=== change_dispenser ===
==> change_dispenser/layers.png <==
Two of the layers only.
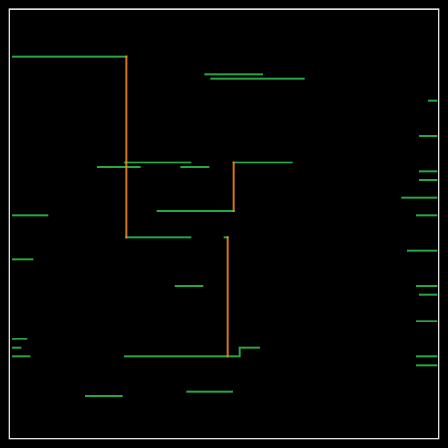

File: config.mk
export PLATFORM = sky130hd
export DESIGN_NAME = change_dispenser
export DESIGN_NICKNAME = d
export VERILOG_FILES = /design/src/rtl/vend_pkg.sv /design/src/rtl/disp_timer.sv /design/src/rtl/change_dispenser.sv
export SDC_FILE = /design/constraint.sdc
export NUM_CORES = 1
export LEC_CHECK = 0
export ABC_AREA = 1
export CORE_UTILIZATION = 50
export CTS_CLUSTER_SIZE = 24
export DETAILED_ROUTE_END_ITERATION = 7
export MAX_ROUTING_LAYER = met4
export PLACE_DENSITY = 0.71
export SLEW_MARGIN = 10
export SYNTH_ARGS = -nofsm -noshare
export SYNTH_HDL_FRONTEND = slang
export SYNTH_HIERARCHICAL = 1
export SYNTH_SLANG_ARGS = --single-unit
File: constraint.sdc
create_clock -name clock -period 1.54 [get_ports clock]
set_input_delay 0.231 -clock clock [delete_from_list [all_inputs] [get_ports clock]]
set_output_delay 0.231 -clock clock [all_outputs]
set_load 0.02 [all_outputs]
File: src/rtl/vend_pkg.sv
// Shared vending definitions: coin codes, change codes, dispenser states and
// the change-code decoder used by change_dispenser.
package vend_pkg;

  localparam logic [1:0] NICKEL  = 2'd1;
  localparam logic [1:0] DIME    = 2'd2;
  localparam logic [1:0] QUARTER = 2'd3;

  localparam int unsigned NICKEL_VAL  = 1;
  localparam int unsigned DIME_VAL    = 2;
  localparam int unsigned QUARTER_VAL = 5;

  localparam logic [2:0] CHG_NONE        = 3'd0;
  localparam logic [2:0] CHG_NICKEL      = 3'd1;
  localparam logic [2:0] CHG_DIME        = 3'd2;
  localparam logic [2:0] CHG_NICKEL_DIME = 3'd3;
  localparam logic [2:0] CHG_DIME_DIME   = 3'd4;

  localparam logic [2:0] S_IDLE  = 3'd0;
  localparam logic [2:0] S_LOAD  = 3'd1;
  localparam logic [2:0] S_PULSE = 3'd2;
  localparam logic [2:0] S_WAIT  = 3'd3;
  localparam logic [2:0] S_DONE  = 3'd4;
  localparam logic [2:0] S_FAULT = 3'd5;

  typedef struct packed {
    logic [1:0] dimes;
    logic [1:0] nickels;
  } coin_count_t;

  function automatic logic is_request(input logic [2:0] code);
    return (code >= CHG_NICKEL) && (code <= CHG_DIME_DIME);
  endfunction

  function automatic coin_count_t decode_change(input logic [2:0] code);
    coin_count_t c;
    c = '0;
    case (code)
      CHG_NICKEL:      c.nickels = 2'd1;
      CHG_DIME:        c.dimes   = 2'd1;
      CHG_NICKEL_DIME: begin
        c.nickels = 2'd1;
        c.dimes   = 2'd1;
      end
      CHG_DIME_DIME:   c.dimes   = 2'd2;
      default:         c = '0;
    endcase
    return c;
  endfunction

endpackage

File: src/rtl/disp_timer.sv
// Loadable down-counter with a registered zero flag; shared by the solenoid
// pulse window and the exit-sensor timeout.
module disp_timer #(
  parameter int unsigned CNT_W = 8
) (
  input  logic             clock,
  input  logic             reset,
  input  logic             load,
  input  logic [CNT_W-1:0] load_val,
  input  logic             dec,
  output logic             zero
);

  logic [CNT_W-1:0] count;

  always_ff @(posedge clock) begin
    if (reset) begin
      count <= '0;
      zero  <= 1'b1;
    end else if (load) begin
      count <= load_val;
      zero  <= (load_val == '0);
    end else if (dec && !zero) begin
      count <= count - CNT_W'(1);
      zero  <= (count == CNT_W'(1));
    end
  end

endmodule

File: src/rtl/change_dispenser.sv
// Change dispenser: queues change requests in a one-deep slot and ejects coins
// one at a time, dimes first. Define CHANGE_DISP_TIMEOUT_EN for sensor timeout.
module change_dispenser
  import vend_pkg::*;
#(
  parameter int unsigned PULSE_CYCLES   = 4,
  parameter int unsigned TIMEOUT_CYCLES = 64,
  parameter int unsigned CNT_W          = 8
) (
  input  logic       clock,
  input  logic       reset,
  input  logic [2:0] change,
  input  logic       coin_sensed,
  output logic       nickel_sol,
  output logic       dime_sol,
  output logic       busy,
  output logic       done,
  output logic       fault,
  output logic       overflow,
  output logic [7:0] paid_total
);

  localparam logic [CNT_W-1:0] PULSE_LOAD   = CNT_W'(PULSE_CYCLES - 1);
  localparam logic [CNT_W-1:0] TIMEOUT_LOAD = CNT_W'(TIMEOUT_CYCLES - 1);

  logic [2:0] state, state_d;
  logic       slot_full, slot_full_d;
  logic [2:0] slot_code, slot_code_d;
  logic [1:0] dime_cnt, dime_cnt_d, nickel_cnt, nickel_cnt_d;
  logic [1:0] sel, sel_d;
  logic       early, early_d;
  logic [7:0] paid_d;
  logic       overflow_d;
  logic       tmr_load, tmr_dec, tmr_zero;
  logic [CNT_W-1:0] tmr_val;
  logic       req, consume;
  coin_count_t slot_coins;

  disp_timer #(.CNT_W(CNT_W)) u_timer (
    .clock    (clock),
    .reset    (reset),
    .load     (tmr_load),
    .load_val (tmr_val),
    .dec      (tmr_dec),
    .zero     (tmr_zero)
  );

  // State register and registered outputs
  always_ff @(posedge clock) begin
    if (reset) begin
      state      <= S_IDLE;
      slot_full  <= 1'b0;
      slot_code  <= CHG_NONE;
      dime_cnt   <= '0;
      nickel_cnt <= '0;
      sel        <= NICKEL;
      early      <= 1'b0;
      paid_total <= '0;
      overflow   <= 1'b0;
      dime_sol   <= 1'b0;
      nickel_sol <= 1'b0;
      busy       <= 1'b0;
      done       <= 1'b0;
    end else begin
      state      <= state_d;
      slot_full  <= slot_full_d;
      slot_code  <= slot_code_d;
      dime_cnt   <= dime_cnt_d;
      nickel_cnt <= nickel_cnt_d;
      sel        <= sel_d;
      early      <= early_d;
      paid_total <= paid_d;
      overflow   <= overflow_d;
      dime_sol   <= (state_d == S_PULSE) && (sel_d == DIME);
      nickel_sol <= (state_d == S_PULSE) && (sel_d == NICKEL);
      busy       <= (state_d != S_IDLE) || slot_full_d;
      done       <= (state_d == S_DONE);
    end
  end

`ifdef CHANGE_DISP_TIMEOUT_EN
  always_ff @(posedge clock) begin
    if (reset) fault <= 1'b0;
    else       fault <= (state_d == S_FAULT);
  end
`else
  assign fault = 1'b0;
`endif

  // Next-state, slot and counter logic
  always_comb begin
    state_d      = state;
    slot_full_d  = slot_full;
    slot_code_d  = slot_code;
    dime_cnt_d   = dime_cnt;
    nickel_cnt_d = nickel_cnt;
    sel_d        = sel;
    early_d      = early;
    paid_d       = paid_total;
    overflow_d   = overflow;
    tmr_load     = 1'b0;
    tmr_val      = PULSE_LOAD;
    tmr_dec      = 1'b0;
    consume      = 1'b0;
    slot_coins   = decode_change(slot_code);
    req          = is_request(change) && (state != S_FAULT);

    case (state)
      S_IDLE: begin
        if (slot_full) begin
          dime_cnt_d   = slot_coins.dimes;
          nickel_cnt_d = slot_coins.nickels;
          consume      = 1'b1;
          state_d      = S_LOAD;
        end
      end
      S_LOAD: begin
        early_d = 1'b0;
        if (dime_cnt != 2'd0) begin
          sel_d    = DIME;
          state_d  = S_PULSE;
          tmr_load = 1'b1;
        end else if (nickel_cnt != 2'd0) begin
          sel_d    = NICKEL;
          state_d  = S_PULSE;
          tmr_load = 1'b1;
        end else begin
          state_d = S_DONE;
        end
      end
      S_PULSE: begin
        // A sensor pulse during the window confirms the coin early, once
        if (coin_sensed && !early) begin
          early_d = 1'b1;
          if (sel == DIME) begin
            dime_cnt_d = dime_cnt - 2'd1;
            paid_d     = paid_total + 8'(DIME_VAL);
          end else begin
            nickel_cnt_d = nickel_cnt - 2'd1;
            paid_d       = paid_total + 8'(NICKEL_VAL);
          end
        end
        if (tmr_zero) begin
          state_d  = early_d ? S_LOAD : S_WAIT;
          tmr_load = 1'b1;
          tmr_val  = TIMEOUT_LOAD;
        end else begin
          tmr_dec = 1'b1;
        end
      end
      S_WAIT: begin
        if (coin_sensed) begin
          state_d = S_LOAD;
          if (sel == DIME) begin
            dime_cnt_d = dime_cnt - 2'd1;
            paid_d     = paid_total + 8'(DIME_VAL);
          end else begin
            nickel_cnt_d = nickel_cnt - 2'd1;
            paid_d       = paid_total + 8'(NICKEL_VAL);
          end
        end
`ifdef CHANGE_DISP_TIMEOUT_EN
        else if (tmr_zero) begin
          state_d = S_FAULT;
        end
`endif
        else begin
          tmr_dec = 1'b1;
        end
      end
      S_DONE:  state_d = S_IDLE;
      S_FAULT: state_d = S_FAULT;
      default: state_d = S_IDLE;
    endcase

    if (req) begin
      if (slot_full && !consume) begin
        overflow_d = 1'b1;
      end else begin
        slot_full_d = 1'b1;
        slot_code_d = change;
      end
    end else if (consume) begin
      slot_full_d = 1'b0;
    end
  end

endmodule

=== uart_rx_frontend ===
===== config.mk =====
export PLATFORM = sky130hd
export DESIGN_NAME = uart_rx_frontend
export DESIGN_NICKNAME = d
export VERILOG_FILES = /design/src/rtl/uart_rx_frontend_pkg.sv /design/src/rtl/uart_rx_frontend_baud_tick.sv /design/src/rtl/uart_rx_frontend.sv
export SDC_FILE = /design/constraint.sdc
export NUM_CORES = 1
export LEC_CHECK = 0
export CORE_ASPECT_RATIO = 0.9
export CORE_MARGIN = 1
export CORE_UTILIZATION = 40
export DETAILED_ROUTE_END_ITERATION = 7
export GPL_TIMING_DRIVEN = 0
export PLACE_DENSITY = 0.63
export SYNTH_ARGS = -nofsm -noshare
export SYNTH_HDL_FRONTEND = slang
export SYNTH_SLANG_ARGS = --single-unit

===== constraint.sdc =====
create_clock -name clock -period 4 [get_ports clock]
set_input_delay 0.8 -clock clock [delete_from_list [all_inputs] [get_ports clock]]
set_output_delay 0.8 -clock clock [all_outputs]
set_load 0.02 [all_outputs]

===== src/rtl/uart_rx_frontend_pkg.sv =====
// Shared types and helpers for the UART receive front end.
package uart_pkg;

  localparam int UART_DATA_W = 8;

  typedef enum logic [2:0] {IDLE, START, DATA, PARITY, STOP, BREAK} rx_state_t;

  // Clocks per oversample tick, rounded to nearest and never below 1.
  function automatic int calc_div(input int clk_hz, input int baud, input int os);
    int d;
    d = (clk_hz + (baud * os) / 2) / (baud * os);
    return (d < 1) ? 1 : d;
  endfunction

endpackage


===== src/rtl/uart_rx_frontend_baud_tick.sv =====
// Oversample tick generator: counts 0..DIV-1, tick on the wrap count; restart re-phases it to 0.
module uart_baud_tick #(
  parameter int DIV = 4
) (
  input  logic clock,
  input  logic reset,
  input  logic restart,
  output logic tick
);
  localparam int CW = (DIV > 1) ? $clog2(DIV) : 1;
  localparam logic [CW-1:0] LAST = CW'(DIV - 1);

  logic [CW-1:0] cnt;

  always_ff @(posedge clock or posedge reset) begin
    if (reset) begin
      cnt <= '0;
    end else if (restart || cnt == LAST) begin
      cnt <= '0;
    end else begin
      cnt <= cnt + CW'(1);
    end
  end

  assign tick = (cnt == LAST);

endmodule


===== src/rtl/uart_rx_frontend.sv =====
// UART receive front end: pin synchroniser, oversampled 8N1 deframer and one-entry output holding register.
// Define UART_RX_PARITY_EN for 8E1 framing with the io_parity_err pulse.
module uart_rx_frontend
  import uart_pkg::*;
#(
  parameter int CLK_HZ     = 100_000_000,
  parameter int BAUD       = 115_200,
  parameter int OVERSAMPLE = 16
) (
  input  logic                   clock,
  input  logic                   reset,
  input  logic                   io_rx,
  output logic [UART_DATA_W-1:0] io_data,
  output logic                   io_valid,
  input  logic                   io_ready,
  output logic                   io_framing_err,
  output logic                   io_overrun,
`ifdef UART_RX_PARITY_EN
  output logic                   io_parity_err,
`endif
  output rx_state_t              dbg_state
);
  localparam int DIV = calc_div(CLK_HZ, BAUD, OVERSAMPLE);
  localparam int SW  = $clog2(OVERSAMPLE);
  localparam logic [SW-1:0] MID_CNT  = SW'(OVERSAMPLE / 2 - 1);
  localparam logic [SW-1:0] LAST_CNT = SW'(OVERSAMPLE - 1);

  // Output handshake: a byte transfers on a rising edge where io_valid and io_ready are both 1;
  // io_data is held constant while io_valid=1 and io_ready=0.

  rx_state_t              state, state_nxt;
  logic                   sync1, rxs, tick, mid, restart, deliver, frame_err;
  logic [SW-1:0]          scnt;
  logic [2:0]             bit_idx;
  logic [UART_DATA_W-1:0] shreg;
`ifdef UART_RX_PARITY_EN
  logic                   par_err, par_bad;
`endif

  always_ff @(posedge clock or posedge reset) begin
    if (reset) begin
      sync1 <= 1'b1;
      rxs   <= 1'b1;
    end else begin
      sync1 <= io_rx;
      rxs   <= sync1;
    end
  end

  uart_baud_tick #(.DIV(DIV)) u_tick (
    .clock   (clock),
    .reset   (reset),
    .restart (restart),
    .tick    (tick)
  );

  assign mid = tick && (scnt == MID_CNT);

  always_ff @(posedge clock or posedge reset) begin
    if (reset) state <= IDLE;
    else       state <= state_nxt;
  end

  always_comb begin
    state_nxt = state;
    case (state)
      IDLE:   if (!rxs) state_nxt = START;
      START:  if (mid) state_nxt = rxs ? IDLE : DATA;
`ifdef UART_RX_PARITY_EN
      DATA:   if (mid && bit_idx == 3'd7) state_nxt = PARITY;
      PARITY: if (mid) state_nxt = STOP;
`else
      DATA:   if (mid && bit_idx == 3'd7) state_nxt = STOP;
`endif
      STOP:   if (mid) state_nxt = rxs ? IDLE : BREAK;
      BREAK:  if (rxs) state_nxt = IDLE;
      default: state_nxt = IDLE;
    endcase
  end

  always_comb begin
    restart   = 1'b0;
    deliver   = 1'b0;
    frame_err = 1'b0;
`ifdef UART_RX_PARITY_EN
    par_err   = 1'b0;
`endif
    case (state)
      IDLE: restart = !rxs;
      STOP: begin
        deliver   = mid && rxs;
        frame_err = mid && !rxs;
`ifdef UART_RX_PARITY_EN
        if (par_bad) deliver = 1'b0;
`endif
      end
`ifdef UART_RX_PARITY_EN
      PARITY: par_err = mid && (rxs != ^shreg);
`endif
      default: ;
    endcase
  end

  // Sample counter is parked at 0 in IDLE so the first mid-bit lands half a bit after the start edge.
  always_ff @(posedge clock or posedge reset) begin
    if (reset) begin
      scnt    <= '0;
      bit_idx <= '0;
      shreg   <= '0;
    end else begin
      if (state == IDLE)  scnt <= '0;
      else if (tick)      scnt <= (scnt == LAST_CNT) ? '0 : scnt + SW'(1);
      if (mid && state == START) bit_idx <= '0;
      if (mid && state == DATA) begin
        shreg   <= {rxs, shreg[UART_DATA_W-1:1]};
        bit_idx <= bit_idx + 3'd1;
      end
    end
  end

`ifdef UART_RX_PARITY_EN
  always_ff @(posedge clock or posedge reset) begin
    if (reset) begin
      par_bad       <= 1'b0;
      io_parity_err <= 1'b0;
    end else begin
      io_parity_err <= par_err;
      if (mid && state == START) par_bad <= 1'b0;
      else if (par_err)          par_bad <= 1'b1;
    end
  end
`endif

  always_ff @(posedge clock or posedge reset) begin
    if (reset) begin
      io_data        <= '0;
      io_valid       <= 1'b0;
      io_overrun     <= 1'b0;
      io_framing_err <= 1'b0;
    end else begin
      io_overrun     <= deliver && io_valid && !io_ready;
      io_framing_err <= frame_err;
      if (deliver) begin
        if (!io_valid || io_ready) begin
          io_data  <= shreg;
          io_valid <= 1'b1;
        end
      end else if (io_valid && io_ready) begin
        io_valid <= 1'b0;
      end
    end
  end

  assign dbg_state = state;

endmodule



==> notes/layouts.md <==
Pictures saved along the way, in no particular order.

Where the registers sit.
Bar = 20 µm. Other sequential cells in the stronger grey, the rest of the logic in the fainter grey.
Plate I
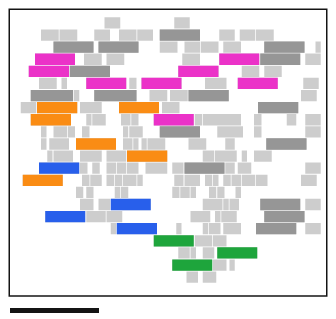
Plate II
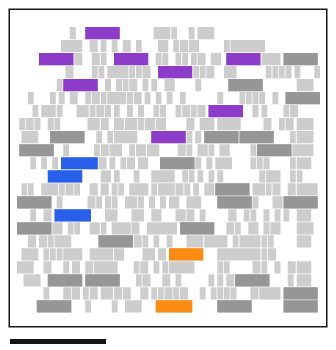
Plate II: change_dispenser
Plate I: uart_rx_frontend
Of these, most cells: Plate II

Key to Plate I:
legend:
  `scnt`:
    colour: blue
    flops: 4
  `shreg`:
    colour: magenta
    flops: 8
  `bit_idx`:
    colour: green
    flops: 3
  `u_tick.cnt`:
    colour: orange
    flops: 6
    where: west
not coloured: 16

==> change_dispenser/congestion_map.png <==
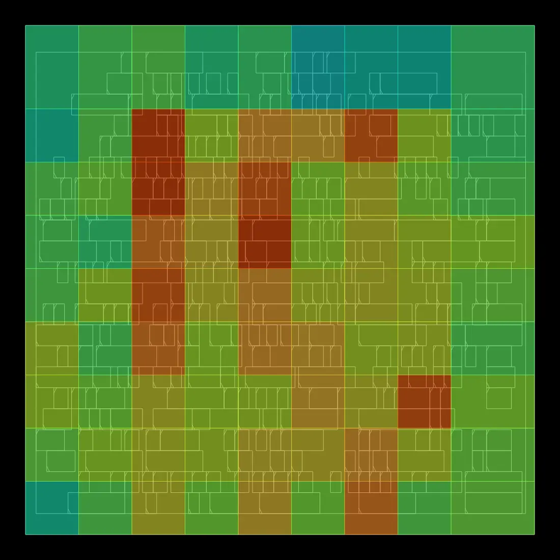
Top Usage Layer GRT: met2
Routed WL per cell: 10.5 µm
GRT Resource Usage Total: 0.232

Notes on change_dispenser/layers.png above:
legend:
  M4:
    colour: orange
    wire_length: 53.7 µm
  M3:
    colour: green
    wire_length: 181 µm
via count: 1,946
WL final: 4.13 mm

==> impl_metrics.yaml, change_dispenser <==
# flow metrics
outcome:
  status: "complete, no violations"
final_layout:
  antenna_cells: 0
  seqCellArea_um2: 724
  seq_share: 0.293
  logic_area_um2: 1190
  fin_cells: 392
routing:
  drt.antenna.violating_nets: 0
  initialDrtViolationCount: 87
  wl_met1_mm: 2.11
  routed.top_layer: "met4"
pwr:
  power.share.switching: 0.300
  power.switching_mw: 0.664
critical_path:
  worstPathMaxFanout: 2
  path_depth: 1
  cp_slowest_cell: "clkdlybuf4s50_1"
  startpoint_type: "flop"
  max_stage_delay_ns: 0.61
clock_network:
  cts_tree: "done"
  clkTransAtPathRegs_ns: 0.07
timing:
  rsz0062_at_grt: "no"
  finalHoldViolCount: 0
  holdWs_ns: 0.466
  finalWorstSetupSlack_ns: 0.0938
logic_synthesis:
  synthTopLogicFamily: "simple AND/OR/NAND/NOR gates"
run:
  warning_count: 27
die:
  dieWidth_um: 66.0
change_dispenser: power by group through the flow:
stage / clock [mW] / combinational (mW) / sequential (mW)
floorplan: 0 / 0.348 / 1.05
global placement: 0 / 0.469 / 1.05
detailed placement: 0 / 0.472 / 1.05
CTS: 0.707 / 0.473 / 1.03
global route: 0.760 / 0.570 / 1.04
finish: 0.688 / 0.495 / 1.03
change_dispenser: how the worst min path moves through the flow:
stage | startpoint | end | slack (ns) | cells after the start
after global routing | u_timer/count[1]$_SDFFE_PP0P_ | u_timer/count[1]$_SDFFE_PP0P_ | 0.48 | 2
after CTS | u_timer/count[1]$_SDFFE_PP0P_ | u_timer/count[1]$_SDFFE_PP0P_ | 0.47 | 2
after detailed placement | u_timer/count[1]$_SDFFE_PP0P_ | u_timer/count[1]$_SDFFE_PP0P_ | 0.46 | 2
after floorplan | change[0] | slot_code[0]$_SDFFE_PP0P_ | 0.37 | 2
after global placement | u_timer/count[1]$_SDFFE_PP0P_ | u_timer/count[1]$_SDFFE_PP0P_ | 0.45 | 2
final | u_timer/count[1]$_SDFFE_PP0P_ | u_timer/count[1]$_SDFFE_PP0P_ | 0.47 | 2
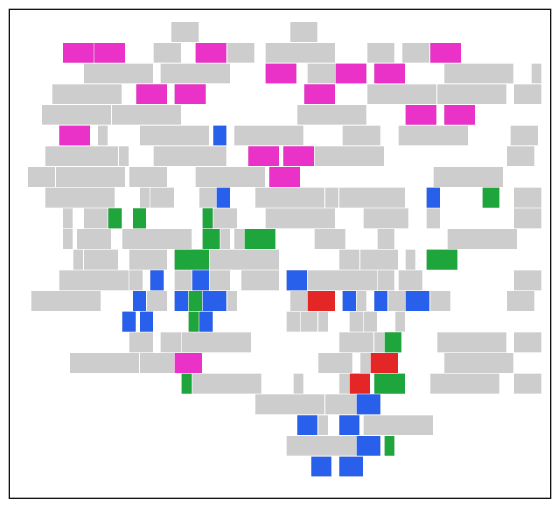
(uart_rx_frontend/gates.png)
legend:
  mux cells:
    colour: magenta
    cells: 17
    most_used: mux2_2
  non-inverting ao/oa cells:
    colour: red
    cells: 3
  nand cells:
    colour: green
    cells: 14
    most_used: nand2_1
  aoi and oai cells:
    colour: blue
    cells: 21
    most_used: o21ai_0
combinational share of cell area: 0.354
Commonest Layout Cell: dfrtp_1

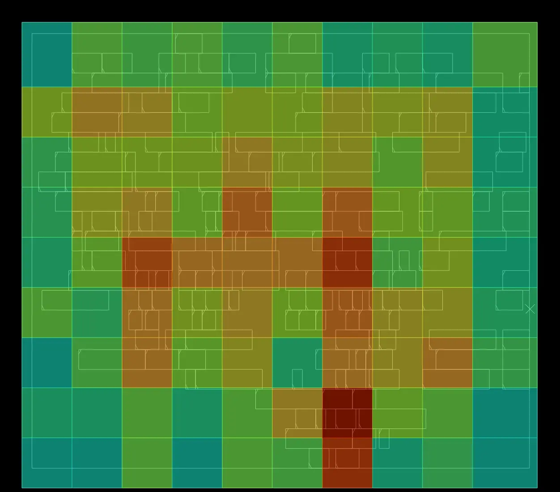
(uart_rx_frontend/congestion_map.png)
Final Core Density: 0.494
GRT Resource Usage Total: 0.155
Top Usage Layer GRT: met2

==> impl_metrics.yaml, uart_rx_frontend <==
# flow metrics
outcome:
  status: "finished, violations left"
  violations: "DRC"
hold_path:
  min_to: "rxs$_DFF_PP1_"
  hp-class: "flop to flop"
global_route:
  grt_max_degree: 38
timing:
  finClkSkew_ns: 0.00832
  rsz0062_at_grt: "no"
logic_synthesis:
  edf_count: 0
  synth_area_per_cell_um2: 12.2
  ys_sh_mux: 0.111
final_layout:
  antenna_cells: 0
  fill_cells: 365
  syn_to_final_growth_pct: 18.2
routing:
  drcViolationCount: 1
  dr.pass1.iters: 8
clock_network:
  cts_resized: 0
die:
  dieArea_um2: 4550
critical_path:
  startpoint_type: "primary input"
## uart_rx_frontend: flip-flops by register name (all words and copies together) (netlist names)
name            flops
bit_idx             3
dbg_state           3
io_data             8
io_framing_err      1
io_overrun          1
io_valid            1
rxs                 1
scnt                4
shreg               8
sync1               1
u_tick.cnt          6
## uart_rx_frontend: stage by stage
| step | cells | setup WS (ns) |
|---|---|---|
| after detailed placement | 205 | 1.53 |
| after CTS | 213 | 1.83 |
| after global routing | 213 | 1.77 |
| after floorplan | 140 | 2.19 |
| final | 213 | 1.85 |
| after global placement | 205 | 1.56 |
## uart_rx_frontend: power by group
part | internal (mW) | switching [mW] | total [mW]
clock network | 0.121 | 0.127 | 0.248
logic | 0.00299 | 0.00723 | 0.0102
registers | 0.376 | 0.00144 | 0.377
## uart_rx_frontend: final cells by class
cell class | count | area [µm²] | share of cell area
repair buffers | 17 | 170 | 0.0840
well taps | 48 | 60.1 | 0.0296
plain buffers | 6 | 35.0 | 0.0173
multi-input cells | 88 | 717 | 0.354
inverters | 9 | 33.8 | 0.0167
clock inverters | 2 | 10.0 | 0.00494
clock buffers | 6 | 72.6 | 0.0358
flip-flops and latches | 37 | 928 | 0.458

=== max_pool_stream ===
## src/rtl/mnist_pool_pkg.sv

```systemverilog
// Shared constants and the per-sample max helper for the pooling stages.
package mnist_pool_pkg;
  localparam int POOL_K      = 2;
  localparam int POOL_STRIDE = 2;
  localparam int VMAX_W      = 32;

  // Callers widen samples to VMAX_W first (sign- or zero-extended to match sgn).
  function automatic logic [VMAX_W-1:0] vmax(input logic [VMAX_W-1:0] a, input logic [VMAX_W-1:0] b,
                                             input logic sgn);
    if (sgn) return ($signed(a) > $signed(b)) ? a : b;
    return (a > b) ? a : b;
  endfunction
endpackage

```

## src/rtl/max_pool_cmp.sv

```systemverilog
// CH-lane combinational max of two packed pixel vectors (DATA_W < 32).
module max_pool_cmp
  import mnist_pool_pkg::*;
#(
  parameter int DATA_W = 8,
  parameter int CH     = 1,
  parameter int SIGNED = 0
) (
  input  logic [CH-1:0][DATA_W-1:0] a,
  input  logic [CH-1:0][DATA_W-1:0] b,
  output logic [CH-1:0][DATA_W-1:0] y
);
  localparam logic SG = (SIGNED != 0);

  for (genvar i = 0; i < CH; i++) begin : g_lane
    logic [VMAX_W-1:0] ax, bx;
    assign ax   = {{(VMAX_W-DATA_W){SG & a[i][DATA_W-1]}}, a[i]};
    assign bx   = {{(VMAX_W-DATA_W){SG & b[i][DATA_W-1]}}, b[i]};
    assign y[i] = (vmax(ax, bx, SG) == ax) ? a[i] : b[i];
  end
endmodule

```

## src/rtl/max_pool_stream.sv

```systemverilog
// Streaming 2x2 stride-2 max pool: pair register, half-width row buffer of pair maxima,
// one registered pooled vector per completed window.
module max_pool_stream
  import mnist_pool_pkg::*;
#(
  parameter int DATA_W = 8,
  parameter int CH     = 1,
  parameter int IMG_W  = 24,
  parameter int IMG_H  = 24,
  parameter int SIGNED = 0
) (
  input  logic                 clk,
  input  logic                 rst,
  input  logic                 clr,
  input  logic                 valid_in,
  input  logic [CH*DATA_W-1:0] pixel_in,
  output logic                 valid_out,
  output logic [CH*DATA_W-1:0] pool_out,
  output logic                 frame_done
);
  localparam int PW = IMG_W / POOL_STRIDE;
  localparam int PH = IMG_H / POOL_STRIDE;
  localparam int CW = $clog2(IMG_W);
  localparam int RW = $clog2(IMG_H);
  localparam int AW = (PW > 1) ? $clog2(PW) : 1;

  typedef logic [CH-1:0][DATA_W-1:0] vec_t;

  vec_t          pix, pair_q, pair_max, rb_rd, win_max;
  vec_t          rowbuf [PW];
  logic [CW-1:0] col, c_eff;
  logic [RW-1:0] row, r_eff;
  logic [AW-1:0] addr;
  logic          pool_beat, emit, last_col, last_row;

  // clr with valid_in makes this beat pixel (0,0) of a fresh frame.
  assign pix       = pixel_in;
  assign c_eff     = clr ? '0 : col;
  assign r_eff     = clr ? '0 : row;
  assign addr      = AW'(c_eff >> 1);
  assign pool_beat = valid_in & c_eff[0] & (int'(c_eff) < POOL_K*PW) & (int'(r_eff) < POOL_K*PH);
  assign emit      = pool_beat & r_eff[0];
  assign last_col  = (int'(c_eff) == POOL_K*PW-1);
  assign last_row  = (int'(r_eff) == POOL_K*PH-1);
  assign rb_rd     = rowbuf[addr];

  max_pool_cmp #(.DATA_W(DATA_W), .CH(CH), .SIGNED(SIGNED)) u_pair (
    .a(pair_q), .b(pix), .y(pair_max)
  );
  max_pool_cmp #(.DATA_W(DATA_W), .CH(CH), .SIGNED(SIGNED)) u_win (
    .a(pair_max), .b(rb_rd), .y(win_max)
  );

  // Datapath storage needs no reset: every read follows a write in the same frame.
  always_ff @(posedge clk) begin
    if (valid_in & ~c_eff[0]) pair_q <= pix;
    if (pool_beat & ~r_eff[0]) rowbuf[addr] <= pair_max;
  end

  always_ff @(posedge clk or posedge rst) begin
    if (rst) begin
      col        <= '0;
      row        <= '0;
      valid_out  <= 1'b0;
      frame_done <= 1'b0;
      pool_out   <= '0;
    end else begin
      valid_out  <= emit;
      frame_done <= emit & last_col & last_row;
      if (emit) pool_out <= win_max;
      if (valid_in) begin
        if (c_eff == CW'(IMG_W-1)) begin
          col <= '0;
          row <= (r_eff == RW'(IMG_H-1)) ? '0 : r_eff + 1'b1;
        end else begin
          col <= c_eff + 1'b1;
          row <= r_eff;
        end
      end else if (clr) begin
        col <= '0;
        row <= '0;
      end
    end
  end
endmodule

```

## config.mk

```make
export PLATFORM = sky130hd
export DESIGN_NAME = max_pool_stream
export DESIGN_NICKNAME = d
export VERILOG_FILES = /design/src/rtl/mnist_pool_pkg.sv /design/src/rtl/max_pool_cmp.sv /design/src/rtl/max_pool_stream.sv
export SDC_FILE = /design/constraint.sdc
export NUM_CORES = 1
export LEC_CHECK = 0
export CELL_PAD_IN_SITES_DETAIL_PLACEMENT = 1
export CELL_PAD_IN_SITES_GLOBAL_PLACEMENT = 1
export CORE_MARGIN = 1.5
export CORE_UTILIZATION = 39
export DETAILED_ROUTE_END_ITERATION = 16
export PLACE_DENSITY_LB_ADDON = 0.1
export SYNTH_ARGS = -nofsm -noshare
export SYNTH_HDL_FRONTEND = slang
export SYNTH_SLANG_ARGS = --single-unit
```

## constraint.sdc

```tcl
create_clock -name clk -period 3.4 [get_ports clk]
set_input_delay 0.34 -clock clk [delete_from_list [all_inputs] [get_ports clk]]
set_output_delay 0.34 -clock clk [all_outputs]
set_load 0.01 [all_outputs]
```

=== reset_ctrl ===
`config.mk`:
```
export PLATFORM = sky130hd
export DESIGN_NAME = reset_ctrl
export DESIGN_NICKNAME = d
export VERILOG_FILES = /design/src/rtl/reset_ctrl_pkg.sv /design/src/rtl/reset_ctrl_sync2.sv /design/src/rtl/reset_ctrl.sv
export SDC_FILE = /design/constraint.sdc
export NUM_CORES = 1
export LEC_CHECK = 0
export CAP_MARGIN = 20
export CORE_ASPECT_RATIO = 1.25
export CORE_MARGIN = 2
export CORE_UTILIZATION = 45
export DETAILED_ROUTE_END_ITERATION = 8
export GPL_TIMING_DRIVEN = 0
export PLACE_DENSITY = 0.71
export SYNTH_ARGS = -nofsm -noshare
export SYNTH_HDL_FRONTEND = slang
export SYNTH_HIERARCHICAL = 1
export SYNTH_SLANG_ARGS = --single-unit
```
`constraint.sdc`:
```
create_clock -name clk_i -period 2.2 [get_ports clk_i]
set_input_delay 0.33 -clock clk_i [delete_from_list [all_inputs] [get_ports clk_i]]
set_output_delay 0.33 -clock clk_i [all_outputs]
set_load 0.005 [all_outputs]
```
`src/rtl/reset_ctrl_pkg.sv`:
```
// Shared clock-unit types: reset sequencer states and default cycle counts.
package types;

  localparam bit          USB_FULL_SPEED          = 1'b1;

  localparam int unsigned RST_CNT_W               = 17;
  localparam int unsigned DEF_PLL_RST_CYCLES      = 8;
  localparam int unsigned DEF_LOCK_TIMEOUT_CYCLES = 65536;
  localparam int unsigned DEF_LOCK_STABLE_CYCLES  = 1024;
  localparam int unsigned DEF_USB_DELAY_CYCLES    = 16;

  typedef enum logic [2:0] {
    PLL_RST,
    WAIT_LOCK,
    STABILIZE,
    CPU_RUN,
    RUN
  } rst_state_t;

endpackage

```
`src/rtl/reset_ctrl_sync2.sv`:
```
// Generic two-flop bit synchronizer, asynchronous active-high reset to 0.
module sync2 (
  input  logic clk_i,
  input  logic rst,
  input  logic d,
  output logic q
);

  logic [1:0] ff_q;
  logic [1:0] ff_d;

  always_comb ff_d = {ff_q[0], d};

  always_ff @(posedge clk_i or posedge rst) begin
    if (rst) ff_q <= '0;
    else     ff_q <= ff_d;
  end

  assign q = ff_q[1];

endmodule

```
`src/rtl/reset_ctrl.sv`:
```
// PLL / CPU / USB reset sequencer on the reference clock.
module reset_ctrl
  import types::*;
#(
  parameter int unsigned PLL_RST_CYCLES      = DEF_PLL_RST_CYCLES,
  parameter int unsigned LOCK_TIMEOUT_CYCLES = DEF_LOCK_TIMEOUT_CYCLES,
  parameter int unsigned LOCK_STABLE_CYCLES  = DEF_LOCK_STABLE_CYCLES,
  parameter int unsigned USB_DELAY_CYCLES    = DEF_USB_DELAY_CYCLES
) (
  input  logic       clk_i,
  input  logic       reset,
  input  logic       pll_locked,
  input  logic       soft_reset,
  output logic       pll_areset,
  output logic       reset_cpu,
  output logic       reset_usb,
  output logic       ready,
  output logic [7:0] lock_lost_cnt
);

  logic locked_s;

  sync2 u_lock_sync (
    .clk_i (clk_i),
    .rst   (reset),
    .d     (pll_locked),
    .q     (locked_s)
  );

  rst_state_t             state_q, state_d;
  logic [RST_CNT_W-1:0]   cnt_q, cnt_d;
  logic [7:0]             lost_q, lost_d;
  logic                   pll_areset_q, pll_areset_d;
  logic                   reset_cpu_q, reset_cpu_d;
  logic                   reset_usb_q, reset_usb_d;
  logic                   ready_q, ready_d;

  logic pll_rst_done, lock_timeout, lock_stable, usb_delay_done;

  assign pll_rst_done   = (cnt_q == RST_CNT_W'(PLL_RST_CYCLES - 1));
  assign lock_timeout   = (cnt_q == RST_CNT_W'(LOCK_TIMEOUT_CYCLES - 1));
  assign lock_stable    = (cnt_q == RST_CNT_W'(LOCK_STABLE_CYCLES - 1));
  assign usb_delay_done = (cnt_q == RST_CNT_W'(USB_DELAY_CYCLES - 1));

  always_ff @(posedge clk_i or posedge reset) begin
    if (reset) begin
      state_q      <= PLL_RST;
      cnt_q        <= '0;
      lost_q       <= '0;
      pll_areset_q <= 1'b1;
      reset_cpu_q  <= 1'b1;
      reset_usb_q  <= 1'b1;
      ready_q      <= 1'b0;
    end else begin
      state_q      <= state_d;
      cnt_q        <= cnt_d;
      lost_q       <= lost_d;
      pll_areset_q <= pll_areset_d;
      reset_cpu_q  <= reset_cpu_d;
      reset_usb_q  <= reset_usb_d;
      ready_q      <= ready_d;
    end
  end

  // Lock loss takes priority over soft reset in the running states.
  always_comb begin
    state_d = state_q;
    lost_d  = lost_q;
    unique case (state_q)
      PLL_RST:   if (pll_rst_done) state_d = WAIT_LOCK;
      WAIT_LOCK: begin
        if (locked_s)          state_d = STABILIZE;
        else if (lock_timeout) state_d = PLL_RST;
      end
      STABILIZE: begin
        if (!locked_s)        state_d = WAIT_LOCK;
        else if (lock_stable) state_d = CPU_RUN;
      end
      CPU_RUN, RUN: begin
        if (!locked_s) begin
          state_d = PLL_RST;
          if (lost_q != 8'hFF) lost_d = lost_q + 8'd1;
        end else if (soft_reset) begin
          state_d = STABILIZE;
        end else if (state_q == CPU_RUN && usb_delay_done) begin
          state_d = RUN;
        end
      end
      default:   state_d = PLL_RST;
    endcase
    cnt_d = (state_d != state_q) ? '0 : cnt_q + RST_CNT_W'(1);
  end

  // Outputs are decoded from the next state so they move with the state.
  always_comb begin
    pll_areset_d = 1'b0;
    reset_cpu_d  = 1'b1;
    reset_usb_d  = 1'b1;
    ready_d      = 1'b0;
    unique case (state_d)
      PLL_RST:   pll_areset_d = 1'b1;
      WAIT_LOCK,
      STABILIZE: ;
      CPU_RUN:   reset_cpu_d = 1'b0;
      RUN: begin
        reset_cpu_d = 1'b0;
        reset_usb_d = 1'b0;
        ready_d     = 1'b1;
      end
      default:   pll_areset_d = 1'b1;
    endcase
  end

  assign pll_areset    = pll_areset_q;
  assign reset_cpu     = reset_cpu_q;
  assign reset_usb     = reset_usb_q;
  assign ready         = ready_q;
  assign lock_lost_cnt = lost_q;

endmodule
```
=== surf_img_mem_arbiter ===
<file path="src/rtl/surf_mem_pkg.sv">
// Shared types and widths for the SURF input-image memory arbiter.
package surf_mem_pkg;

    localparam int IMG_ADDR_W = 17;
    localparam int IMG_DATA_W = 48;

    typedef enum logic [1:0] {
        IDLE = 2'd0,
        OWN0 = 2'd1,
        OWN1 = 2'd2
    } arb_state_t;

    typedef struct packed {
        logic valid;
        logic id;
    } rsp_tag_t;

endpackage

</file>
<file path="src/rtl/surf_rsp_tag_pipe.sv">
// Shift register of response tags; the last stage lines up with BRAM read data.
module surf_rsp_tag_pipe
    import surf_mem_pkg::*;
#(
    parameter int DEPTH = 3
) (
    input  logic     clk,
    input  logic     rst,
    input  rsp_tag_t tag_in,
    output rsp_tag_t tag_out
);

    rsp_tag_t stage [DEPTH];

    always_ff @(posedge clk) begin
        if (!rst) begin
            for (int i = 0; i < DEPTH; i++) begin
                stage[i] <= '0;
            end
        end else begin
            stage[0] <= tag_in;
            for (int i = 1; i < DEPTH; i++) begin
                stage[i] <= stage[i-1];
            end
        end
    end

    assign tag_out = stage[DEPTH-1];

endmodule

</file>
<file path="src/rtl/surf_img_mem_arbiter.sv">
// Round-robin arbiter sharing the image BRAM port between the descriptor
// fetch engine (requester 0) and the AXI-Lite loader/debug path (requester 1).
//
// state | meaning
// IDLE  | no owner; winner (sole valid, or rr on a tie) is accepted this cycle
// OWN0  | requester 0 holds the port for the rest of its burst
// OWN1  | requester 1 holds the port for the rest of its burst
module surf_img_mem_arbiter
    import surf_mem_pkg::*;
#(
    parameter int ADDR_WIDTH = IMG_ADDR_W,
    parameter int DATA_WIDTH = IMG_DATA_W,
    parameter int RD_LATENCY = 2,
    parameter int MAX_BURST  = 16
) (
    input  logic                  clk,
    input  logic                  rst,

    input  logic                  req_valid_0,
    output logic                  req_ready_0,
    input  logic                  req_we_0,
    input  logic                  req_last_0,
    input  logic [ADDR_WIDTH-1:0] req_addr_0,
    input  logic [DATA_WIDTH-1:0] req_wdata_0,
    output logic                  rsp_valid_0,
    output logic [DATA_WIDTH-1:0] rsp_data_0,

    input  logic                  req_valid_1,
    output logic                  req_ready_1,
    input  logic                  req_we_1,
    input  logic                  req_last_1,
    input  logic [ADDR_WIDTH-1:0] req_addr_1,
    input  logic [DATA_WIDTH-1:0] req_wdata_1,
    output logic                  rsp_valid_1,
    output logic [DATA_WIDTH-1:0] rsp_data_1,

    output logic                  img_ena,
    output logic                  img_wea,
    output logic [ADDR_WIDTH-1:0] img_addra,
    output logic [DATA_WIDTH-1:0] img_dina,
    input  logic [DATA_WIDTH-1:0] img_douta
);

    localparam int              CNT_W   = $clog2(MAX_BURST + 1);
    localparam logic [CNT_W-1:0] CNT_MAX = CNT_W'(MAX_BURST);

    arb_state_t            state, state_nxt;
    logic                  rr, rr_nxt;
    logic [CNT_W-1:0]      cnt, cnt_nxt, cnt_inc;
    logic                  sel;
    logic                  acc;
    logic                  beat_valid;
    logic                  beat_last;
    logic                  beat_we;
    logic [ADDR_WIDTH-1:0] beat_addr;
    logic [DATA_WIDTH-1:0] beat_wdata;
    rsp_tag_t              tag_push;
    rsp_tag_t              tag_out;

    always_comb begin
        state_nxt   = state;
        rr_nxt      = rr;
        cnt_nxt     = cnt;
        sel         = 1'b0;
        req_ready_0 = 1'b0;
        req_ready_1 = 1'b0;

        case (state)
            IDLE: begin
                sel         = (req_valid_0 && req_valid_1) ? rr : req_valid_1;
                req_ready_0 = req_valid_0 && !sel;
                req_ready_1 = req_valid_1 && sel;
            end
            OWN0: begin
                sel         = 1'b0;
                req_ready_0 = 1'b1;
            end
            OWN1: begin
                sel         = 1'b1;
                req_ready_1 = 1'b1;
            end
            default: state_nxt = IDLE;
        endcase

        // Nothing may be accepted while reset is asserted.
        if (!rst) begin
            req_ready_0 = 1'b0;
            req_ready_1 = 1'b0;
        end

        beat_valid = sel ? req_valid_1 : req_valid_0;
        beat_last  = sel ? req_last_1  : req_last_0;
        beat_we    = sel ? req_we_1    : req_we_0;
        beat_addr  = sel ? req_addr_1  : req_addr_0;
        beat_wdata = sel ? req_wdata_1 : req_wdata_0;
        acc        = beat_valid && (sel ? req_ready_1 : req_ready_0);
        cnt_inc    = cnt + 1'b1;

        if (state != IDLE && !beat_valid) begin
            state_nxt = IDLE;
            rr_nxt    = !sel;
            cnt_nxt   = '0;
        end else if (acc) begin
            if (beat_last || cnt_inc == CNT_MAX) begin
                state_nxt = IDLE;
                rr_nxt    = !sel;
                cnt_nxt   = '0;
            end else begin
                state_nxt = sel ? OWN1 : OWN0;
                cnt_nxt   = cnt_inc;
            end
        end

        tag_push       = '0;
        tag_push.valid = acc && !beat_we;
        tag_push.id    = sel;
    end

    always_ff @(posedge clk) begin
        if (!rst) begin
            state     <= IDLE;
            rr        <= 1'b0;
            cnt       <= '0;
            img_ena   <= 1'b0;
            img_wea   <= 1'b0;
            img_addra <= '0;
            img_dina  <= '0;
        end else begin
            state   <= state_nxt;
            rr      <= rr_nxt;
            cnt     <= cnt_nxt;
            img_ena <= acc;
            img_wea <= acc && beat_we;
            if (acc) begin
                img_addra <= beat_addr;
                img_dina  <= beat_wdata;
            end
        end
    end

    // One extra stage covers the img_ena register ahead of the BRAM latency.
    surf_rsp_tag_pipe #(
        .DEPTH (RD_LATENCY + 1)
    ) u_tag_pipe (
        .clk     (clk),
        .rst     (rst),
        .tag_in  (tag_push),
        .tag_out (tag_out)
    );

    always_ff @(posedge clk) begin
        if (!rst) begin
            rsp_valid_0 <= 1'b0;
            rsp_valid_1 <= 1'b0;
            rsp_data_0  <= '0;
            rsp_data_1  <= '0;
        end else begin
            rsp_valid_0 <= tag_out.valid && !tag_out.id;
            rsp_valid_1 <= tag_out.valid && tag_out.id;
            if (tag_out.valid && !tag_out.id) begin
                rsp_data_0 <= img_douta;
            end
            if (tag_out.valid && tag_out.id) begin
                rsp_data_1 <= img_douta;
            end
        end
    end

endmodule

</file>
<file path="config.mk">
export PLATFORM = sky130hd
export DESIGN_NAME = surf_img_mem_arbiter
export DESIGN_NICKNAME = d
export VERILOG_FILES = /design/src/rtl/surf_mem_pkg.sv /design/src/rtl/surf_rsp_tag_pipe.sv /design/src/rtl/surf_img_mem_arbiter.sv
export SDC_FILE = /design/constraint.sdc
export NUM_CORES = 1
export LEC_CHECK = 0
export CORE_AREA = 2 2 139 141
export DETAILED_ROUTE_END_ITERATION = 8
export DIE_AREA = 0 0 141 143
export PLACE_DENSITY_LB_ADDON = 0.2
export SYNTH_ARGS = -nofsm -noshare
export SYNTH_HDL_FRONTEND = slang
export SYNTH_SLANG_ARGS = --single-unit
</file>
<file path="constraint.sdc">
create_clock -name clk -period 2.03 [get_ports clk]
set_clock_uncertainty 0.2 [all_clocks]
set_input_delay 0.406 -clock clk [delete_from_list [all_inputs] [get_ports clk]]
set_output_delay 0.406 -clock clk [all_outputs]
set_load 0.02 [all_outputs]
</file>
==> surf_img_mem_arbiter/m4.png <==
Bar = 50 µm.
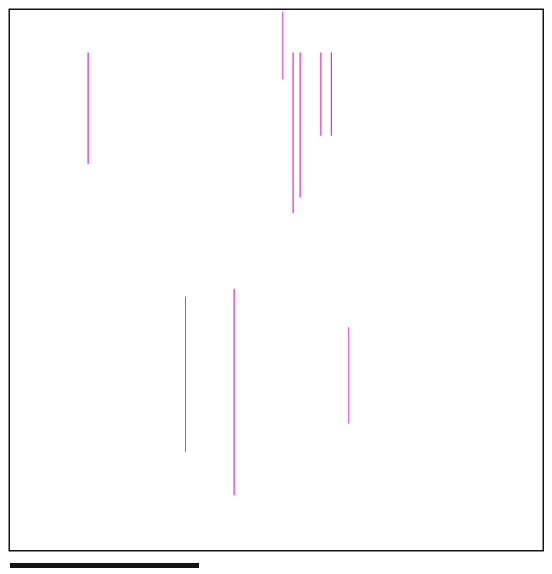
longest straight run: 54.4 µm
main direction: vertical
share of all routed wire: 1.3%
wire length on this layer: 291 µm
nets with wire on the layer: 8
WL final: 22.5 mm
via count: 6,627

==> impl_metrics.yaml, surf_img_mem_arbiter <==
# flow metrics
outcome:
  status: "complete, no violations"
hold_path:
  min_to: "u_tag_pipe.stage[0][3]$_SDFF_PN0_"
  hp-start: "u_tag_pipe.stage[0][1]$_SDFF_PN0_"
routing:
  dr.pass1.iters: 6
  vias_per_cell: 5.05
final_layout:
  logic_area_um2: 2550
  comb-cell-share: 0.232
global_route:
  grt_overflow_total: 0
  top_usage_layer: "met2"
  use_met3: 0.0755
die:
  dieArea_um2: 20200
  die_y_um: 143
logic_synthesis:
  syn_area_um2: 6360
clock_network:
  clock-sinks: 179
  cts_tree: "done"
critical_path:
  r2r_cells: 7
  crit_path_cell_trace: "clkdlybuf4s50_1"
  cp_slowest_cell: "clkdlybuf4s50_1"
timing:
  relSlewSlack: 0.354
==> surf_img_mem_arbiter: cell usage after synthesis, drive strengths merged <==
master / n / area, µm²
and2: 7 / 43.8
inv: 4 / 15.0
and3: 1 / 6.26
o311ai: 1 / 8.76
nor2b: 3 / 18.8
a21oi: 102 / 510
nor3b: 2 / 26.3
o31ai: 1 / 7.51
dfxtp: 179 / 3580
clkbuf: 35 / 131
or3: 1 / 6.26
mux2i: 1 / 10.0
nand3: 5 / 25.0
o21ai: 4 / 20.0
a211o: 1 / 8.76
nand2: 206 / 773
and4b: 1 / 10.0
nor3: 4 / 20.0
o211ai: 1 / 12.5
a222oi: 65 / 651
a31oi: 1 / 6.26
or3b: 2 / 17.5
ha: 1 / 12.5
o21bai: 1 / 11.3
a21o: 1 / 7.51
nor2: 74 / 278
nand2b: 2 / 12.5
and2b: 1 / 7.51
buf: 26 / 124
==> surf_img_mem_arbiter: report_power, final <==
part / internal, mW / switching [mW] / total (mW)
clock: 1.85 / 1.51 / 3.37
combinational: 0.683 / 0.572 / 1.26
sequential: 3.64 / 0.0759 / 3.72
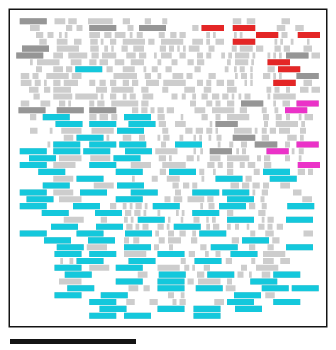
(max_pool_stream/ff_map.png)
Bar = 50 µm. Other sequential cells in the stronger grey, the rest of the logic in the fainter grey.
legend:
  `row`:
    colour: magenta
    flops: 5
    where: east
  `pool_out`:
    colour: red
    flops: 8
    where: north-east
  `rowbuf`:
    colour: cyan
    flops: 96
not coloured: 15
fraction of area in registers: 0.472
sequential power: 1.72 mW
sequential cell area: 3620 µm²

==> impl_metrics.yaml, max_pool_stream <==
# flow metrics
die:
  tap-cell-count: 184
routing:
  vias: 3984
  drt.antenna.violating_nets: 0
outcome:
  status: "finished, violations left"
  violations: "setup timing"
clock_network:
  post_cts_buffers: 1
  cts_resized: 3
  cts_buffers: 17
  cts_root_buffer: "clkbuf_16"
global_route:
  grt_pass1_vias: 4211
final_layout:
  seq_cells: 124
  buf_share: 0.121
  largest-register: "rowbuf"
logic_synthesis:
  syn_nets: 450
  syn_area_um2: 5850
  ys_sh_mux: 0.0755
  ys_sh_adder: 0.0385
  ys_seq_elements: 124
  top_area_cell: "edfxtp_1"
  yosys_warnings: 0
timing:
  finalWorstSetupSlack_ns: -0.0775
  setup_viol: 7
place:
  gp_congestion: 0.765
critical_path:
  r2r_cells: 15
  end_kind: "flop"
==> max_pool_stream: power by group through the flow <==
| stage | logic [mW] | registers (mW) | clock network [mW] |
|---|---|---|---|
| after floorplan | 0.346 | 1.74 | 0 |
| after global placement | 0.596 | 1.74 | 0 |
| after detailed placement | 0.618 | 1.74 | 0 |
| after CTS | 0.632 | 1.71 | 1.68 |
| after global routing | 0.729 | 1.72 | 1.74 |
| final | 0.673 | 1.72 | 1.65 |
==> max_pool_stream: routing by layer <==
metal / vias up / routed length [µm] / GRT usage
met5: - / 0 / 0
met4: 0 / 271 / 0.0695
met3: 20 / 647 / 0.0445
met2: 73 / 7970 / 0.344
met1: 2043 / 7170 / 0.288
li1: 1848 / - / -
==> max_pool_stream: worst max-delay path, cell delays in order (launching register included) <==
cell and delay (ns):
edfxtp_1 0.43, ha_4 0.25, nor2b_2 0.15, o21ai_2 0.21, and4bb_2 0.31, o21ai_4 0.07, mux2_4 0.32, ha_4 0.21
nor2b_1 0.12, o21a_1 0.16, o21a_1 0.18, o21a_1 0.17, o21bai_1 0.17, a22oi_2 0.13, o21ba_4 0.31, o221ai_1 0.14
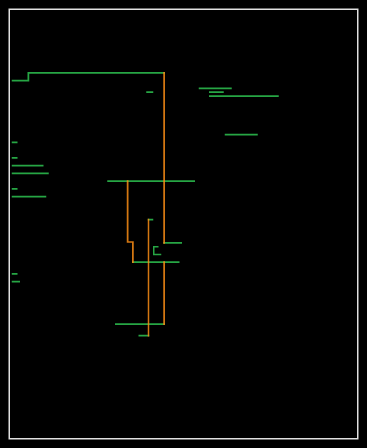
(reset_ctrl/layers.png)
Two of the layers only.
legend:
  M4:
    colour: orange
    wire_length: 76.4 µm
  M3:
    colour: green
    wire_length: 116 µm
WL final: 4.15 mm
via count: 1,436
Routed WL per cell: 15.8 µm
GRT Resource Usage Total: 0.213

==> impl_metrics.yaml, reset_ctrl <==
# flow metrics
clock_network:
  clock-sinks: 34
  ctsHtreeMaxLevel: 2
  clkTransAtPathRegs_ns: 0.07
place:
  dpl_cell_area_um2: 2090
routing:
  wl_met1_mm: 1.67
pwr:
  power.leakage_nw: 0.979
critical_path:
  worstSetupEndpoint: "cnt_q[15]$_DFF_PP0_"
timing:
  setup_viol: 18
  rsz0062_at_grt: "yes"
  finalWorstSetupSlack_ns: -0.0824
outcome:
  violations: "setup timing"
  status: "finished, violations left"
logic_synthesis:
  synth.distinct_cells: 42
  ys_cells: 172
  yosys_warnings: 6
die:
  dieArea_um2: 4600
-- reset_ctrl: cell type report --
| cell class | instances | area [µm²] |
|---|---|---|
| Timing Repair Buffer | 30 | 298 |
| Multi-Input combinational cell | 122 | 951 |
| Clock buffer | 6 | 72.6 |
| Tap cell | 54 | 67.6 |
| Buffer | 6 | 48.8 |
| Sequential cell | 34 | 855 |
| Fill cell | 309 | 1490 |
| Inverter | 8 | 30.0 |
| Clock inverter | 2 | 37.5 |
-- reset_ctrl: per-stage QoR --
| step | TNS (ns) | std cells | hold slack, ns |
|---|---|---|---|
| 2_1_floorplan | -1.10 | 172 | 0.0712 |
| 6_report | -1.24 | 262 | 0.235 |
| 3_3_place_gp | -4.58 | 241 | 0.338 |
| 3_5_place_dp | -5.72 | 242 | 0.336 |
| 5_1_grt | -2.75 | 262 | 0.264 |
| 4_1_cts | -1.02 | 262 | 0.233 |
-- reset_ctrl: power groups by stage --
stage	Sequential (mW)	Combinational, mW	Clock, mW
after floorplan	0.770	0.400	0
after global routing	0.782	0.742	0.598
after global placement	0.776	0.492	0
final	0.773	0.684	0.570
after detailed placement	0.788	0.528	0
after CTS	0.769	0.604	0.580

=== stopwatch_ctrl ===
==> stopwatch_ctrl/pinout.png <==
Bar = 20 µm. Pins as bars across the die edge, other pins in grey.
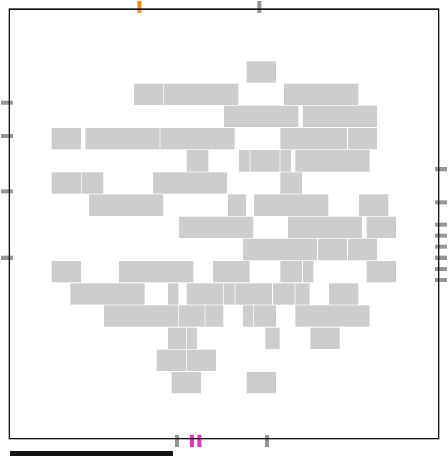

File: config.mk
export PLATFORM = sky130hd
export DESIGN_NAME = stopwatch_ctrl
export DESIGN_NICKNAME = d
export VERILOG_FILES = /design/src/rtl/stopwatch_pkg.sv /design/src/rtl/sync_edge.sv /design/src/rtl/stopwatch_ctrl.sv
export SDC_FILE = /design/constraint.sdc
export NUM_CORES = 1
export LEC_CHECK = 0
export CORE_MARGIN = 5
export CORE_UTILIZATION = 32
export DETAILED_ROUTE_END_ITERATION = 8
export SYNTH_ARGS = -nofsm -noshare
export SYNTH_HDL_FRONTEND = slang
export SYNTH_SLANG_ARGS = --single-unit
File: constraint.sdc
create_clock -name clk -period 2.3 [get_ports clk]
set_input_delay 0.345 -clock clk [delete_from_list [all_inputs] [get_ports clk]]
set_output_delay 0.345 -clock clk [all_outputs]
set_load 0.03 [all_outputs]
File: src/rtl/stopwatch_pkg.sv
// Shared types and constants for the stopwatch mode controller.
// Mode encoding doubles as the debug/LED value on the mode port.
package stopwatch_pkg;

    typedef enum logic [1:0] {
        STOP = 2'd0,
        RUN  = 2'd1,
        ADJ  = 2'd2
    } mode_e;

    localparam logic [1:0] MASK_MIN  = 2'b10;
    localparam logic [1:0] MASK_SEC  = 2'b01;
    localparam logic [1:0] MASK_NONE = 2'b00;

endpackage

File: src/rtl/sync_edge.sv
// Level synchroniser with one history flop for edge detection.
// rise_o/change_o are combinational against the history flop.
module sync_edge #(
    parameter int STAGES = 2
) (
    input  logic clk,
    input  logic rstN,
    input  logic d_i,
    output logic level_o,
    output logic rise_o,
    output logic change_o
);

    logic [STAGES-1:0] sync_q;
    logic              hist_q;

    always_ff @(posedge clk or negedge rstN) begin
        if (!rstN) begin
            sync_q <= '0;
            hist_q <= 1'b0;
        end else begin
            sync_q <= {sync_q[STAGES-2:0], d_i};
            hist_q <= sync_q[STAGES-1];
        end
    end

    assign level_o  = sync_q[STAGES-1];
    assign rise_o   = level_o & ~hist_q;
    assign change_o = level_o ^ hist_q;

endmodule

File: src/rtl/stopwatch_ctrl.sv
// STOP/RUN/ADJ mode controller issuing one-cycle counter commands.
// Commands are decoded from the state held at the start of the cycle.
module stopwatch_ctrl
    import stopwatch_pkg::*;
#(
    parameter int SYNC_STAGES = 2
) (
    input  logic       clk,
    input  logic       rstN,
    input  logic       validRstBtn,
    input  logic       validPueBtn,
    input  logic       validSel,
    input  logic       validAdj,
    input  logic       tick1Hz,
    input  logic       tick2Hz,
    input  logic       tickBlink,
    input  logic       secMax,
    output logic       incSec,
    output logic       incMin,
    output logic       clrAll,
    output logic [1:0] blinkMask,
    output logic [1:0] mode,
    output logic       running
);

    logic rstPress, puePress, sel, adj;
    logic rst_level_unused, rst_chg_unused;
    logic pue_level_unused, pue_rise_unused;
    logic sel_rise_unused, sel_chg_unused;
    logic adj_rise_unused, adj_chg_unused;

    sync_edge #(.STAGES(SYNC_STAGES)) u_rst (
        .clk(clk), .rstN(rstN), .d_i(validRstBtn),
        .level_o(rst_level_unused), .rise_o(rstPress),
        .change_o(rst_chg_unused)
    );

    sync_edge #(.STAGES(SYNC_STAGES)) u_pue (
        .clk(clk), .rstN(rstN), .d_i(validPueBtn),
        .level_o(pue_level_unused), .rise_o(pue_rise_unused),
        .change_o(puePress)
    );

    sync_edge #(.STAGES(SYNC_STAGES)) u_sel (
        .clk(clk), .rstN(rstN), .d_i(validSel),
        .level_o(sel), .rise_o(sel_rise_unused),
        .change_o(sel_chg_unused)
    );

    sync_edge #(.STAGES(SYNC_STAGES)) u_adj (
        .clk(clk), .rstN(rstN), .d_i(validAdj),
        .level_o(adj), .rise_o(adj_rise_unused),
        .change_o(adj_chg_unused)
    );

    mode_e state_q, state_d;
    logic  runFlag_q, runFlag_d;
    logic  phase_q, phase_d;
    logic  incSec_q, incSec_d;
    logic  incMin_q, incMin_d;
    logic  clrAll_q, clrAll_d;

    always_comb begin
        state_d   = STOP;
        runFlag_d = runFlag_q;
        phase_d   = 1'b0;
        incSec_d  = 1'b0;
        incMin_d  = 1'b0;
        clrAll_d  = 1'b0;

        case (state_q)
            RUN: begin
                if (tick1Hz) begin
                    incSec_d = 1'b1;
                    incMin_d = secMax;
                end
            end
            ADJ: begin
                phase_d = phase_q ^ tickBlink;
                if (tick2Hz) begin
                    incMin_d = sel;
                    incSec_d = ~sel;
                end
            end
            default: ;
        endcase

        // Reset press wins over everything, including ticks seen this cycle.
        if (rstPress) begin
            clrAll_d  = 1'b1;
            incSec_d  = 1'b0;
            incMin_d  = 1'b0;
            runFlag_d = 1'b0;
            state_d   = adj ? ADJ : STOP;
        end else if (adj) begin
            runFlag_d = runFlag_q ^ puePress;
            state_d   = ADJ;
        end else begin
            runFlag_d = runFlag_q ^ puePress;
            state_d   = runFlag_d ? RUN : STOP;
        end
    end

    always_ff @(posedge clk or negedge rstN) begin
        if (!rstN) begin
            state_q   <= STOP;
            runFlag_q <= 1'b0;
            phase_q   <= 1'b0;
            incSec_q  <= 1'b0;
            incMin_q  <= 1'b0;
            clrAll_q  <= 1'b0;
        end else begin
            state_q   <= state_d;
            runFlag_q <= runFlag_d;
            phase_q   <= phase_d;
            incSec_q  <= incSec_d;
            incMin_q  <= incMin_d;
            clrAll_q  <= clrAll_d;
        end
    end

    assign incSec    = incSec_q;
    assign incMin    = incMin_q;
    assign clrAll    = clrAll_q;
    assign mode      = state_q;
    assign running   = runFlag_q;
    assign blinkMask = (state_q == ADJ && phase_q)
                     ? (sel ? MASK_MIN : MASK_SEC) : MASK_NONE;

endmodule
=== mux4_rr_arbiter_flat ===
<file path="src/rtl/mux4_rr_arbiter_pkg.sv">
// Shared types, widths and the rotate-priority pick function for the mux4 round-robin arbiter.
package mux4_arb_pkg;

    localparam int ARB_N     = 4;
    localparam int ARB_IDX_W = 2;

    typedef enum logic [0:0] {
        ARB_IDLE  = 1'b0,
        ARB_GRANT = 1'b1
    } arb_state_e;

    // Returns {found, idx}: first set req bit scanning start, start+1, ... (mod 4).
    function automatic logic [ARB_IDX_W:0] rr_pick(input logic [ARB_N-1:0] req,
                                                   input logic [ARB_IDX_W-1:0] start);
        logic                 found;
        logic                 hit;
        logic [ARB_IDX_W-1:0] idx;
        logic [ARB_IDX_W-1:0] cand;
        found = 1'b0;
        idx   = {ARB_IDX_W{1'b0}};
        for (int i = 0; i < ARB_N; i++) begin
            cand  = start + ARB_IDX_W'(i);
            hit   = !found && req[cand];
            idx   = hit ? cand : idx;
            found = found | hit;
        end
        return {found, idx};
    endfunction

endpackage

</file>
<file path="src/rtl/mux4_rr_arbiter_if.sv">
// Request/grant/select bundle between four requesters and the mux4 arbiter.
interface mux4_rr_arbiter_if;
    import mux4_arb_pkg::*;

    logic [ARB_N-1:0] req;
    logic [ARB_N-1:0] gnt;
    logic             s0;
    logic             s1;
    logic             valid;

    modport master (output req, input gnt, input s0, input s1, input valid);
    modport slave  (input req, output gnt, output s0, output s1, output valid);

endinterface

</file>
<file path="src/rtl/mux4_rr_arbiter_prio4.sv">
// Combinational rotate-priority encoder: first requester at or after start wins.
module rr_prio4
    import mux4_arb_pkg::*;
(
    input  logic [ARB_N-1:0]     req,
    input  logic [ARB_IDX_W-1:0] start,
    output logic                 found,
    output logic [ARB_IDX_W-1:0] idx
);

    assign {found, idx} = rr_pick(req, start);

endmodule

</file>
<file path="src/rtl/mux4_rr_arbiter.sv">
// Round-robin owner/select sequencer in front of mux4_1; s1/s0 drive the mux select directly.
// Optional per-owner hold limit is built when MUX4_ARB_TIMEOUT_EN is defined.
module mux4_rr_arbiter
    import mux4_arb_pkg::*;
#(
    parameter int unsigned HOLD_MAX = 15
) (
    input  logic               clk,
    input  logic               rst_n,
    mux4_rr_arbiter_if.slave   bus
);

    arb_state_e           state_r;
    arb_state_e           nxt_state_s;
    logic [ARB_IDX_W-1:0] own_r;
    logic [ARB_IDX_W-1:0] last_r;
    logic [ARB_IDX_W-1:0] nxt_own_s;
    logic [ARB_IDX_W-1:0] start_s;
    logic                 take_s;
    logic                 pick_found_s;
    logic [ARB_IDX_W-1:0] pick_idx_s;
    logic                 others_s;
    logic                 timeout_s;
    logic [ARB_N-1:0]     gnt_r;
    logic                 s0_r;
    logic                 s1_r;
    logic                 valid_r;

    // While granted last_r equals own_r, so one search start serves both the IDLE and release paths.
    assign start_s  = last_r + 2'd1;
    assign others_s = |(bus.req & ~gnt_r);

    rr_prio4 u_prio (
        .req   (bus.req),
        .start (start_s),
        .found (pick_found_s),
        .idx   (pick_idx_s)
    );

`ifdef MUX4_ARB_TIMEOUT_EN
    localparam logic [7:0] HOLD_LIM = 8'(HOLD_MAX - 1);

    logic [7:0] hold_cnt_r;

    assign timeout_s = (hold_cnt_r == HOLD_LIM) && others_s;

    // Hold counter: cleared on each new owner, saturating at HOLD_MAX-1 while ownership continues.
    always_ff @(posedge clk) begin
        if (!rst_n) begin
            hold_cnt_r <= 8'd0;
        end else if (take_s) begin
            hold_cnt_r <= 8'd0;
        end else if ((state_r == ARB_GRANT) && (hold_cnt_r != HOLD_LIM)) begin
            hold_cnt_r <= hold_cnt_r + 8'd1;
        end
    end
`else
    // HOLD_MAX only matters with the hold limit built in.
    logic unused_hold_max_s;
    assign unused_hold_max_s = ^32'(HOLD_MAX);
    assign timeout_s         = 1'b0;
`endif

    // Next-state / next-owner selection.
    always_comb begin
        nxt_state_s = state_r;
        nxt_own_s   = own_r;
        take_s      = 1'b0;
        case (state_r)
            ARB_IDLE: begin
                if (pick_found_s) begin
                    nxt_state_s = ARB_GRANT;
                    nxt_own_s   = pick_idx_s;
                    take_s      = 1'b1;
                end else begin
                    nxt_state_s = ARB_IDLE;
                end
            end
            ARB_GRANT: begin
                if (bus.req[own_r] && !timeout_s) begin
                    nxt_state_s = ARB_GRANT;
                end else if (pick_found_s) begin
                    nxt_state_s = ARB_GRANT;
                    nxt_own_s   = pick_idx_s;
                    take_s      = 1'b1;
                end else begin
                    nxt_state_s = ARB_IDLE;
                end
            end
            default: begin
                nxt_state_s = ARB_IDLE;
            end
        endcase
    end

    // State, pointer and registered outputs; select holds its value while idle.
    always_ff @(posedge clk) begin
        if (!rst_n) begin
            state_r <= ARB_IDLE;
            own_r   <= 2'd0;
            last_r  <= 2'd3;
            gnt_r   <= 4'b0000;
            s0_r    <= 1'b0;
            s1_r    <= 1'b0;
            valid_r <= 1'b0;
        end else begin
            state_r <= nxt_state_s;
            own_r   <= nxt_own_s;
            if (take_s) begin
                last_r <= nxt_own_s;
            end
            if (nxt_state_s == ARB_GRANT) begin
                gnt_r   <= 4'b0001 << nxt_own_s;
                s0_r    <= nxt_own_s[0];
                s1_r    <= nxt_own_s[1];
                valid_r <= 1'b1;
            end else begin
                gnt_r   <= 4'b0000;
                valid_r <= 1'b0;
            end
        end
    end

    assign bus.gnt   = gnt_r;
    assign bus.s0    = s0_r;
    assign bus.s1    = s1_r;
    assign bus.valid = valid_r;

endmodule

</file>
<file path="src/flat_wrapper.sv">
// flat-port wrapper written by rule: the top's interface ports become plain ports
module mux4_rr_arbiter_flat import mux4_arb_pkg::*;
#(
    parameter int unsigned HOLD_MAX = 15
)
  (clk, rst_n, bus_req, bus_gnt, bus_s0, bus_s1, bus_valid);
  mux4_rr_arbiter_if bus_i ();
  input  logic clk;
  input  logic rst_n;
  input wire logic [$bits(bus_i.req)-1:0] bus_req;
  output wire logic [$bits(bus_i.gnt)-1:0] bus_gnt;
  output wire logic [$bits(bus_i.s0)-1:0] bus_s0;
  output wire logic [$bits(bus_i.s1)-1:0] bus_s1;
  output wire logic [$bits(bus_i.valid)-1:0] bus_valid;
  assign bus_i.req = bus_req;
  assign bus_gnt = bus_i.gnt;
  assign bus_s0 = bus_i.s0;
  assign bus_s1 = bus_i.s1;
  assign bus_valid = bus_i.valid;
  mux4_rr_arbiter #(.HOLD_MAX(HOLD_MAX)) u_core (.clk(clk), .rst_n(rst_n), .bus(bus_i));
endmodule
</file>
<file path="config.mk">
export PLATFORM = sky130hd
export DESIGN_NAME = mux4_rr_arbiter_flat
export DESIGN_NICKNAME = d
export VERILOG_FILES = /design/src/rtl/mux4_rr_arbiter_pkg.sv /design/src/rtl/mux4_rr_arbiter_if.sv /design/src/rtl/mux4_rr_arbiter_prio4.sv /design/src/rtl/mux4_rr_arbiter.sv /design/src/flat_wrapper.sv
export SDC_FILE = /design/constraint.sdc
export NUM_CORES = 1
export LEC_CHECK = 0
export CORE_MARGIN = 2
export CORE_UTILIZATION = 30
export DETAILED_ROUTE_END_ITERATION = 8
export HOLD_SLACK_MARGIN = 0.1
export SLEW_MARGIN = 25
export SYNTH_ARGS = -nofsm -noshare
export SYNTH_HDL_FRONTEND = slang
export SYNTH_SLANG_ARGS = --single-unit
export TNS_END_PERCENT = 100
</file>
<file path="constraint.sdc">
create_clock -name clk -period 2.3 [get_ports clk]
set_input_delay 0.46 -clock clk [delete_from_list [all_inputs] [get_ports clk]]
set_output_delay 0.46 -clock clk [all_outputs]
set_load 0.02 [all_outputs]
</file>
==> stopwatch_ctrl/congestion_map.png <==
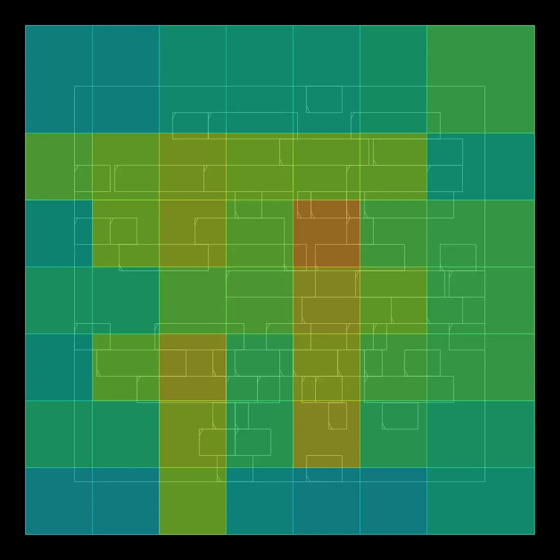
Final Core Density: 0.467
GR Layer Usage met2: 0.122
Top Usage Layer GRT: met2

About stopwatch_ctrl/pinout.png:
legend:
  `blinkMask`:
    colour: magenta
    pins: 2
    direction: output
    edge: south
  `validPueBtn`:
    colour: orange
    pins: 1
    direction: input
    edge: north
all pins by edge: 8 east, 4 south, 4 west, 2 north
number of port buffers: 17
DIE WIDTH: 52.5 µm
die height: 52.5 µm

==> impl_metrics.yaml, stopwatch_ctrl <==
# flow metrics
clock_network:
  ctsHtreeMaxLevel: 1
  clkTransAtPathRegs_ns: 0.09
timing:
  drv_slew: 0
  finalHoldViolCount: 0
  timing.final.crit_share: 0.913
critical_path:
  worstSetupPathType: "flop to output port"
  r2r_cells: 3
  path_depth: 5
  startpoint_type: "flop"
die:
  ios: 18
final_layout:
  logic_area_um2: 145
  antenna_cells: 0
logic_synthesis:
  common_cells: "17 x dfrtp_1, 3 x ha_1"
  top_area_frac: 0.736
  synth.distinct_cells: 14
outcome:
  status: "complete, no violations"
global_route:
  grt_max_degree: 18
stopwatch_ctrl: power groups by stage:
stage | sequential (mW) | clock [mW] | combinational [mW]
after floorplan | 0.375 | 0 | 0.0444
after global placement | 0.345 | 0 | 0.139
after detailed placement | 0.347 | 0 | 0.137
after CTS | 0.341 | 0.156 | 0.138
after global routing | 0.344 | 0.171 | 0.147
final | 0.340 | 0.147 | 0.135
stopwatch_ctrl: layout make-up:
type	count	area share
tap	25	0.0388
multi-input combinational	18	0.180
inverter	2	0.00932
sequential	17	0.528
timing repair buffer	17	0.211
clock buffer	4	0.0326
stopwatch_ctrl: flip-flops by register name, summed over array words and instances (netlist names):
name	count
u_rst.sync_q	2
incSec	1
running	1
mode	2
u_rst.hist_q	1
u_pue.hist_q	1
u_adj.sync_q	2
clrAll	1
u_sel.sync_q	2
phase_q	1
incMin	1
u_pue.sync_q	2
stopwatch_ctrl: cells by family after synthesis:
group	count (synthesis)	synth area share
xor+xnor	2	0.0541
compound gates	2	0.0260
fa+ha+maj	3	0.0649
flops	17	0.736
simple gates	11	0.106
buf+inv	2	0.0130
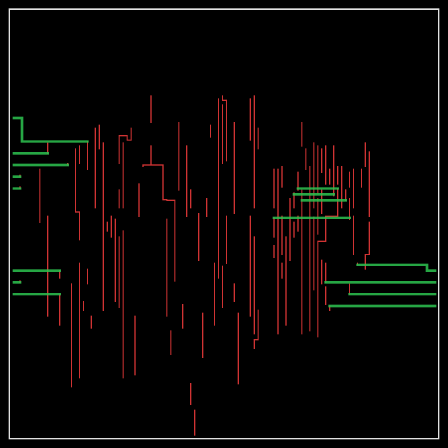
(mux4_rr_arbiter_flat/layers.png)
Two of the layers only.
legend:
  M2:
    colour: red
    wire_length: 574 µm
  M3:
    colour: green
    wire_length: 101 µm
Routed WL per cell: 11.9 µm
via count: 508
WL final: 1.27 mm
GRT Resource Usage Total: 0.116

==> impl_metrics.yaml, mux4_rr_arbiter_flat <==
# flow metrics
outcome:
  status: "complete, no violations"
routing:
  wl_met3_um: 101
  routed.top_layer: "met3"
clock_network:
  clk_path_buf_depth: 2
pwr:
  seq_cell_power_mw: 0.253
  power.switching_mw: 0.194
  power.share.switching: 0.327
logic_synthesis:
  syn_nets: 71
  ys_cells: 65
  synth-simple-area-share: 0.277
final_layout:
  comb-cell-share: 0.466
  seq_share: 0.278
timing:
  setup_tns_ns: 0
  finClkSkew_ns: 0.00195
critical_path:
  worstPathMaxFanout: 6
die:
  core-area_um2: 1960
==> mux4_rr_arbiter_flat: critical path: cells and delay by family <==
kind	cells	cell delay [ns]
buf+inv	1	0.59
mux	1	0.36
simple gates	4	0.70
==> mux4_rr_arbiter_flat: cells in the final DEF (no fill, tap or decap), types with 2 or more instances in the layout <==
master / instances
dfxtp_1: 11
inv_1: 4
nor2b_1: 2
clkdlybuf4s50_1: 12
clkbuf_4: 3
mux2i_1: 5
o21ai_1: 2
nand2_1: 8
a21oi_1: 2
nor2_1: 5
nor3b_2: 3
==> mux4_rr_arbiter_flat: flip-flops by register name, summed over array words and instances (netlist names) <==
register,flops
u_core.bus.valid,1
u_core.bus.s0,1
u_core.own_r,2
u_core.bus.gnt,4
u_core.bus.s1,1
u_core.last_r,2
==> mux4_rr_arbiter_flat: through the flow <==
stage / power [mW] / setup WS [ns]
4_1_cts: 0.600 / 0.345
2_1_floorplan: 0.404 / 0.724
3_5_place_dp: 0.469 / 0.0831
6_report: 0.592 / 0.344
3_3_place_gp: 0.470 / 0.0701
5_1_grt: 0.638 / 0.232

==> screenshots <==
Selected gate families.
picture 1
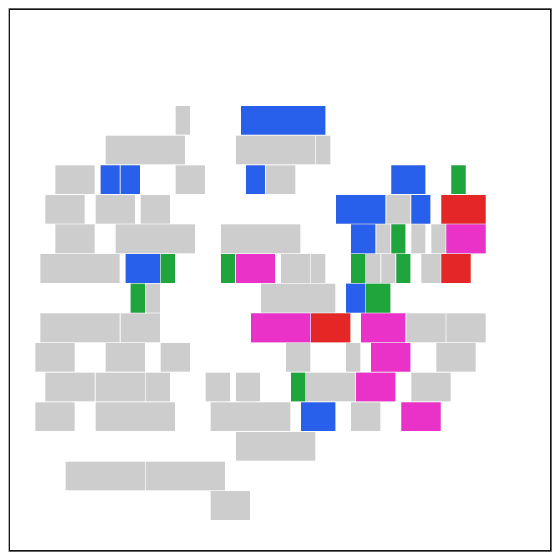
picture 2
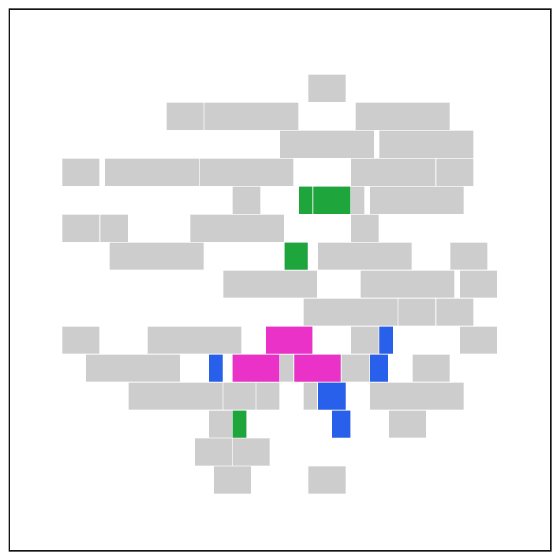
| from | picture |
|---|---|
| mux4_rr_arbiter_flat | picture 1 |
| stopwatch_ctrl | picture 2 |
The one with the most cells is picture 1.

Key to picture 1:
legend:
  non-inverting ao/oa cells:
    colour: red
    cells: 3
  mux cells:
    colour: magenta
    cells: 7
    most_used: mux2i_1
  nand cells:
    colour: green
    cells: 9
    most_used: nand2_1
  aoi and oai cells:
    colour: blue
    cells: 11


=== alu_seq ===
--- config.mk ---
export PLATFORM = sky130hd
export DESIGN_NAME = alu_seq
export DESIGN_NICKNAME = d
export VERILOG_FILES = /design/src/rtl/alu_pkg.sv /design/src/rtl/alu_seq.sv
export SDC_FILE = /design/constraint.sdc
export NUM_CORES = 1
export LEC_CHECK = 0
export ABC_AREA = 0
export ABC_CLOCK_PERIOD_IN_PS = 3070
export CORE_MARGIN = 2
export CORE_UTILIZATION = 49
export DETAILED_ROUTE_END_ITERATION = 12
export MAX_ROUTING_LAYER = met4
export PLACE_DENSITY = 0.81
export SYNTH_ARGS = -nofsm -noshare
export SYNTH_HDL_FRONTEND = slang
export SYNTH_SLANG_ARGS = --single-unit
--- constraint.sdc ---
create_clock -name i_clk -period 3.07 [get_ports i_clk]
set_input_delay 0.614 -clock i_clk [delete_from_list [all_inputs] [get_ports i_clk]]
set_output_delay 0.614 -clock i_clk [all_outputs]
set_load 0.1 [all_outputs]
--- src/rtl/alu_pkg.sv ---
// rtl/alu_pkg.sv - 8-bit ALU opcodes, 16-bit word command encoding and status flag indices.
package alu_pkg;

  localparam logic [3:0] ALU_NOP = 4'b0000;
  localparam logic [3:0] ALU_CPC = 4'b0001;
  localparam logic [3:0] ALU_SBC = 4'b0010;
  localparam logic [3:0] ALU_ADD = 4'b0011;
  localparam logic [3:0] ALU_CP  = 4'b0101;
  localparam logic [3:0] ALU_SUB = 4'b0110;
  localparam logic [3:0] ALU_ADC = 4'b0111;
  localparam logic [3:0] ALU_AND = 4'b1000;
  localparam logic [3:0] ALU_EOR = 4'b1001;
  localparam logic [3:0] ALU_OR  = 4'b1010;
  localparam logic [3:0] ALU_MOV = 4'b1011;

  typedef enum logic [2:0] {
    CMD_ADDW = 3'b000,
    CMD_SUBW = 3'b001,
    CMD_CPW  = 3'b010,
    CMD_ANDW = 3'b011,
    CMD_ORW  = 3'b100,
    CMD_EORW = 3'b101,
    CMD_MOVW = 3'b110,
    CMD_RSVD = 3'b111
  } word_cmd_e;

  localparam int FLAG_H = 5;
  localparam int FLAG_S = 4;
  localparam int FLAG_V = 3;
  localparam int FLAG_N = 2;
  localparam int FLAG_Z = 1;
  localparam int FLAG_C = 0;

  // High pass uses the carry-consuming variant so the low-byte carry/borrow chains in.
  function automatic logic [3:0] word_op(input word_cmd_e cmd, input logic hi);
    logic [3:0] op;
    op = ALU_NOP;
    case (cmd)
      CMD_ADDW: op = hi ? ALU_ADC : ALU_ADD;
      CMD_SUBW: op = hi ? ALU_SBC : ALU_SUB;
      CMD_CPW:  op = hi ? ALU_CPC : ALU_CP;
      CMD_ANDW: op = ALU_AND;
      CMD_ORW:  op = ALU_OR;
      CMD_EORW: op = ALU_EOR;
      CMD_MOVW: op = ALU_MOV;
      default:  op = ALU_NOP;
    endcase
    return op;
  endfunction

endpackage

--- src/rtl/alu_seq.sv ---
// rtl/alu_seq.sv - runs 16-bit word ops on an 8-bit ALU as low then high byte passes.
// Optional ALU_SEQ_IMM_EN: i_imm_sel swaps the source word for zero-extended i_imm.
module alu_seq
  import alu_pkg::*;
#(
  parameter int ALU_LAT = 1
) (
  input  logic        i_clk,
  input  logic        i_reset,
  input  logic        i_start,
  input  logic [2:0]  i_cmd,
  input  logic [15:0] i_a,
  input  logic [15:0] i_b,
  input  logic        i_imm_sel,
  input  logic [5:0]  i_imm,
  input  logic [7:0]  i_sreg,
  output logic        o_busy,
  output logic        o_done,
  output logic        o_err,
  output logic        o_wr_en,
  output logic [15:0] o_result,
  output logic [7:0]  o_sreg,
  output logic [3:0]  o_alu_operation,
  output logic [7:0]  o_alu_op1,
  output logic [7:0]  o_alu_op2,
  output logic [5:0]  o_alu_flags,
  input  logic [7:0]  i_alu_result,
  input  logic [5:0]  i_alu_flags
);

  localparam int CW = (ALU_LAT > 0) ? $clog2(ALU_LAT + 1) : 1;

  typedef enum logic [1:0] {S_IDLE, S_LO, S_HI, S_DONE} state_e;

  state_e      state_q, state_d;
  logic [CW-1:0] cnt_q, cnt_d;
  word_cmd_e   cmd_q, cmd_d;
  logic [15:0] a_q, a_d, b_q, b_d;
  logic [7:0]  sreg_q, sreg_d;
  logic [7:0]  lo_res_q, lo_res_d;
  logic [5:0]  lo_flags_q, lo_flags_d;
  logic [15:0] result_q, result_d;
  logic [7:0]  sreg_out_q, sreg_out_d;
  logic [15:0] src_word;
  logic        pass_end;

`ifdef ALU_SEQ_IMM_EN
  assign src_word = i_imm_sel ? {10'b0, i_imm} : i_b;
`else
  logic unused_imm;
  assign unused_imm = ^{i_imm_sel, i_imm};
  assign src_word   = i_b;
`endif

  assign pass_end = (cnt_q == CW'(ALU_LAT));

  always_comb begin
    state_d         = state_q;
    cnt_d           = cnt_q;
    cmd_d           = cmd_q;
    a_d             = a_q;
    b_d             = b_q;
    sreg_d          = sreg_q;
    lo_res_d        = lo_res_q;
    lo_flags_d      = lo_flags_q;
    result_d        = result_q;
    sreg_out_d      = sreg_out_q;
    o_alu_operation = ALU_NOP;
    o_alu_op1       = 8'h00;
    o_alu_op2       = 8'h00;
    o_alu_flags     = 6'h00;
    case (state_q)
      S_IDLE, S_DONE: begin
        state_d = S_IDLE;
        if (i_start) begin
          cmd_d  = word_cmd_e'(i_cmd);
          a_d    = i_a;
          b_d    = src_word;
          sreg_d = i_sreg;
          cnt_d  = '0;
          if (word_cmd_e'(i_cmd) == CMD_RSVD) begin
            state_d    = S_DONE;
            result_d   = i_a;
            sreg_out_d = i_sreg;
          end else begin
            state_d = S_LO;
          end
        end
      end
      S_LO: begin
        o_alu_operation = word_op(cmd_q, 1'b0);
        o_alu_op1       = a_q[7:0];
        o_alu_op2       = b_q[7:0];
        // Seed the chain: no carry in, and Z=1 so a chained-Z op reduces to the low byte.
        o_alu_flags     = {sreg_q[5:2], 1'b1, 1'b0};
        if (pass_end) begin
          lo_res_d   = i_alu_result;
          lo_flags_d = i_alu_flags;
          cnt_d      = '0;
          state_d    = S_HI;
        end else begin
          cnt_d = cnt_q + CW'(1);
        end
      end
      S_HI: begin
        o_alu_operation = word_op(cmd_q, 1'b1);
        o_alu_op1       = a_q[15:8];
        o_alu_op2       = b_q[15:8];
        o_alu_flags     = lo_flags_q;
        if (pass_end) begin
          state_d = S_DONE;
          cnt_d   = '0;
          if (cmd_q == CMD_MOVW) begin
            result_d   = b_q;
            sreg_out_d = sreg_q;
          end else begin
            result_d   = {i_alu_result, lo_res_q};
            sreg_out_d = {sreg_q[7:6], i_alu_flags[FLAG_H:FLAG_N],
                          i_alu_flags[FLAG_Z] & lo_flags_q[FLAG_Z], i_alu_flags[FLAG_C]};
          end
        end else begin
          cnt_d = cnt_q + CW'(1);
        end
      end
      default: state_d = S_IDLE;
    endcase
  end

  always_ff @(posedge i_clk or posedge i_reset) begin
    if (i_reset) begin
      state_q    <= S_IDLE;
      cnt_q      <= '0;
      cmd_q      <= CMD_ADDW;
      a_q        <= '0;
      b_q        <= '0;
      sreg_q     <= '0;
      lo_res_q   <= '0;
      lo_flags_q <= '0;
      result_q   <= '0;
      sreg_out_q <= '0;
    end else begin
      state_q    <= state_d;
      cnt_q      <= cnt_d;
      cmd_q      <= cmd_d;
      a_q        <= a_d;
      b_q        <= b_d;
      sreg_q     <= sreg_d;
      lo_res_q   <= lo_res_d;
      lo_flags_q <= lo_flags_d;
      result_q   <= result_d;
      sreg_out_q <= sreg_out_d;
    end
  end

  assign o_busy   = (state_q == S_LO) || (state_q == S_HI);
  assign o_done   = (state_q == S_DONE);
  assign o_err    = o_done && (cmd_q == CMD_RSVD);
  assign o_wr_en  = o_done && (cmd_q != CMD_RSVD) && (cmd_q != CMD_CPW);
  assign o_result = result_q;
  assign o_sreg   = sreg_out_q;

endmodule
=== i2s_rx_10xe ===
===== src/rtl/i2s_rx_10xe.sv =====
`default_nettype none
// ============================================================================
// Module   : i2s_rx_10xe
// Purpose  : I2S master-mode receiver. Generates SCLK/LRCLK from aud_mclk,
//            deserialises MSB-first samples and emits them on AXI-Stream
//            through a 2-entry FIFO with a sticky overflow flag.
// Options  : I2S_RX_10XE_SIGN_EXT_EN - sign-extend tdata above the sample
//            (default: zero-extend).
// Revision : 1.0 - initial release
// ============================================================================
module i2s_rx_10xe #(
  parameter int AUD_WIDTH             = 24,
  parameter int AXI_STREAM_DATA_WIDTH = 32,
  parameter int AXI_STREAM_TID_WIDTH  = 3
) (
  input  logic                             aud_mclk,
  input  logic                             aud_mrst_n,
  input  logic                             ctrl_en,
  input  logic [7:0]                       cfg_sclk_div,
  input  logic                             ovf_clr,
  input  logic                             sdata_in,
  output logic                             sclk_out,
  output logic                             lrclk_out,
  output logic [AXI_STREAM_DATA_WIDTH-1:0] m_axis_aud_tdata,
  output logic [AXI_STREAM_TID_WIDTH-1:0]  m_axis_aud_tid,
  output logic                             m_axis_aud_tlast,
  output logic                             m_axis_aud_tvalid,
  input  logic                             m_axis_aud_tready,
  output logic                             ovf
);

  localparam logic [4:0] LAST_SLOT = 5'(AUD_WIDTH);
  localparam int         ENTRY_W   = AUD_WIDTH + 1;

  // Bit-clock divider and slot framing
  logic [7:0]           div_cnt;
  logic [7:0]           div_cur;
  logic [7:0]           div_eff;
  logic                 div_tc;
  logic [4:0]           bit_cnt;
  logic [AUD_WIDTH-1:0] shreg;
  logic [AUD_WIDTH-1:0] shift_next;
  logic                 rise_ev;
  logic                 capture;
  logic                 word_done;

  // Completed word waiting one cycle before entering the FIFO
  logic                 push_pend;
  logic [ENTRY_W-1:0]   push_data;

  // Output FIFO
  logic [ENTRY_W-1:0]   mem [2];
  logic                 wr_ptr;
  logic                 rd_ptr;
  logic [1:0]           count;
  logic                 full;
  logic                 pop;
  logic                 push_ok;
  logic                 drop;
  logic [ENTRY_W-1:0]   head;
  logic [AUD_WIDTH-1:0] head_sample;

  // A divisor of 0 behaves as 1
  assign div_eff    = (cfg_sclk_div == 8'd0) ? 8'd1 : cfg_sclk_div;
  assign div_tc     = (div_cnt == div_cur - 8'd1);
  assign rise_ev    = div_tc && !sclk_out;
  assign capture    = rise_ev && (bit_cnt != 5'd0) && (bit_cnt <= LAST_SLOT);
  assign word_done  = rise_ev && (bit_cnt == LAST_SLOT);
  assign shift_next = {shreg[AUD_WIDTH-2:0], sdata_in};

  // Divider, SCLK/LRCLK generation and serial capture; disable holds it idle
  always_ff @(posedge aud_mclk or negedge aud_mrst_n) begin
    if (!aud_mrst_n) begin
      div_cnt   <= 8'd0;
      div_cur   <= 8'd1;
      sclk_out  <= 1'b0;
      lrclk_out <= 1'b0;
      bit_cnt   <= 5'd0;
      shreg     <= '0;
    end else if (!ctrl_en) begin
      div_cnt   <= 8'd0;
      div_cur   <= div_eff;
      sclk_out  <= 1'b0;
      lrclk_out <= 1'b0;
      bit_cnt   <= 5'd0;
      shreg     <= '0;
    end else if (div_tc) begin
      div_cnt  <= 8'd0;
      div_cur  <= div_eff;
      sclk_out <= ~sclk_out;
      if (sclk_out) begin
        bit_cnt <= bit_cnt + 5'd1;
        if (bit_cnt == 5'd31) begin
          lrclk_out <= ~lrclk_out;
        end
      end else if (capture) begin
        shreg <= shift_next;
      end
    end else begin
      div_cnt <= div_cnt + 8'd1;
    end
  end

  // Stage the finished word so it lands in the FIFO on the following edge
  always_ff @(posedge aud_mclk or negedge aud_mrst_n) begin
    if (!aud_mrst_n) begin
      push_pend <= 1'b0;
      push_data <= '0;
    end else begin
      push_pend <= ctrl_en && word_done;
      push_data <= {shift_next, lrclk_out};
    end
  end

  assign full    = (count == 2'd2);
  assign pop     = m_axis_aud_tvalid && m_axis_aud_tready;
  assign push_ok = push_pend && (!full || pop);
  assign drop    = push_pend && full && !pop;

  // FIFO storage, pointers, occupancy and sticky overflow (drop beats clear)
  always_ff @(posedge aud_mclk or negedge aud_mrst_n) begin
    if (!aud_mrst_n) begin
      mem[0] <= '0;
      mem[1] <= '0;
      wr_ptr <= 1'b0;
      rd_ptr <= 1'b0;
      count  <= 2'd0;
      ovf    <= 1'b0;
    end else begin
      if (push_ok) begin
        mem[wr_ptr] <= push_data;
        wr_ptr      <= ~wr_ptr;
      end
      if (pop) begin
        rd_ptr <= ~rd_ptr;
      end
      unique case ({push_ok, pop})
        2'b10:   count <= count + 2'd1;
        2'b01:   count <= count - 2'd1;
        default: count <= count;
      endcase
      if (drop) begin
        ovf <= 1'b1;
      end else if (ovf_clr) begin
        ovf <= 1'b0;
      end
    end
  end

  assign head        = mem[rd_ptr];
  assign head_sample = head[ENTRY_W-1:1];

  assign m_axis_aud_tvalid = (count != 2'd0);
  assign m_axis_aud_tid    = AXI_STREAM_TID_WIDTH'(head[0]);
  assign m_axis_aud_tlast  = head[0];
`ifdef I2S_RX_10XE_SIGN_EXT_EN
  assign m_axis_aud_tdata  = AXI_STREAM_DATA_WIDTH'($signed(head_sample));
`else
  assign m_axis_aud_tdata  = AXI_STREAM_DATA_WIDTH'(head_sample);
`endif

endmodule
`default_nettype wire


===== config.mk =====
export PLATFORM = sky130hd
export DESIGN_NAME = i2s_rx_10xe
export DESIGN_NICKNAME = d
export VERILOG_FILES = /design/src/rtl/i2s_rx_10xe.sv
export SDC_FILE = /design/constraint.sdc
export NUM_CORES = 1
export LEC_CHECK = 0
export CORE_UTILIZATION = 30
export DETAILED_ROUTE_END_ITERATION = 10
export HOLD_SLACK_MARGIN = 0.06
export PLACE_DENSITY = 0.45
export SYNTH_ARGS = -nofsm -noshare
export SYNTH_HDL_FRONTEND = slang
export SYNTH_SLANG_ARGS = --single-unit

===== constraint.sdc =====
create_clock -name aud_mclk -period 3.7 [get_ports aud_mclk]
set_clock_uncertainty 0.2 [all_clocks]
set_input_delay 0.74 -clock aud_mclk [delete_from_list [all_inputs] [get_ports aud_mclk]]
set_output_delay 0.74 -clock aud_mclk [all_outputs]
set_load 0.02 [all_outputs]


==> screenshots <==
Selected gate families.
shot_01.png
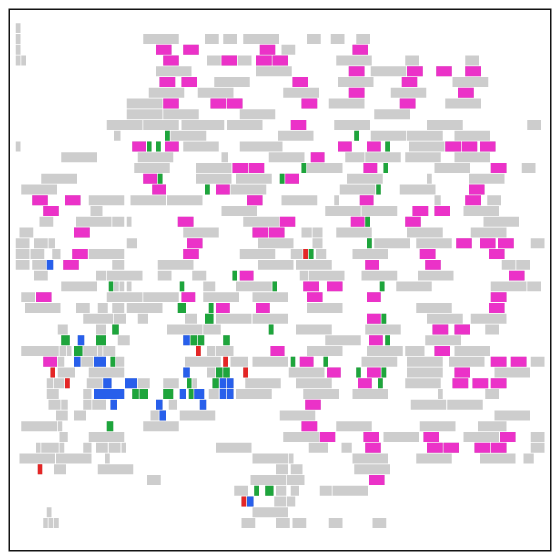
shot_02.png
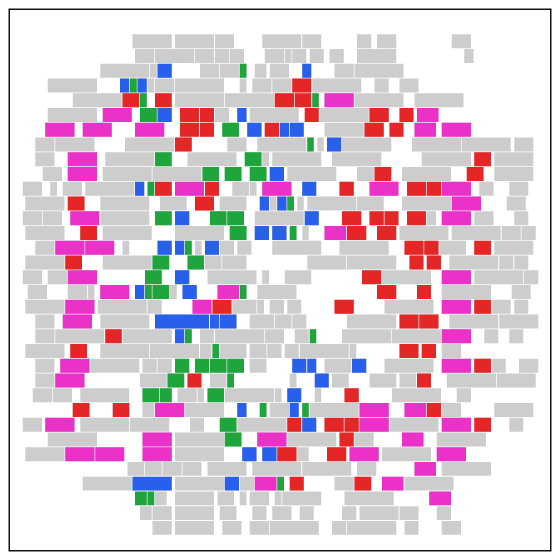
- most cells: shot_01.png
shot_02.png: alu_seq
shot_01.png: i2s_rx_10xe

Key to shot_02.png:
legend:
  mux cells:
    colour: magenta
    cells: 50
    most_used: mux2_4
    where: spread over the die
  non-inverting ao/oa cells:
    colour: red
    cells: 67
    most_used: a21o_1
  nand cells:
    colour: green
    cells: 45
    most_used: nand4b_1
  aoi and oai cells:
    colour: blue
    cells: 41
    most_used: o211ai_1

==> alu_seq/ff_map.png <==
Bar = 20 µm. Other sequential cells in the stronger grey, the rest of the logic in the fainter grey.
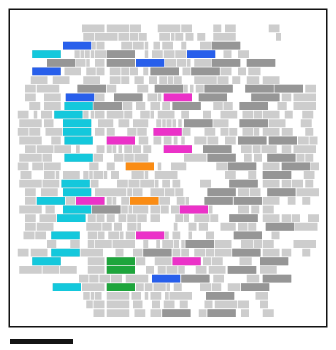
legend:
  `cmd_q`:
    colour: green
    flops: 3
  `lo_flags_q`:
    colour: blue
    flops: 6
  `lo_res_q`:
    colour: magenta
    flops: 8
    where: centre
  `state_q`:
    colour: orange
    flops: 2
  `b_q`:
    colour: cyan
    flops: 16
not coloured: 49
fraction of area in registers: 0.349
sequential cell area: 2100 µm²

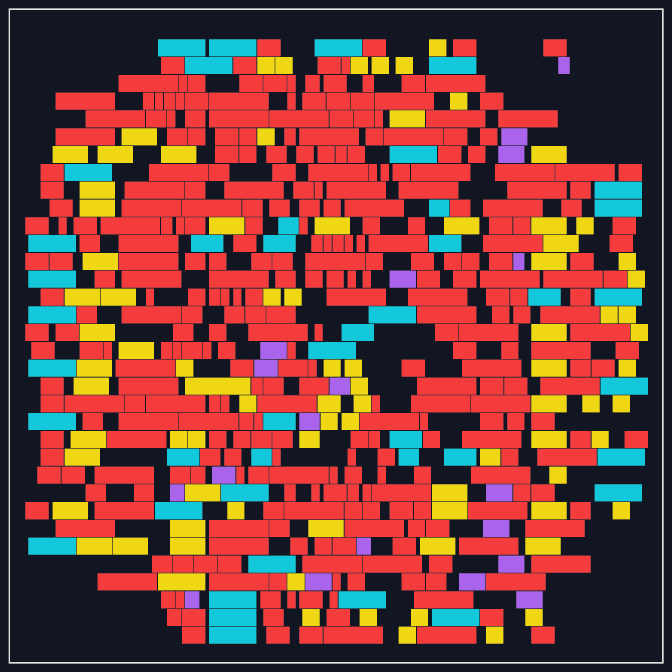
(alu_seq/sizing.png)
legend:
  x3 and x4:
    colour: yellow
    cells: 84
  x6 and larger:
    colour: cyan
    cells: 42
    most_used: buf_12
  x1 and smaller:
    colour: red
    cells: 329
    most_used: dfrtp_1
  x2:
    colour: purple
    cells: 19
    most_used: mux2_2
cell area after layout: 6030 µm²
setup slack after layout: 0.222 ns
Area growth, synth to finish: 34.6%
Non-clock buffers: 127

==> impl_metrics.yaml, alu_seq <==
# flow metrics
outcome:
  status: "complete, no violations"
logic_synthesis:
  synth_area_per_cell_um2: 12.2
  synth.distinct_cells: 38
  syn_nets: 436
  synthTopCellsByArea: "dfrtp_1 47%, mux2_4 13%, a32o_1 4.9%, nand4b_1 4.3%, a22o_1 3.9%"
die:
  dieWidth_um: 99.6
  fp_util: 0.509
  dieArea_um2: 9920
  rows: 34
final_layout:
  fill_cells: 625
  buf_share: 0.243
  logic_area_um2: 2050
  nMultiInputCombCells: 222
  final_common_cell: "dfrtp_1"
  clk_share: 0.0299
run:
  warning_count: 36
timing:
  setup_tns_ns: 0
  setup_viol: 0
  finalHoldViolCount: 0
  period_minus_slack_ns: 2.85
clock_network:
  hold_buffers: 0
critical_path:
  cp-startpoint: "state_q[0]$_DFFE_PP0P_"
  r2r_cells: 6
  r2r_slack_ns: 0.67
hold_path:
  hold_depth: 2
global_route:
  grt_pass1_vias: 3532
routing:
  drt.antenna.violating_nets: 0
[alu_seq: layer usage]
layer / wire length (µm) / GRT usage / vias to the layer above
met5: 0 / - / -
met4: 114 / 0.0653 / 0
met3: 553 / 0.0513 / 9
met2: 5810 / 0.402 / 117
met1: 4990 / 0.328 / 1699
li1: - / - / 1561
[alu_seq: flip-flops by register name (all words and copies together), names as in the netlist]
signal      flops
a_q            16
b_q            16
cmd_q           3
cnt_q           1
lo_flags_q      6
lo_res_q        8
o_result       16
o_sreg          8
sreg_q          8
state_q         2
[alu_seq: stage by stage]
stage                     hold WS (ns)
after floorplan                  0.442
after global placement           0.455
after detailed placement         0.470
after CTS                        0.490
after global routing             0.515
final                            0.489
[alu_seq: kinds of logic after synthesis]
family                     synth area share
xor gates and xnor gates            0.00587
muxes                                 0.158
buffers and inverters                0.0788
AOI/OAI and AO/OA                     0.196
adders and majority gates           0.00838
DFF                                   0.469
and+or+nand+nor                      0.0838
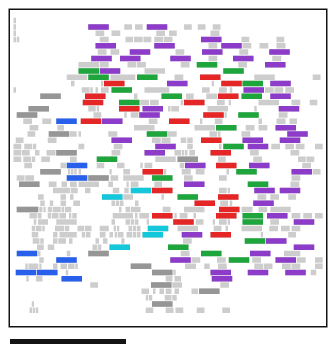
(i2s_rx_10xe/ff_map.png)
Bar = 50 µm. Other sequential cells in the stronger grey, the rest of the logic in the fainter grey.
legend:
  `div_cnt`:
    colour: blue
    flops: 8
  `bit_cnt`:
    colour: cyan
    flops: 5
  `push_data`:
    colour: green
    flops: 25
  `mem`:
    colour: purple
    flops: 50
  `shreg`:
    colour: red
    flops: 23
fraction of area in registers: 0.477
sequential cell area: 3180 µm²

==> impl_metrics.yaml, i2s_rx_10xe <==
# flow metrics
timing:
  setup_viol: 0
  worst_pin_slew_ns: 0.609
run:
  drv_cap: 0
logic_synthesis:
  synth.most_common_cell: "dfrtp_1"
  ys_sh_adder: 0.0138
  ys_sh_mux: 0.218
  synth.distinct_cells: 45
  top_area_cell: "dfrtp_1"
  ys_seq_elements: 127
  synth_area_per_cell_um2: 13.4
  synth-simple-area-share: 0.0858
  synth_xor_xnor_area_share: 0.0323
critical_path:
  worstPathMaxFanout: 23
  end_kind: "output port"
  worstSetupPathType: "flop to output port"
global_route:
  grt_pass1_vias: 3332
  antenna_found_initial: 0
  grt_max_degree: 56
clock_network:
  clock-sinks: 127
  ctsHtreeMaxLevel: 4
die:
  dieArea_um2: 18600
  rows: 48
  fp_util: 0.311
routing:
  wl_met3_um: 418
final_layout:
  fill_cells: 1690
outcome:
  status: "complete, no violations"
place:
  hpwl_mm: 6.60
## i2s_rx_10xe: critical path, stage by stage, from the launching register on
cell and delay, ns:
dfrtp_1 0.42, buf_4 0.38, mux2_2 0.41, clkdlybuf4s50_1 0.55
## i2s_rx_10xe: cell type report
cell class	instances	area (µm²)	area share
sequential	127	3180	0.477
multi-input combinational	253	2070	0.310
timing repair buffer	53	515	0.0774
clock buffer	23	478	0.0718
tap	225	282	0.0423
clock inverter	9	108	0.0162
inverter	8	30.0	0.00451
## i2s_rx_10xe: layer usage
layer	GRT usage	up-vias
met2	0.194	56
met1	0.153	1569
met5	0	-
li1	-	1491
met3	0.0459	12
met4	0.0531	0
## i2s_rx_10xe: sequential cells by signal (all words and copies together), names as in the netlist, 2 cells and up
signal,count
mem,50
push_data,25
shreg,23
div_cnt,8
div_cur,8
bit_cnt,5
count,2

=== sram_ctl ===
==> sram_ctl/sizing.png <==
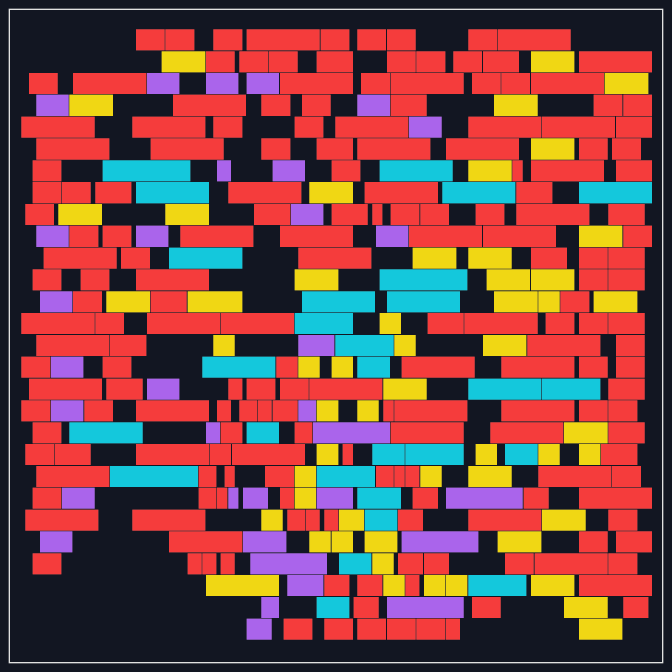

**config.mk**
```make
export PLATFORM = sky130hd
export DESIGN_NAME = sram_ctl
export DESIGN_NICKNAME = d
export VERILOG_FILES = /design/src/rtl/sram_ctl.sv
export SDC_FILE = /design/constraint.sdc
export NUM_CORES = 1
export LEC_CHECK = 0
export CAP_MARGIN = 0
export CORE_UTILIZATION = 38
export CTS_BUF_LIST = sky130_fd_sc_hd__clkbuf_16
export CTS_CLUSTER_DIAMETER = 100
export DETAILED_ROUTE_END_ITERATION = 7
export PLACE_DENSITY = 0.86
export SETUP_SLACK_MARGIN = 0.15
export SLEW_MARGIN = 20
export SYNTH_ARGS = -nofsm -noshare
export SYNTH_HDL_FRONTEND = slang
export SYNTH_SLANG_ARGS = --single-unit
```
**constraint.sdc**
```tcl
create_clock -name clk_core -period 1.8 [get_ports clk_core]
set_input_delay 0.45 -clock clk_core [delete_from_list [all_inputs] [get_ports clk_core]]
set_output_delay 0.45 -clock clk_core [all_outputs]
set_load 0.005 [all_outputs]
```
**src/rtl/sram_ctl.sv**
```systemverilog
// rtl/sram_ctl.sv - FSM-sequenced async SRAM controller with parametrised wait states and byte lanes.
// Optional SRAM_CTL_BACK2BACK_EN lets a new access start in the final read cycle or the write hold cycle.
module sram_ctl #(
  parameter int ADDR_WIDTH = 13,
  parameter int DATA_WIDTH = 16,
  parameter int RD_WAIT    = 1,
  parameter int WR_WAIT    = 1
) (
  input  logic                    clk_core,
  input  logic                    reset,
  input  logic                    req_valid,
  output logic                    req_ready,
  input  logic                    req_we,
  input  logic [DATA_WIDTH/8-1:0] req_be,
  input  logic [ADDR_WIDTH-1:0]   req_addr,
  input  logic [DATA_WIDTH-1:0]   req_wdata,
  output logic                    rsp_valid,
  output logic [DATA_WIDTH-1:0]   rsp_rdata,
  output logic [ADDR_WIDTH-1:0]   sram_a,
  output logic [DATA_WIDTH-1:0]   sram_d_out,
  output logic                    sram_d_oe,
  input  logic [DATA_WIDTH-1:0]   sram_d_in,
  output logic                    sram_ce_n,
  output logic                    sram_oe_n,
  output logic                    sram_we_n,
  output logic [DATA_WIDTH/8-1:0] sram_be_n
);
  localparam int LANES = DATA_WIDTH / 8;

  typedef enum logic [2:0] {IDLE, RD, WR_SETUP, WR_PULSE, WR_HOLD} state_t;

  state_t                state_q, state_d;
  logic [3:0]            cnt_q, cnt_d;
  logic [ADDR_WIDTH-1:0] a_q, a_d;
  logic [DATA_WIDTH-1:0] dout_q, dout_d;
  logic                  doe_q, doe_d;
  logic                  ce_n_q, ce_n_d;
  logic                  oe_n_q, oe_n_d;
  logic                  we_n_q, we_n_d;
  logic [LANES-1:0]      be_n_q, be_n_d;
  logic                  rsp_valid_q, rsp_valid_d;
  logic [DATA_WIDTH-1:0] rdata_q, rdata_d;
  logic                  accept;

`ifdef SRAM_CTL_BACK2BACK_EN
  assign req_ready = !reset && ((state_q == IDLE) || (state_q == WR_HOLD) ||
                                ((state_q == RD) && (cnt_q == 4'd0)));
`else
  assign req_ready = !reset && (state_q == IDLE);
`endif

  assign accept = req_valid && req_ready;

  // Every pin value is computed one cycle ahead and registered, so the
  // strobes seen during a state are those set on entry to it.
  always_comb begin
    state_d     = state_q;
    cnt_d       = cnt_q;
    a_d         = a_q;
    dout_d      = dout_q;
    doe_d       = 1'b0;
    ce_n_d      = 1'b1;
    oe_n_d      = 1'b1;
    we_n_d      = 1'b1;
    be_n_d      = '1;
    rsp_valid_d = 1'b0;
    rdata_d     = rdata_q;
    case (state_q)
      RD: begin
        if (cnt_q == 4'd0) begin
          rdata_d     = sram_d_in;
          rsp_valid_d = 1'b1;
          state_d     = IDLE;
        end else begin
          cnt_d  = cnt_q - 4'd1;
          ce_n_d = 1'b0;
          oe_n_d = 1'b0;
          be_n_d = '0;
        end
      end
      WR_SETUP: begin
        state_d = WR_PULSE;
        cnt_d   = 4'(WR_WAIT);
        ce_n_d  = 1'b0;
        be_n_d  = be_n_q;
        we_n_d  = 1'b0;
        doe_d   = 1'b1;
      end
      WR_PULSE: begin
        ce_n_d = 1'b0;
        be_n_d = be_n_q;
        doe_d  = 1'b1;
        if (cnt_q == 4'd0) begin
          state_d = WR_HOLD;
        end else begin
          cnt_d  = cnt_q - 4'd1;
          we_n_d = 1'b0;
        end
      end
      WR_HOLD: state_d = IDLE;
      default: state_d = IDLE;
    endcase
    // req_ready is only high in states where starting a new access is legal.
    if (accept) begin
      a_d    = req_addr;
      ce_n_d = 1'b0;
      doe_d  = 1'b0;
      we_n_d = 1'b1;
      if (req_we) begin
        state_d = WR_SETUP;
        dout_d  = req_wdata;
        be_n_d  = ~req_be;
        oe_n_d  = 1'b1;
      end else begin
        state_d = RD;
        cnt_d   = 4'(RD_WAIT);
        oe_n_d  = 1'b0;
        be_n_d  = '0;
      end
    end
  end

  always_ff @(posedge clk_core or posedge reset) begin
    if (reset) begin
      state_q     <= IDLE;
      cnt_q       <= 4'd0;
      a_q         <= '0;
      dout_q      <= '0;
      doe_q       <= 1'b0;
      ce_n_q      <= 1'b1;
      oe_n_q      <= 1'b1;
      we_n_q      <= 1'b1;
      be_n_q      <= '1;
      rsp_valid_q <= 1'b0;
      rdata_q     <= '0;
    end else begin
      state_q     <= state_d;
      cnt_q       <= cnt_d;
      a_q         <= a_d;
      dout_q      <= dout_d;
      doe_q       <= doe_d;
      ce_n_q      <= ce_n_d;
      oe_n_q      <= oe_n_d;
      we_n_q      <= we_n_d;
      be_n_q      <= be_n_d;
      rsp_valid_q <= rsp_valid_d;
      rdata_q     <= rdata_d;
    end
  end

  assign sram_a     = a_q;
  assign sram_d_out = dout_q;
  assign sram_d_oe  = doe_q;
  assign sram_ce_n  = ce_n_q;
  assign sram_oe_n  = oe_n_q;
  assign sram_we_n  = we_n_q;
  assign sram_be_n  = be_n_q;
  assign rsp_valid  = rsp_valid_q;
  assign rsp_rdata  = rdata_q;
endmodule

```
=== if_fetch_stage_flat ===
<file path="config.mk">
export PLATFORM = sky130hd
export DESIGN_NAME = if_fetch_stage_flat
export DESIGN_NICKNAME = d
export VERILOG_FILES = /design/src/rtl/if_fetch_stage_if.sv /design/src/rtl/if_fetch_stage.sv /design/src/flat_wrapper.sv
export SDC_FILE = /design/constraint.sdc
export NUM_CORES = 1
export LEC_CHECK = 0
export CORE_MARGIN = 1.5
export CORE_UTILIZATION = 40
export DETAILED_ROUTE_END_ITERATION = 8
export PLACE_DENSITY = 0.64
export SETUP_SLACK_MARGIN = 0.1
export SYNTH_ARGS = -nofsm -noshare
export SYNTH_HDL_FRONTEND = slang
export SYNTH_SLANG_ARGS = --single-unit
</file>
<file path="constraint.sdc">
create_clock -name clk -period 7.6 [get_ports clk]
set_clock_uncertainty 0.05 [all_clocks]
set_input_delay 2.28 -clock clk [delete_from_list [all_inputs] [get_ports clk]]
set_output_delay 2.28 -clock clk [all_outputs]
set_load 0.005 [all_outputs]
</file>
<file path="src/rtl/if_fetch_stage_if.sv">
// Fetch-stage bundle: instruction-memory req/gnt/rvalid channel plus the decode-side head/stall/redirect signals.
// master = fetch stage, slave = instruction memory and decode.
interface if_fetch_stage_if;
    logic        imem_req;
    logic [31:0] imem_addr;
    logic        imem_gnt;
    logic        imem_rvalid;
    logic [31:0] imem_rdata;
    logic        id_valid;
    logic [31:0] id_instruction;
    logic [31:0] id_pc_4;
    logic        id_stall;
    logic        id_redirect;
    logic [31:0] id_redirect_pc;
    logic        if_err;

    modport master (
        output imem_req, imem_addr, id_valid, id_instruction, id_pc_4, if_err,
        input  imem_gnt, imem_rvalid, imem_rdata, id_stall, id_redirect, id_redirect_pc
    );

    modport slave (
        input  imem_req, imem_addr, id_valid, id_instruction, id_pc_4, if_err,
        output imem_gnt, imem_rvalid, imem_rdata, id_stall, id_redirect, id_redirect_pc
    );
endinterface

</file>
<file path="src/rtl/if_fetch_stage.sv">
// Instruction fetch: sequential req/gnt fetch into a DEPTH-entry FIFO, head shown to decode; 2 cycles reset/redirect to id_valid.
// Decode stall holds the head and throttles requests via occupancy+outstanding; redirect flushes and kills in-flight words.
module if_fetch_stage #(
    parameter logic [31:0] RESET_PC = 32'h0000_0000,
    parameter int          DEPTH    = 2
) (
    input  logic             clk,
    input  logic             rst,
    if_fetch_stage_if.master bus
);
    localparam int CW = $clog2(DEPTH + 1);
    localparam int PW = $clog2(DEPTH);

    typedef logic [CW-1:0] cnt_t;
    typedef logic [PW-1:0] ptr_t;
    typedef struct packed {
        logic [31:0] pc_4;
        logic [31:0] instruction;
    } entry_t;

    entry_t      mem [DEPTH];
    entry_t      head;
    ptr_t        rd_ptr, wr_ptr;
    cnt_t        occupancy, outstanding, kill;
    logic [31:0] fetch_pc, resp_pc, target;
    logic [CW:0] inflight;
    logic        err;
    logic        valid, take_redirect, req, hs, rsp, drop, push, pop;

    function automatic ptr_t ptr_inc(input ptr_t p);
        return (p == ptr_t'(DEPTH - 1)) ? '0 : p + 1'b1;
    endfunction

    always_comb begin
        valid         = (occupancy != '0);
        take_redirect = bus.id_redirect && valid && !bus.id_stall;
        inflight      = {1'b0, occupancy} + {1'b0, outstanding};
        req           = !rst && !take_redirect && (inflight < (CW+1)'(DEPTH));
        hs            = req && bus.imem_gnt;
        // A response with nothing outstanding is spurious and must not touch any counter.
        rsp           = bus.imem_rvalid && (outstanding != '0);
        drop          = rsp && (kill != '0);
        push          = rsp && !drop && !take_redirect;
        pop           = valid && !bus.id_stall;
        target        = {bus.id_redirect_pc[31:2], 2'b00};
        head          = mem[rd_ptr];
    end

    assign bus.imem_req       = req;
    assign bus.imem_addr      = fetch_pc;
    assign bus.id_valid       = valid;
    assign bus.id_instruction = valid ? head.instruction : 32'h0;
    assign bus.id_pc_4        = valid ? head.pc_4 : 32'h0;
    assign bus.if_err         = err;

    always_ff @(posedge clk or posedge rst) begin
        if (rst) begin
            fetch_pc    <= RESET_PC;
            resp_pc     <= RESET_PC;
            outstanding <= '0;
            kill        <= '0;
            occupancy   <= '0;
            rd_ptr      <= '0;
            wr_ptr      <= '0;
            err         <= 1'b0;
        end else begin
            if (bus.imem_rvalid && outstanding == '0) begin
                err <= 1'b1;
            end
            outstanding <= outstanding + cnt_t'(hs) - cnt_t'(rsp);
            if (take_redirect) begin
                // Everything still in flight after this cycle belongs to the wrong path.
                fetch_pc  <= target;
                resp_pc   <= target;
                kill      <= outstanding - cnt_t'(rsp);
                occupancy <= '0;
                rd_ptr    <= '0;
                wr_ptr    <= '0;
            end else begin
                if (hs) begin
                    fetch_pc <= fetch_pc + 32'd4;
                end
                if (drop) begin
                    kill <= kill - 1'b1;
                end
                if (push) begin
                    resp_pc <= resp_pc + 32'd4;
                    wr_ptr  <= ptr_inc(wr_ptr);
                end
                if (pop) begin
                    rd_ptr <= ptr_inc(rd_ptr);
                end
                occupancy <= occupancy + cnt_t'(push) - cnt_t'(pop);
            end
        end
    end

    always_ff @(posedge clk) begin
        if (push) begin
            mem[wr_ptr] <= {resp_pc + 32'd4, bus.imem_rdata};
        end
    end

    push_to_full: assert property (@(posedge clk) disable iff (rst)
        !(push && occupancy == cnt_t'(DEPTH)));

endmodule
</file>
<file path="src/flat_wrapper.sv">
// flat-port wrapper written by rule: the top's interface ports become plain ports
module if_fetch_stage_flat 
#(
    parameter logic [31:0] RESET_PC = 32'h0000_0000,
    parameter int          DEPTH    = 2
)
  (clk, rst, bus_imem_req, bus_imem_addr, bus_id_valid, bus_id_instruction, bus_id_pc_4, bus_if_err, bus_imem_gnt, bus_imem_rvalid, bus_imem_rdata, bus_id_stall, bus_id_redirect, bus_id_redirect_pc);
  if_fetch_stage_if bus_i ();
  input  logic clk;
  input  logic rst;
  output wire logic [$bits(bus_i.imem_req)-1:0] bus_imem_req;
  output wire logic [$bits(bus_i.imem_addr)-1:0] bus_imem_addr;
  output wire logic [$bits(bus_i.id_valid)-1:0] bus_id_valid;
  output wire logic [$bits(bus_i.id_instruction)-1:0] bus_id_instruction;
  output wire logic [$bits(bus_i.id_pc_4)-1:0] bus_id_pc_4;
  output wire logic [$bits(bus_i.if_err)-1:0] bus_if_err;
  input wire logic [$bits(bus_i.imem_gnt)-1:0] bus_imem_gnt;
  input wire logic [$bits(bus_i.imem_rvalid)-1:0] bus_imem_rvalid;
  input wire logic [$bits(bus_i.imem_rdata)-1:0] bus_imem_rdata;
  input wire logic [$bits(bus_i.id_stall)-1:0] bus_id_stall;
  input wire logic [$bits(bus_i.id_redirect)-1:0] bus_id_redirect;
  input wire logic [$bits(bus_i.id_redirect_pc)-1:0] bus_id_redirect_pc;
  assign bus_imem_req = bus_i.imem_req;
  assign bus_imem_addr = bus_i.imem_addr;
  assign bus_id_valid = bus_i.id_valid;
  assign bus_id_instruction = bus_i.id_instruction;
  assign bus_id_pc_4 = bus_i.id_pc_4;
  assign bus_if_err = bus_i.if_err;
  assign bus_i.imem_gnt = bus_imem_gnt;
  assign bus_i.imem_rvalid = bus_imem_rvalid;
  assign bus_i.imem_rdata = bus_imem_rdata;
  assign bus_i.id_stall = bus_id_stall;
  assign bus_i.id_redirect = bus_id_redirect;
  assign bus_i.id_redirect_pc = bus_id_redirect_pc;
  if_fetch_stage #(.RESET_PC(RESET_PC), .DEPTH(DEPTH)) u_core (.clk(clk), .rst(rst), .bus(bus_i));
endmodule
</file>
==> sram_ctl/congestion_map.png <==
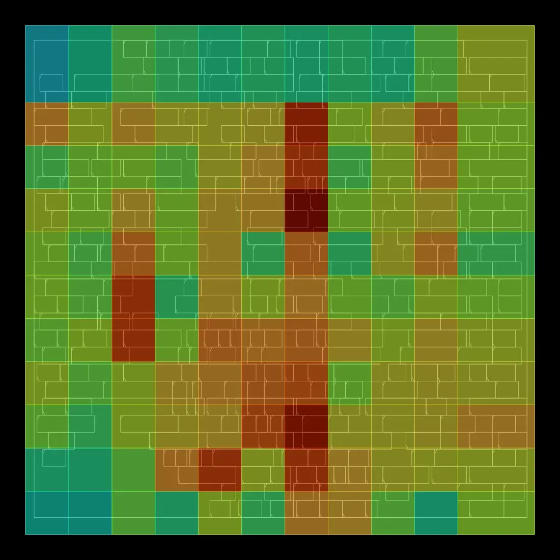
Routed WL per cell: 17.0 µm
global routing usage on met1: 0.201
GRT Resource Usage Total: 0.192

Notes on sram_ctl/sizing.png above:
legend:
  x2:
    colour: purple
    cells: 33
    most_used: mux2_2
  x1 and smaller:
    colour: red
    cells: 190
    most_used: clkdlybuf4s50_1
  x3 and x4:
    colour: yellow
    cells: 54
    most_used: mux2_4
  x6 and larger:
    colour: cyan
    cells: 27
    most_used: clkbuf_16
Non-clock buffers: 136
Area growth, synth to finish: 82.0%
setup slack after layout: -0.0682 ns
cell area after layout: 4340 µm²

==> impl_metrics.yaml, sram_ctl <==
# flow metrics
critical_path:
  worstSetupPathType: "flop to output port"
  r2r_cells: 5
  cp.arrival_ns: 1.42
  cp_slowest_cell: "or4_4"
  crit_path_cell_trace: "or4_4 -> clkinv_4 -> buf_6"
  r2r_slack_ns: -0.04
timing:
  setup_viol: 21
  finalHoldViolCount: 0
  setup_tns_ns: -0.524
  finalWorstSetupSlack_ns: -0.0682
  holdWs_ns: 0.449
outcome:
  violations: "setup timing"
  status: "finished, violations left"
run:
  drv_cap: 0
  warning_count: 29
logic_synthesis:
  ys_seq_frac: 0.621
  synth_area_per_cell_um2: 15.3
  synth_xor_xnor_area_share: 0
  ys_area_um2: 2390
global_route:
  grt_overflow_total: 0
clock_network:
  cts_tree: "done"
  ctsHtreeMaxLevel: 3
pwr:
  power.switching_mw: 1.99
  pwr-share-clk: 0.252
  combPwrFrac: 0.430
  power.share.switching: 0.264
final_layout:
  final_cell_mix: "71 x clkdlybuf4s50_1, 54 x dfrtp_1, 28 x mux2_4"
  logic_area_um2: 973
routing:
  drt.antenna.violating_nets: 0
==> sram_ctl: cells in the mapped netlist (2+ instances only) <==
library cell,n,area [µm²]
or3_1,2,12.5
dfstp_2,5,131
buf_6,3,33.8
nor3b_1,3,22.5
nor3_1,2,10.0
o22a_1,2,17.5
mux2_2,37,417
mux2_4,8,120
a21oi_1,5,25.0
or4_1,2,15.0
o21ai_0,6,30.0
nand2_1,2,7.51
dfrtp_1,54,1350
inv_1,5,18.8
nor4bb_1,2,20.0
a22oi_1,2,15.0
nand2b_1,3,18.8
==> sram_ctl: sequential cells by signal, summed over array words and instances, names as in the netlist, 2 cells and up <==
name	count
sram_a	13
state_q	3
rsp_rdata	16
sram_be_n	2
cnt_q	4
sram_d_out	16
==> sram_ctl: cells by family (layout without fill, tap and decap cells) <==
| family | count (synthesis) | in the layout |
|---|---|---|
| AOI/OAI and AO/OA | 17 | 17 |
| adders and majority gates | 1 | 1 |
| buffers and inverters | 10 | 158 |
| DFF | 59 | 59 |
| muxes | 45 | 45 |
| and+or+nand+nor | 24 | 24 |
==> sram_ctl: per-layer routing <==
layer  track usage  routed length, µm
met4        0.0714                 99
met3        0.0719                423
met2         0.346               3420
met5             0                  0
met1         0.201               2510
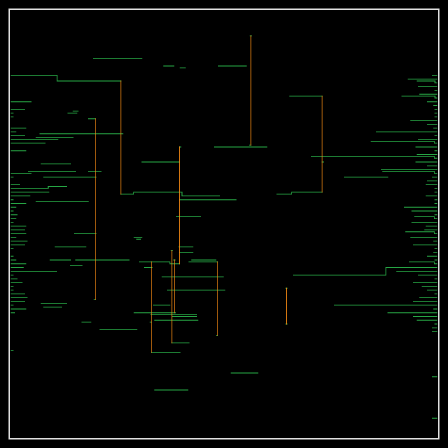
(if_fetch_stage_flat/layers.png)
Two of the layers only.
legend:
  M4:
    colour: orange
    wire_length: 347 µm
  M3:
    colour: green
    wire_length: 1,360 µm
Routed WL per cell: 17.5 µm
via count: 6,718
WL final: 21.6 mm

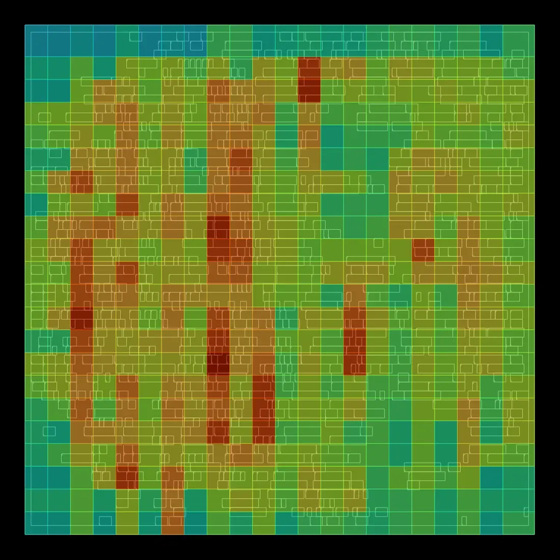
(if_fetch_stage_flat/congestion_map.png)
Top Usage Layer GRT: met2
GR Layer Usage met2: 0.285
global routing usage on met1: 0.260

==> impl_metrics.yaml, if_fetch_stage_flat <==
# flow metrics
outcome:
  status: "complete, no violations"
pwr:
  p_total_mw: 4.41
  power.switching_mw: 1.55
  pg_clk_mw: 0.919
  seq_cell_power_mw: 1.77
  power.density_cell_area_nw_per_um2: 378
  pg_comb_mw: 1.72
  pwr-share-clk: 0.208
  seqPwrFrac: 0.402
final_layout:
  drive_above_1_share: 0.0526
  fill_cells: 1986
  n_all_buffers: 171
  seqCellArea_um2: 5450
place:
  dpl_worst_slack_ns: 1.19
  hpwl_mm: 14.6
timing:
  finalWorstSetupSlack_ns: 1.21
  fmax_ghz: 0.156
  worst_pin_slew_ns: 0.946
die:
  fp_util: 0.407
  core-area_um2: 22600
clock_network:
  cts_resized: 0
  clk_path_buf_depth: 2
  hold_buffers: 0
logic_synthesis:
  top_area_cell: "edfxtp_1"
  ys_area_um2: 9180
routing:
  dr.pass1.iters: 5
critical_path:
  startpoint_type: "primary input"
  crit_path_cell_trace: "clkdlybuf4s50_1 -> inv_1 -> nor2_1 -> nor4_1 -> clkdlybuf4s50_1"
==> if_fetch_stage_flat: cell usage in the layout, fill, tap and decap left out, drive strengths merged, types with 17 or more instances in the layout <==
cell type and n:
xor2 27, edfxtp 124, dfrtp 69, o21ai 26, nor3 24, or4 23
and4 19, xnor2 23, nor2 117, mux2i 62, nand2 31, a31oi 28
inv 22, clkbuf 17, nand3 18, a21oi 25, clkdlybuf4s50 162
==> if_fetch_stage_flat: kinds of logic after synthesis <==
family / Yosys count / synth area share
xor gates and xnor gates: 50 / 0.0477
adders and majority gates: 8 / 0.0117
muxes: 62 / 0.0676
DFF: 193 / 0.594
other: 1 / 0.000408
and+or+nand+nor: 286 / 0.159
buffers and inverters: 72 / 0.0313
AOI/OAI and AO/OA: 126 / 0.0882
==> if_fetch_stage_flat: state kept, by name, indices dropped and copies added (netlist names) <==
signal and flops:
u_core.rd_ptr 1, u_core.outstanding 2, u_core.bus.if_err 1, u_core.bus.imem_addr 30, u_core.kill 2, u_core.resp_pc 30
u_core.occupancy 2, u_core.wr_ptr 1, u_core.mem 124

==> screenshots <==
Where the registers sit.
panel A
Bar = 20 µm. Other sequential cells in the stronger grey, the rest of the logic in the fainter grey.
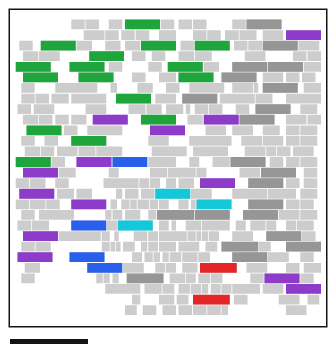
panel B
Bar = 50 µm. Other sequential cells in the stronger grey, the rest of the logic in the fainter grey.
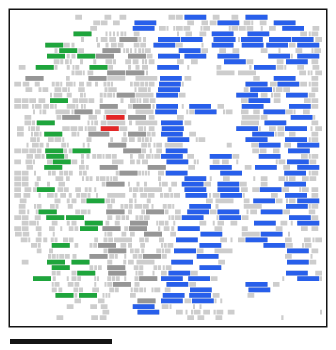
- most cells: panel B
panel A -> sram_ctl
panel B -> if_fetch_stage_flat



## Gallery

Routing congestion.
(a)
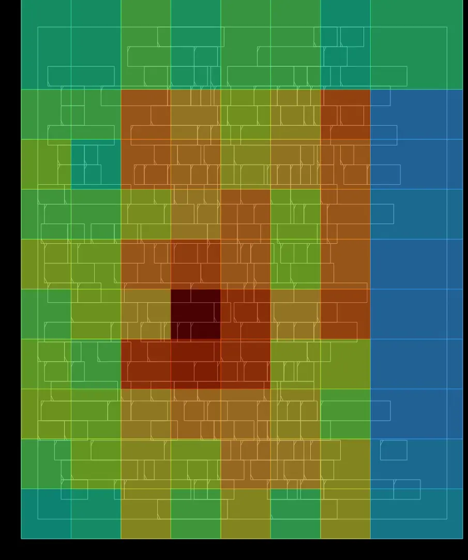
(b)
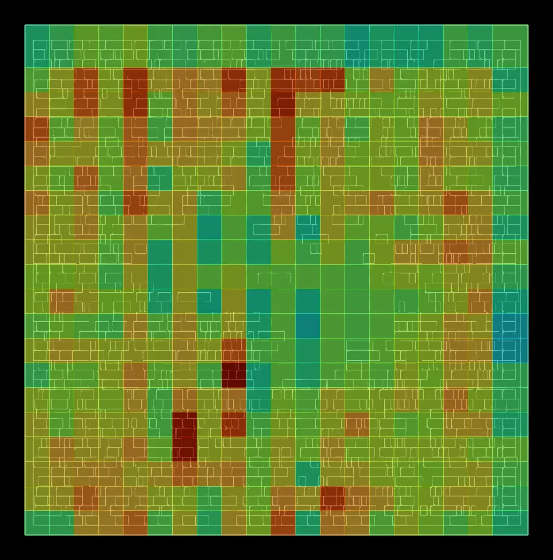
(c)
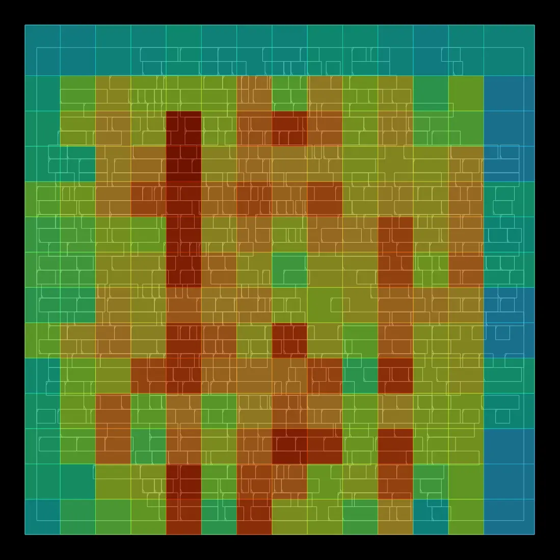
(d)
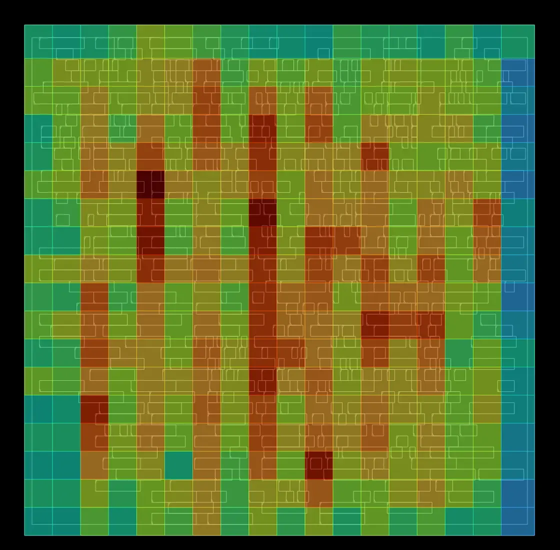
(e)
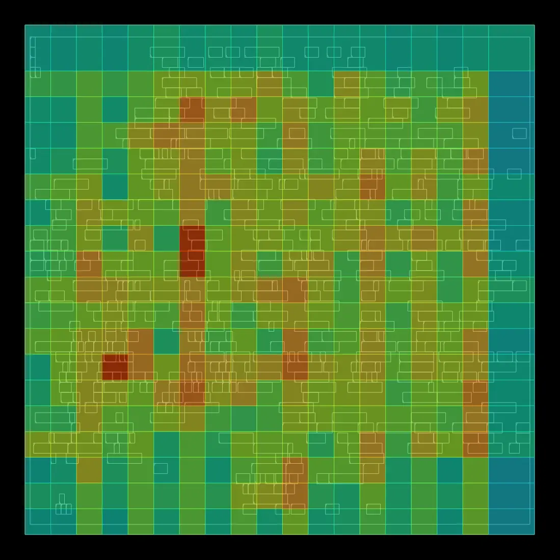
- (d) = max_pool_stream
- (a) = reset_ctrl
- (b) = surf_img_mem_arbiter
- (e) = i2s_rx_10xe
- (c) = alu_seq


==> gallery <==
Where the registers sit.
image #1
Bar = 10 µm. Other sequential cells in the stronger grey, the rest of the logic in the fainter grey.
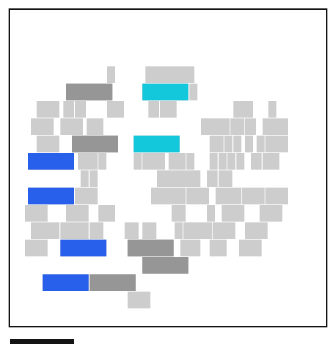
image #2
Bar = 20 µm. Other sequential cells in the stronger grey, the rest of the logic in the fainter grey.
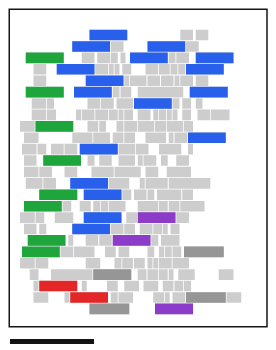
image #3
Bar = 50 µm. Other sequential cells in the stronger grey, the rest of the logic in the fainter grey.
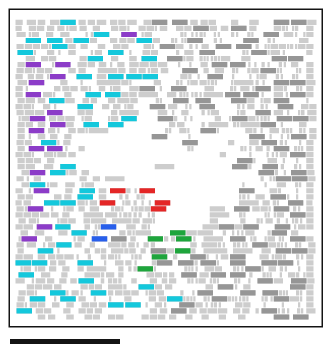
Image #1 is mux4_rr_arbiter_flat.
Image #3 is surf_img_mem_arbiter.
Image #2 is reset_ctrl.

No activity file was given, so power comes from the tool's default toggle rates.
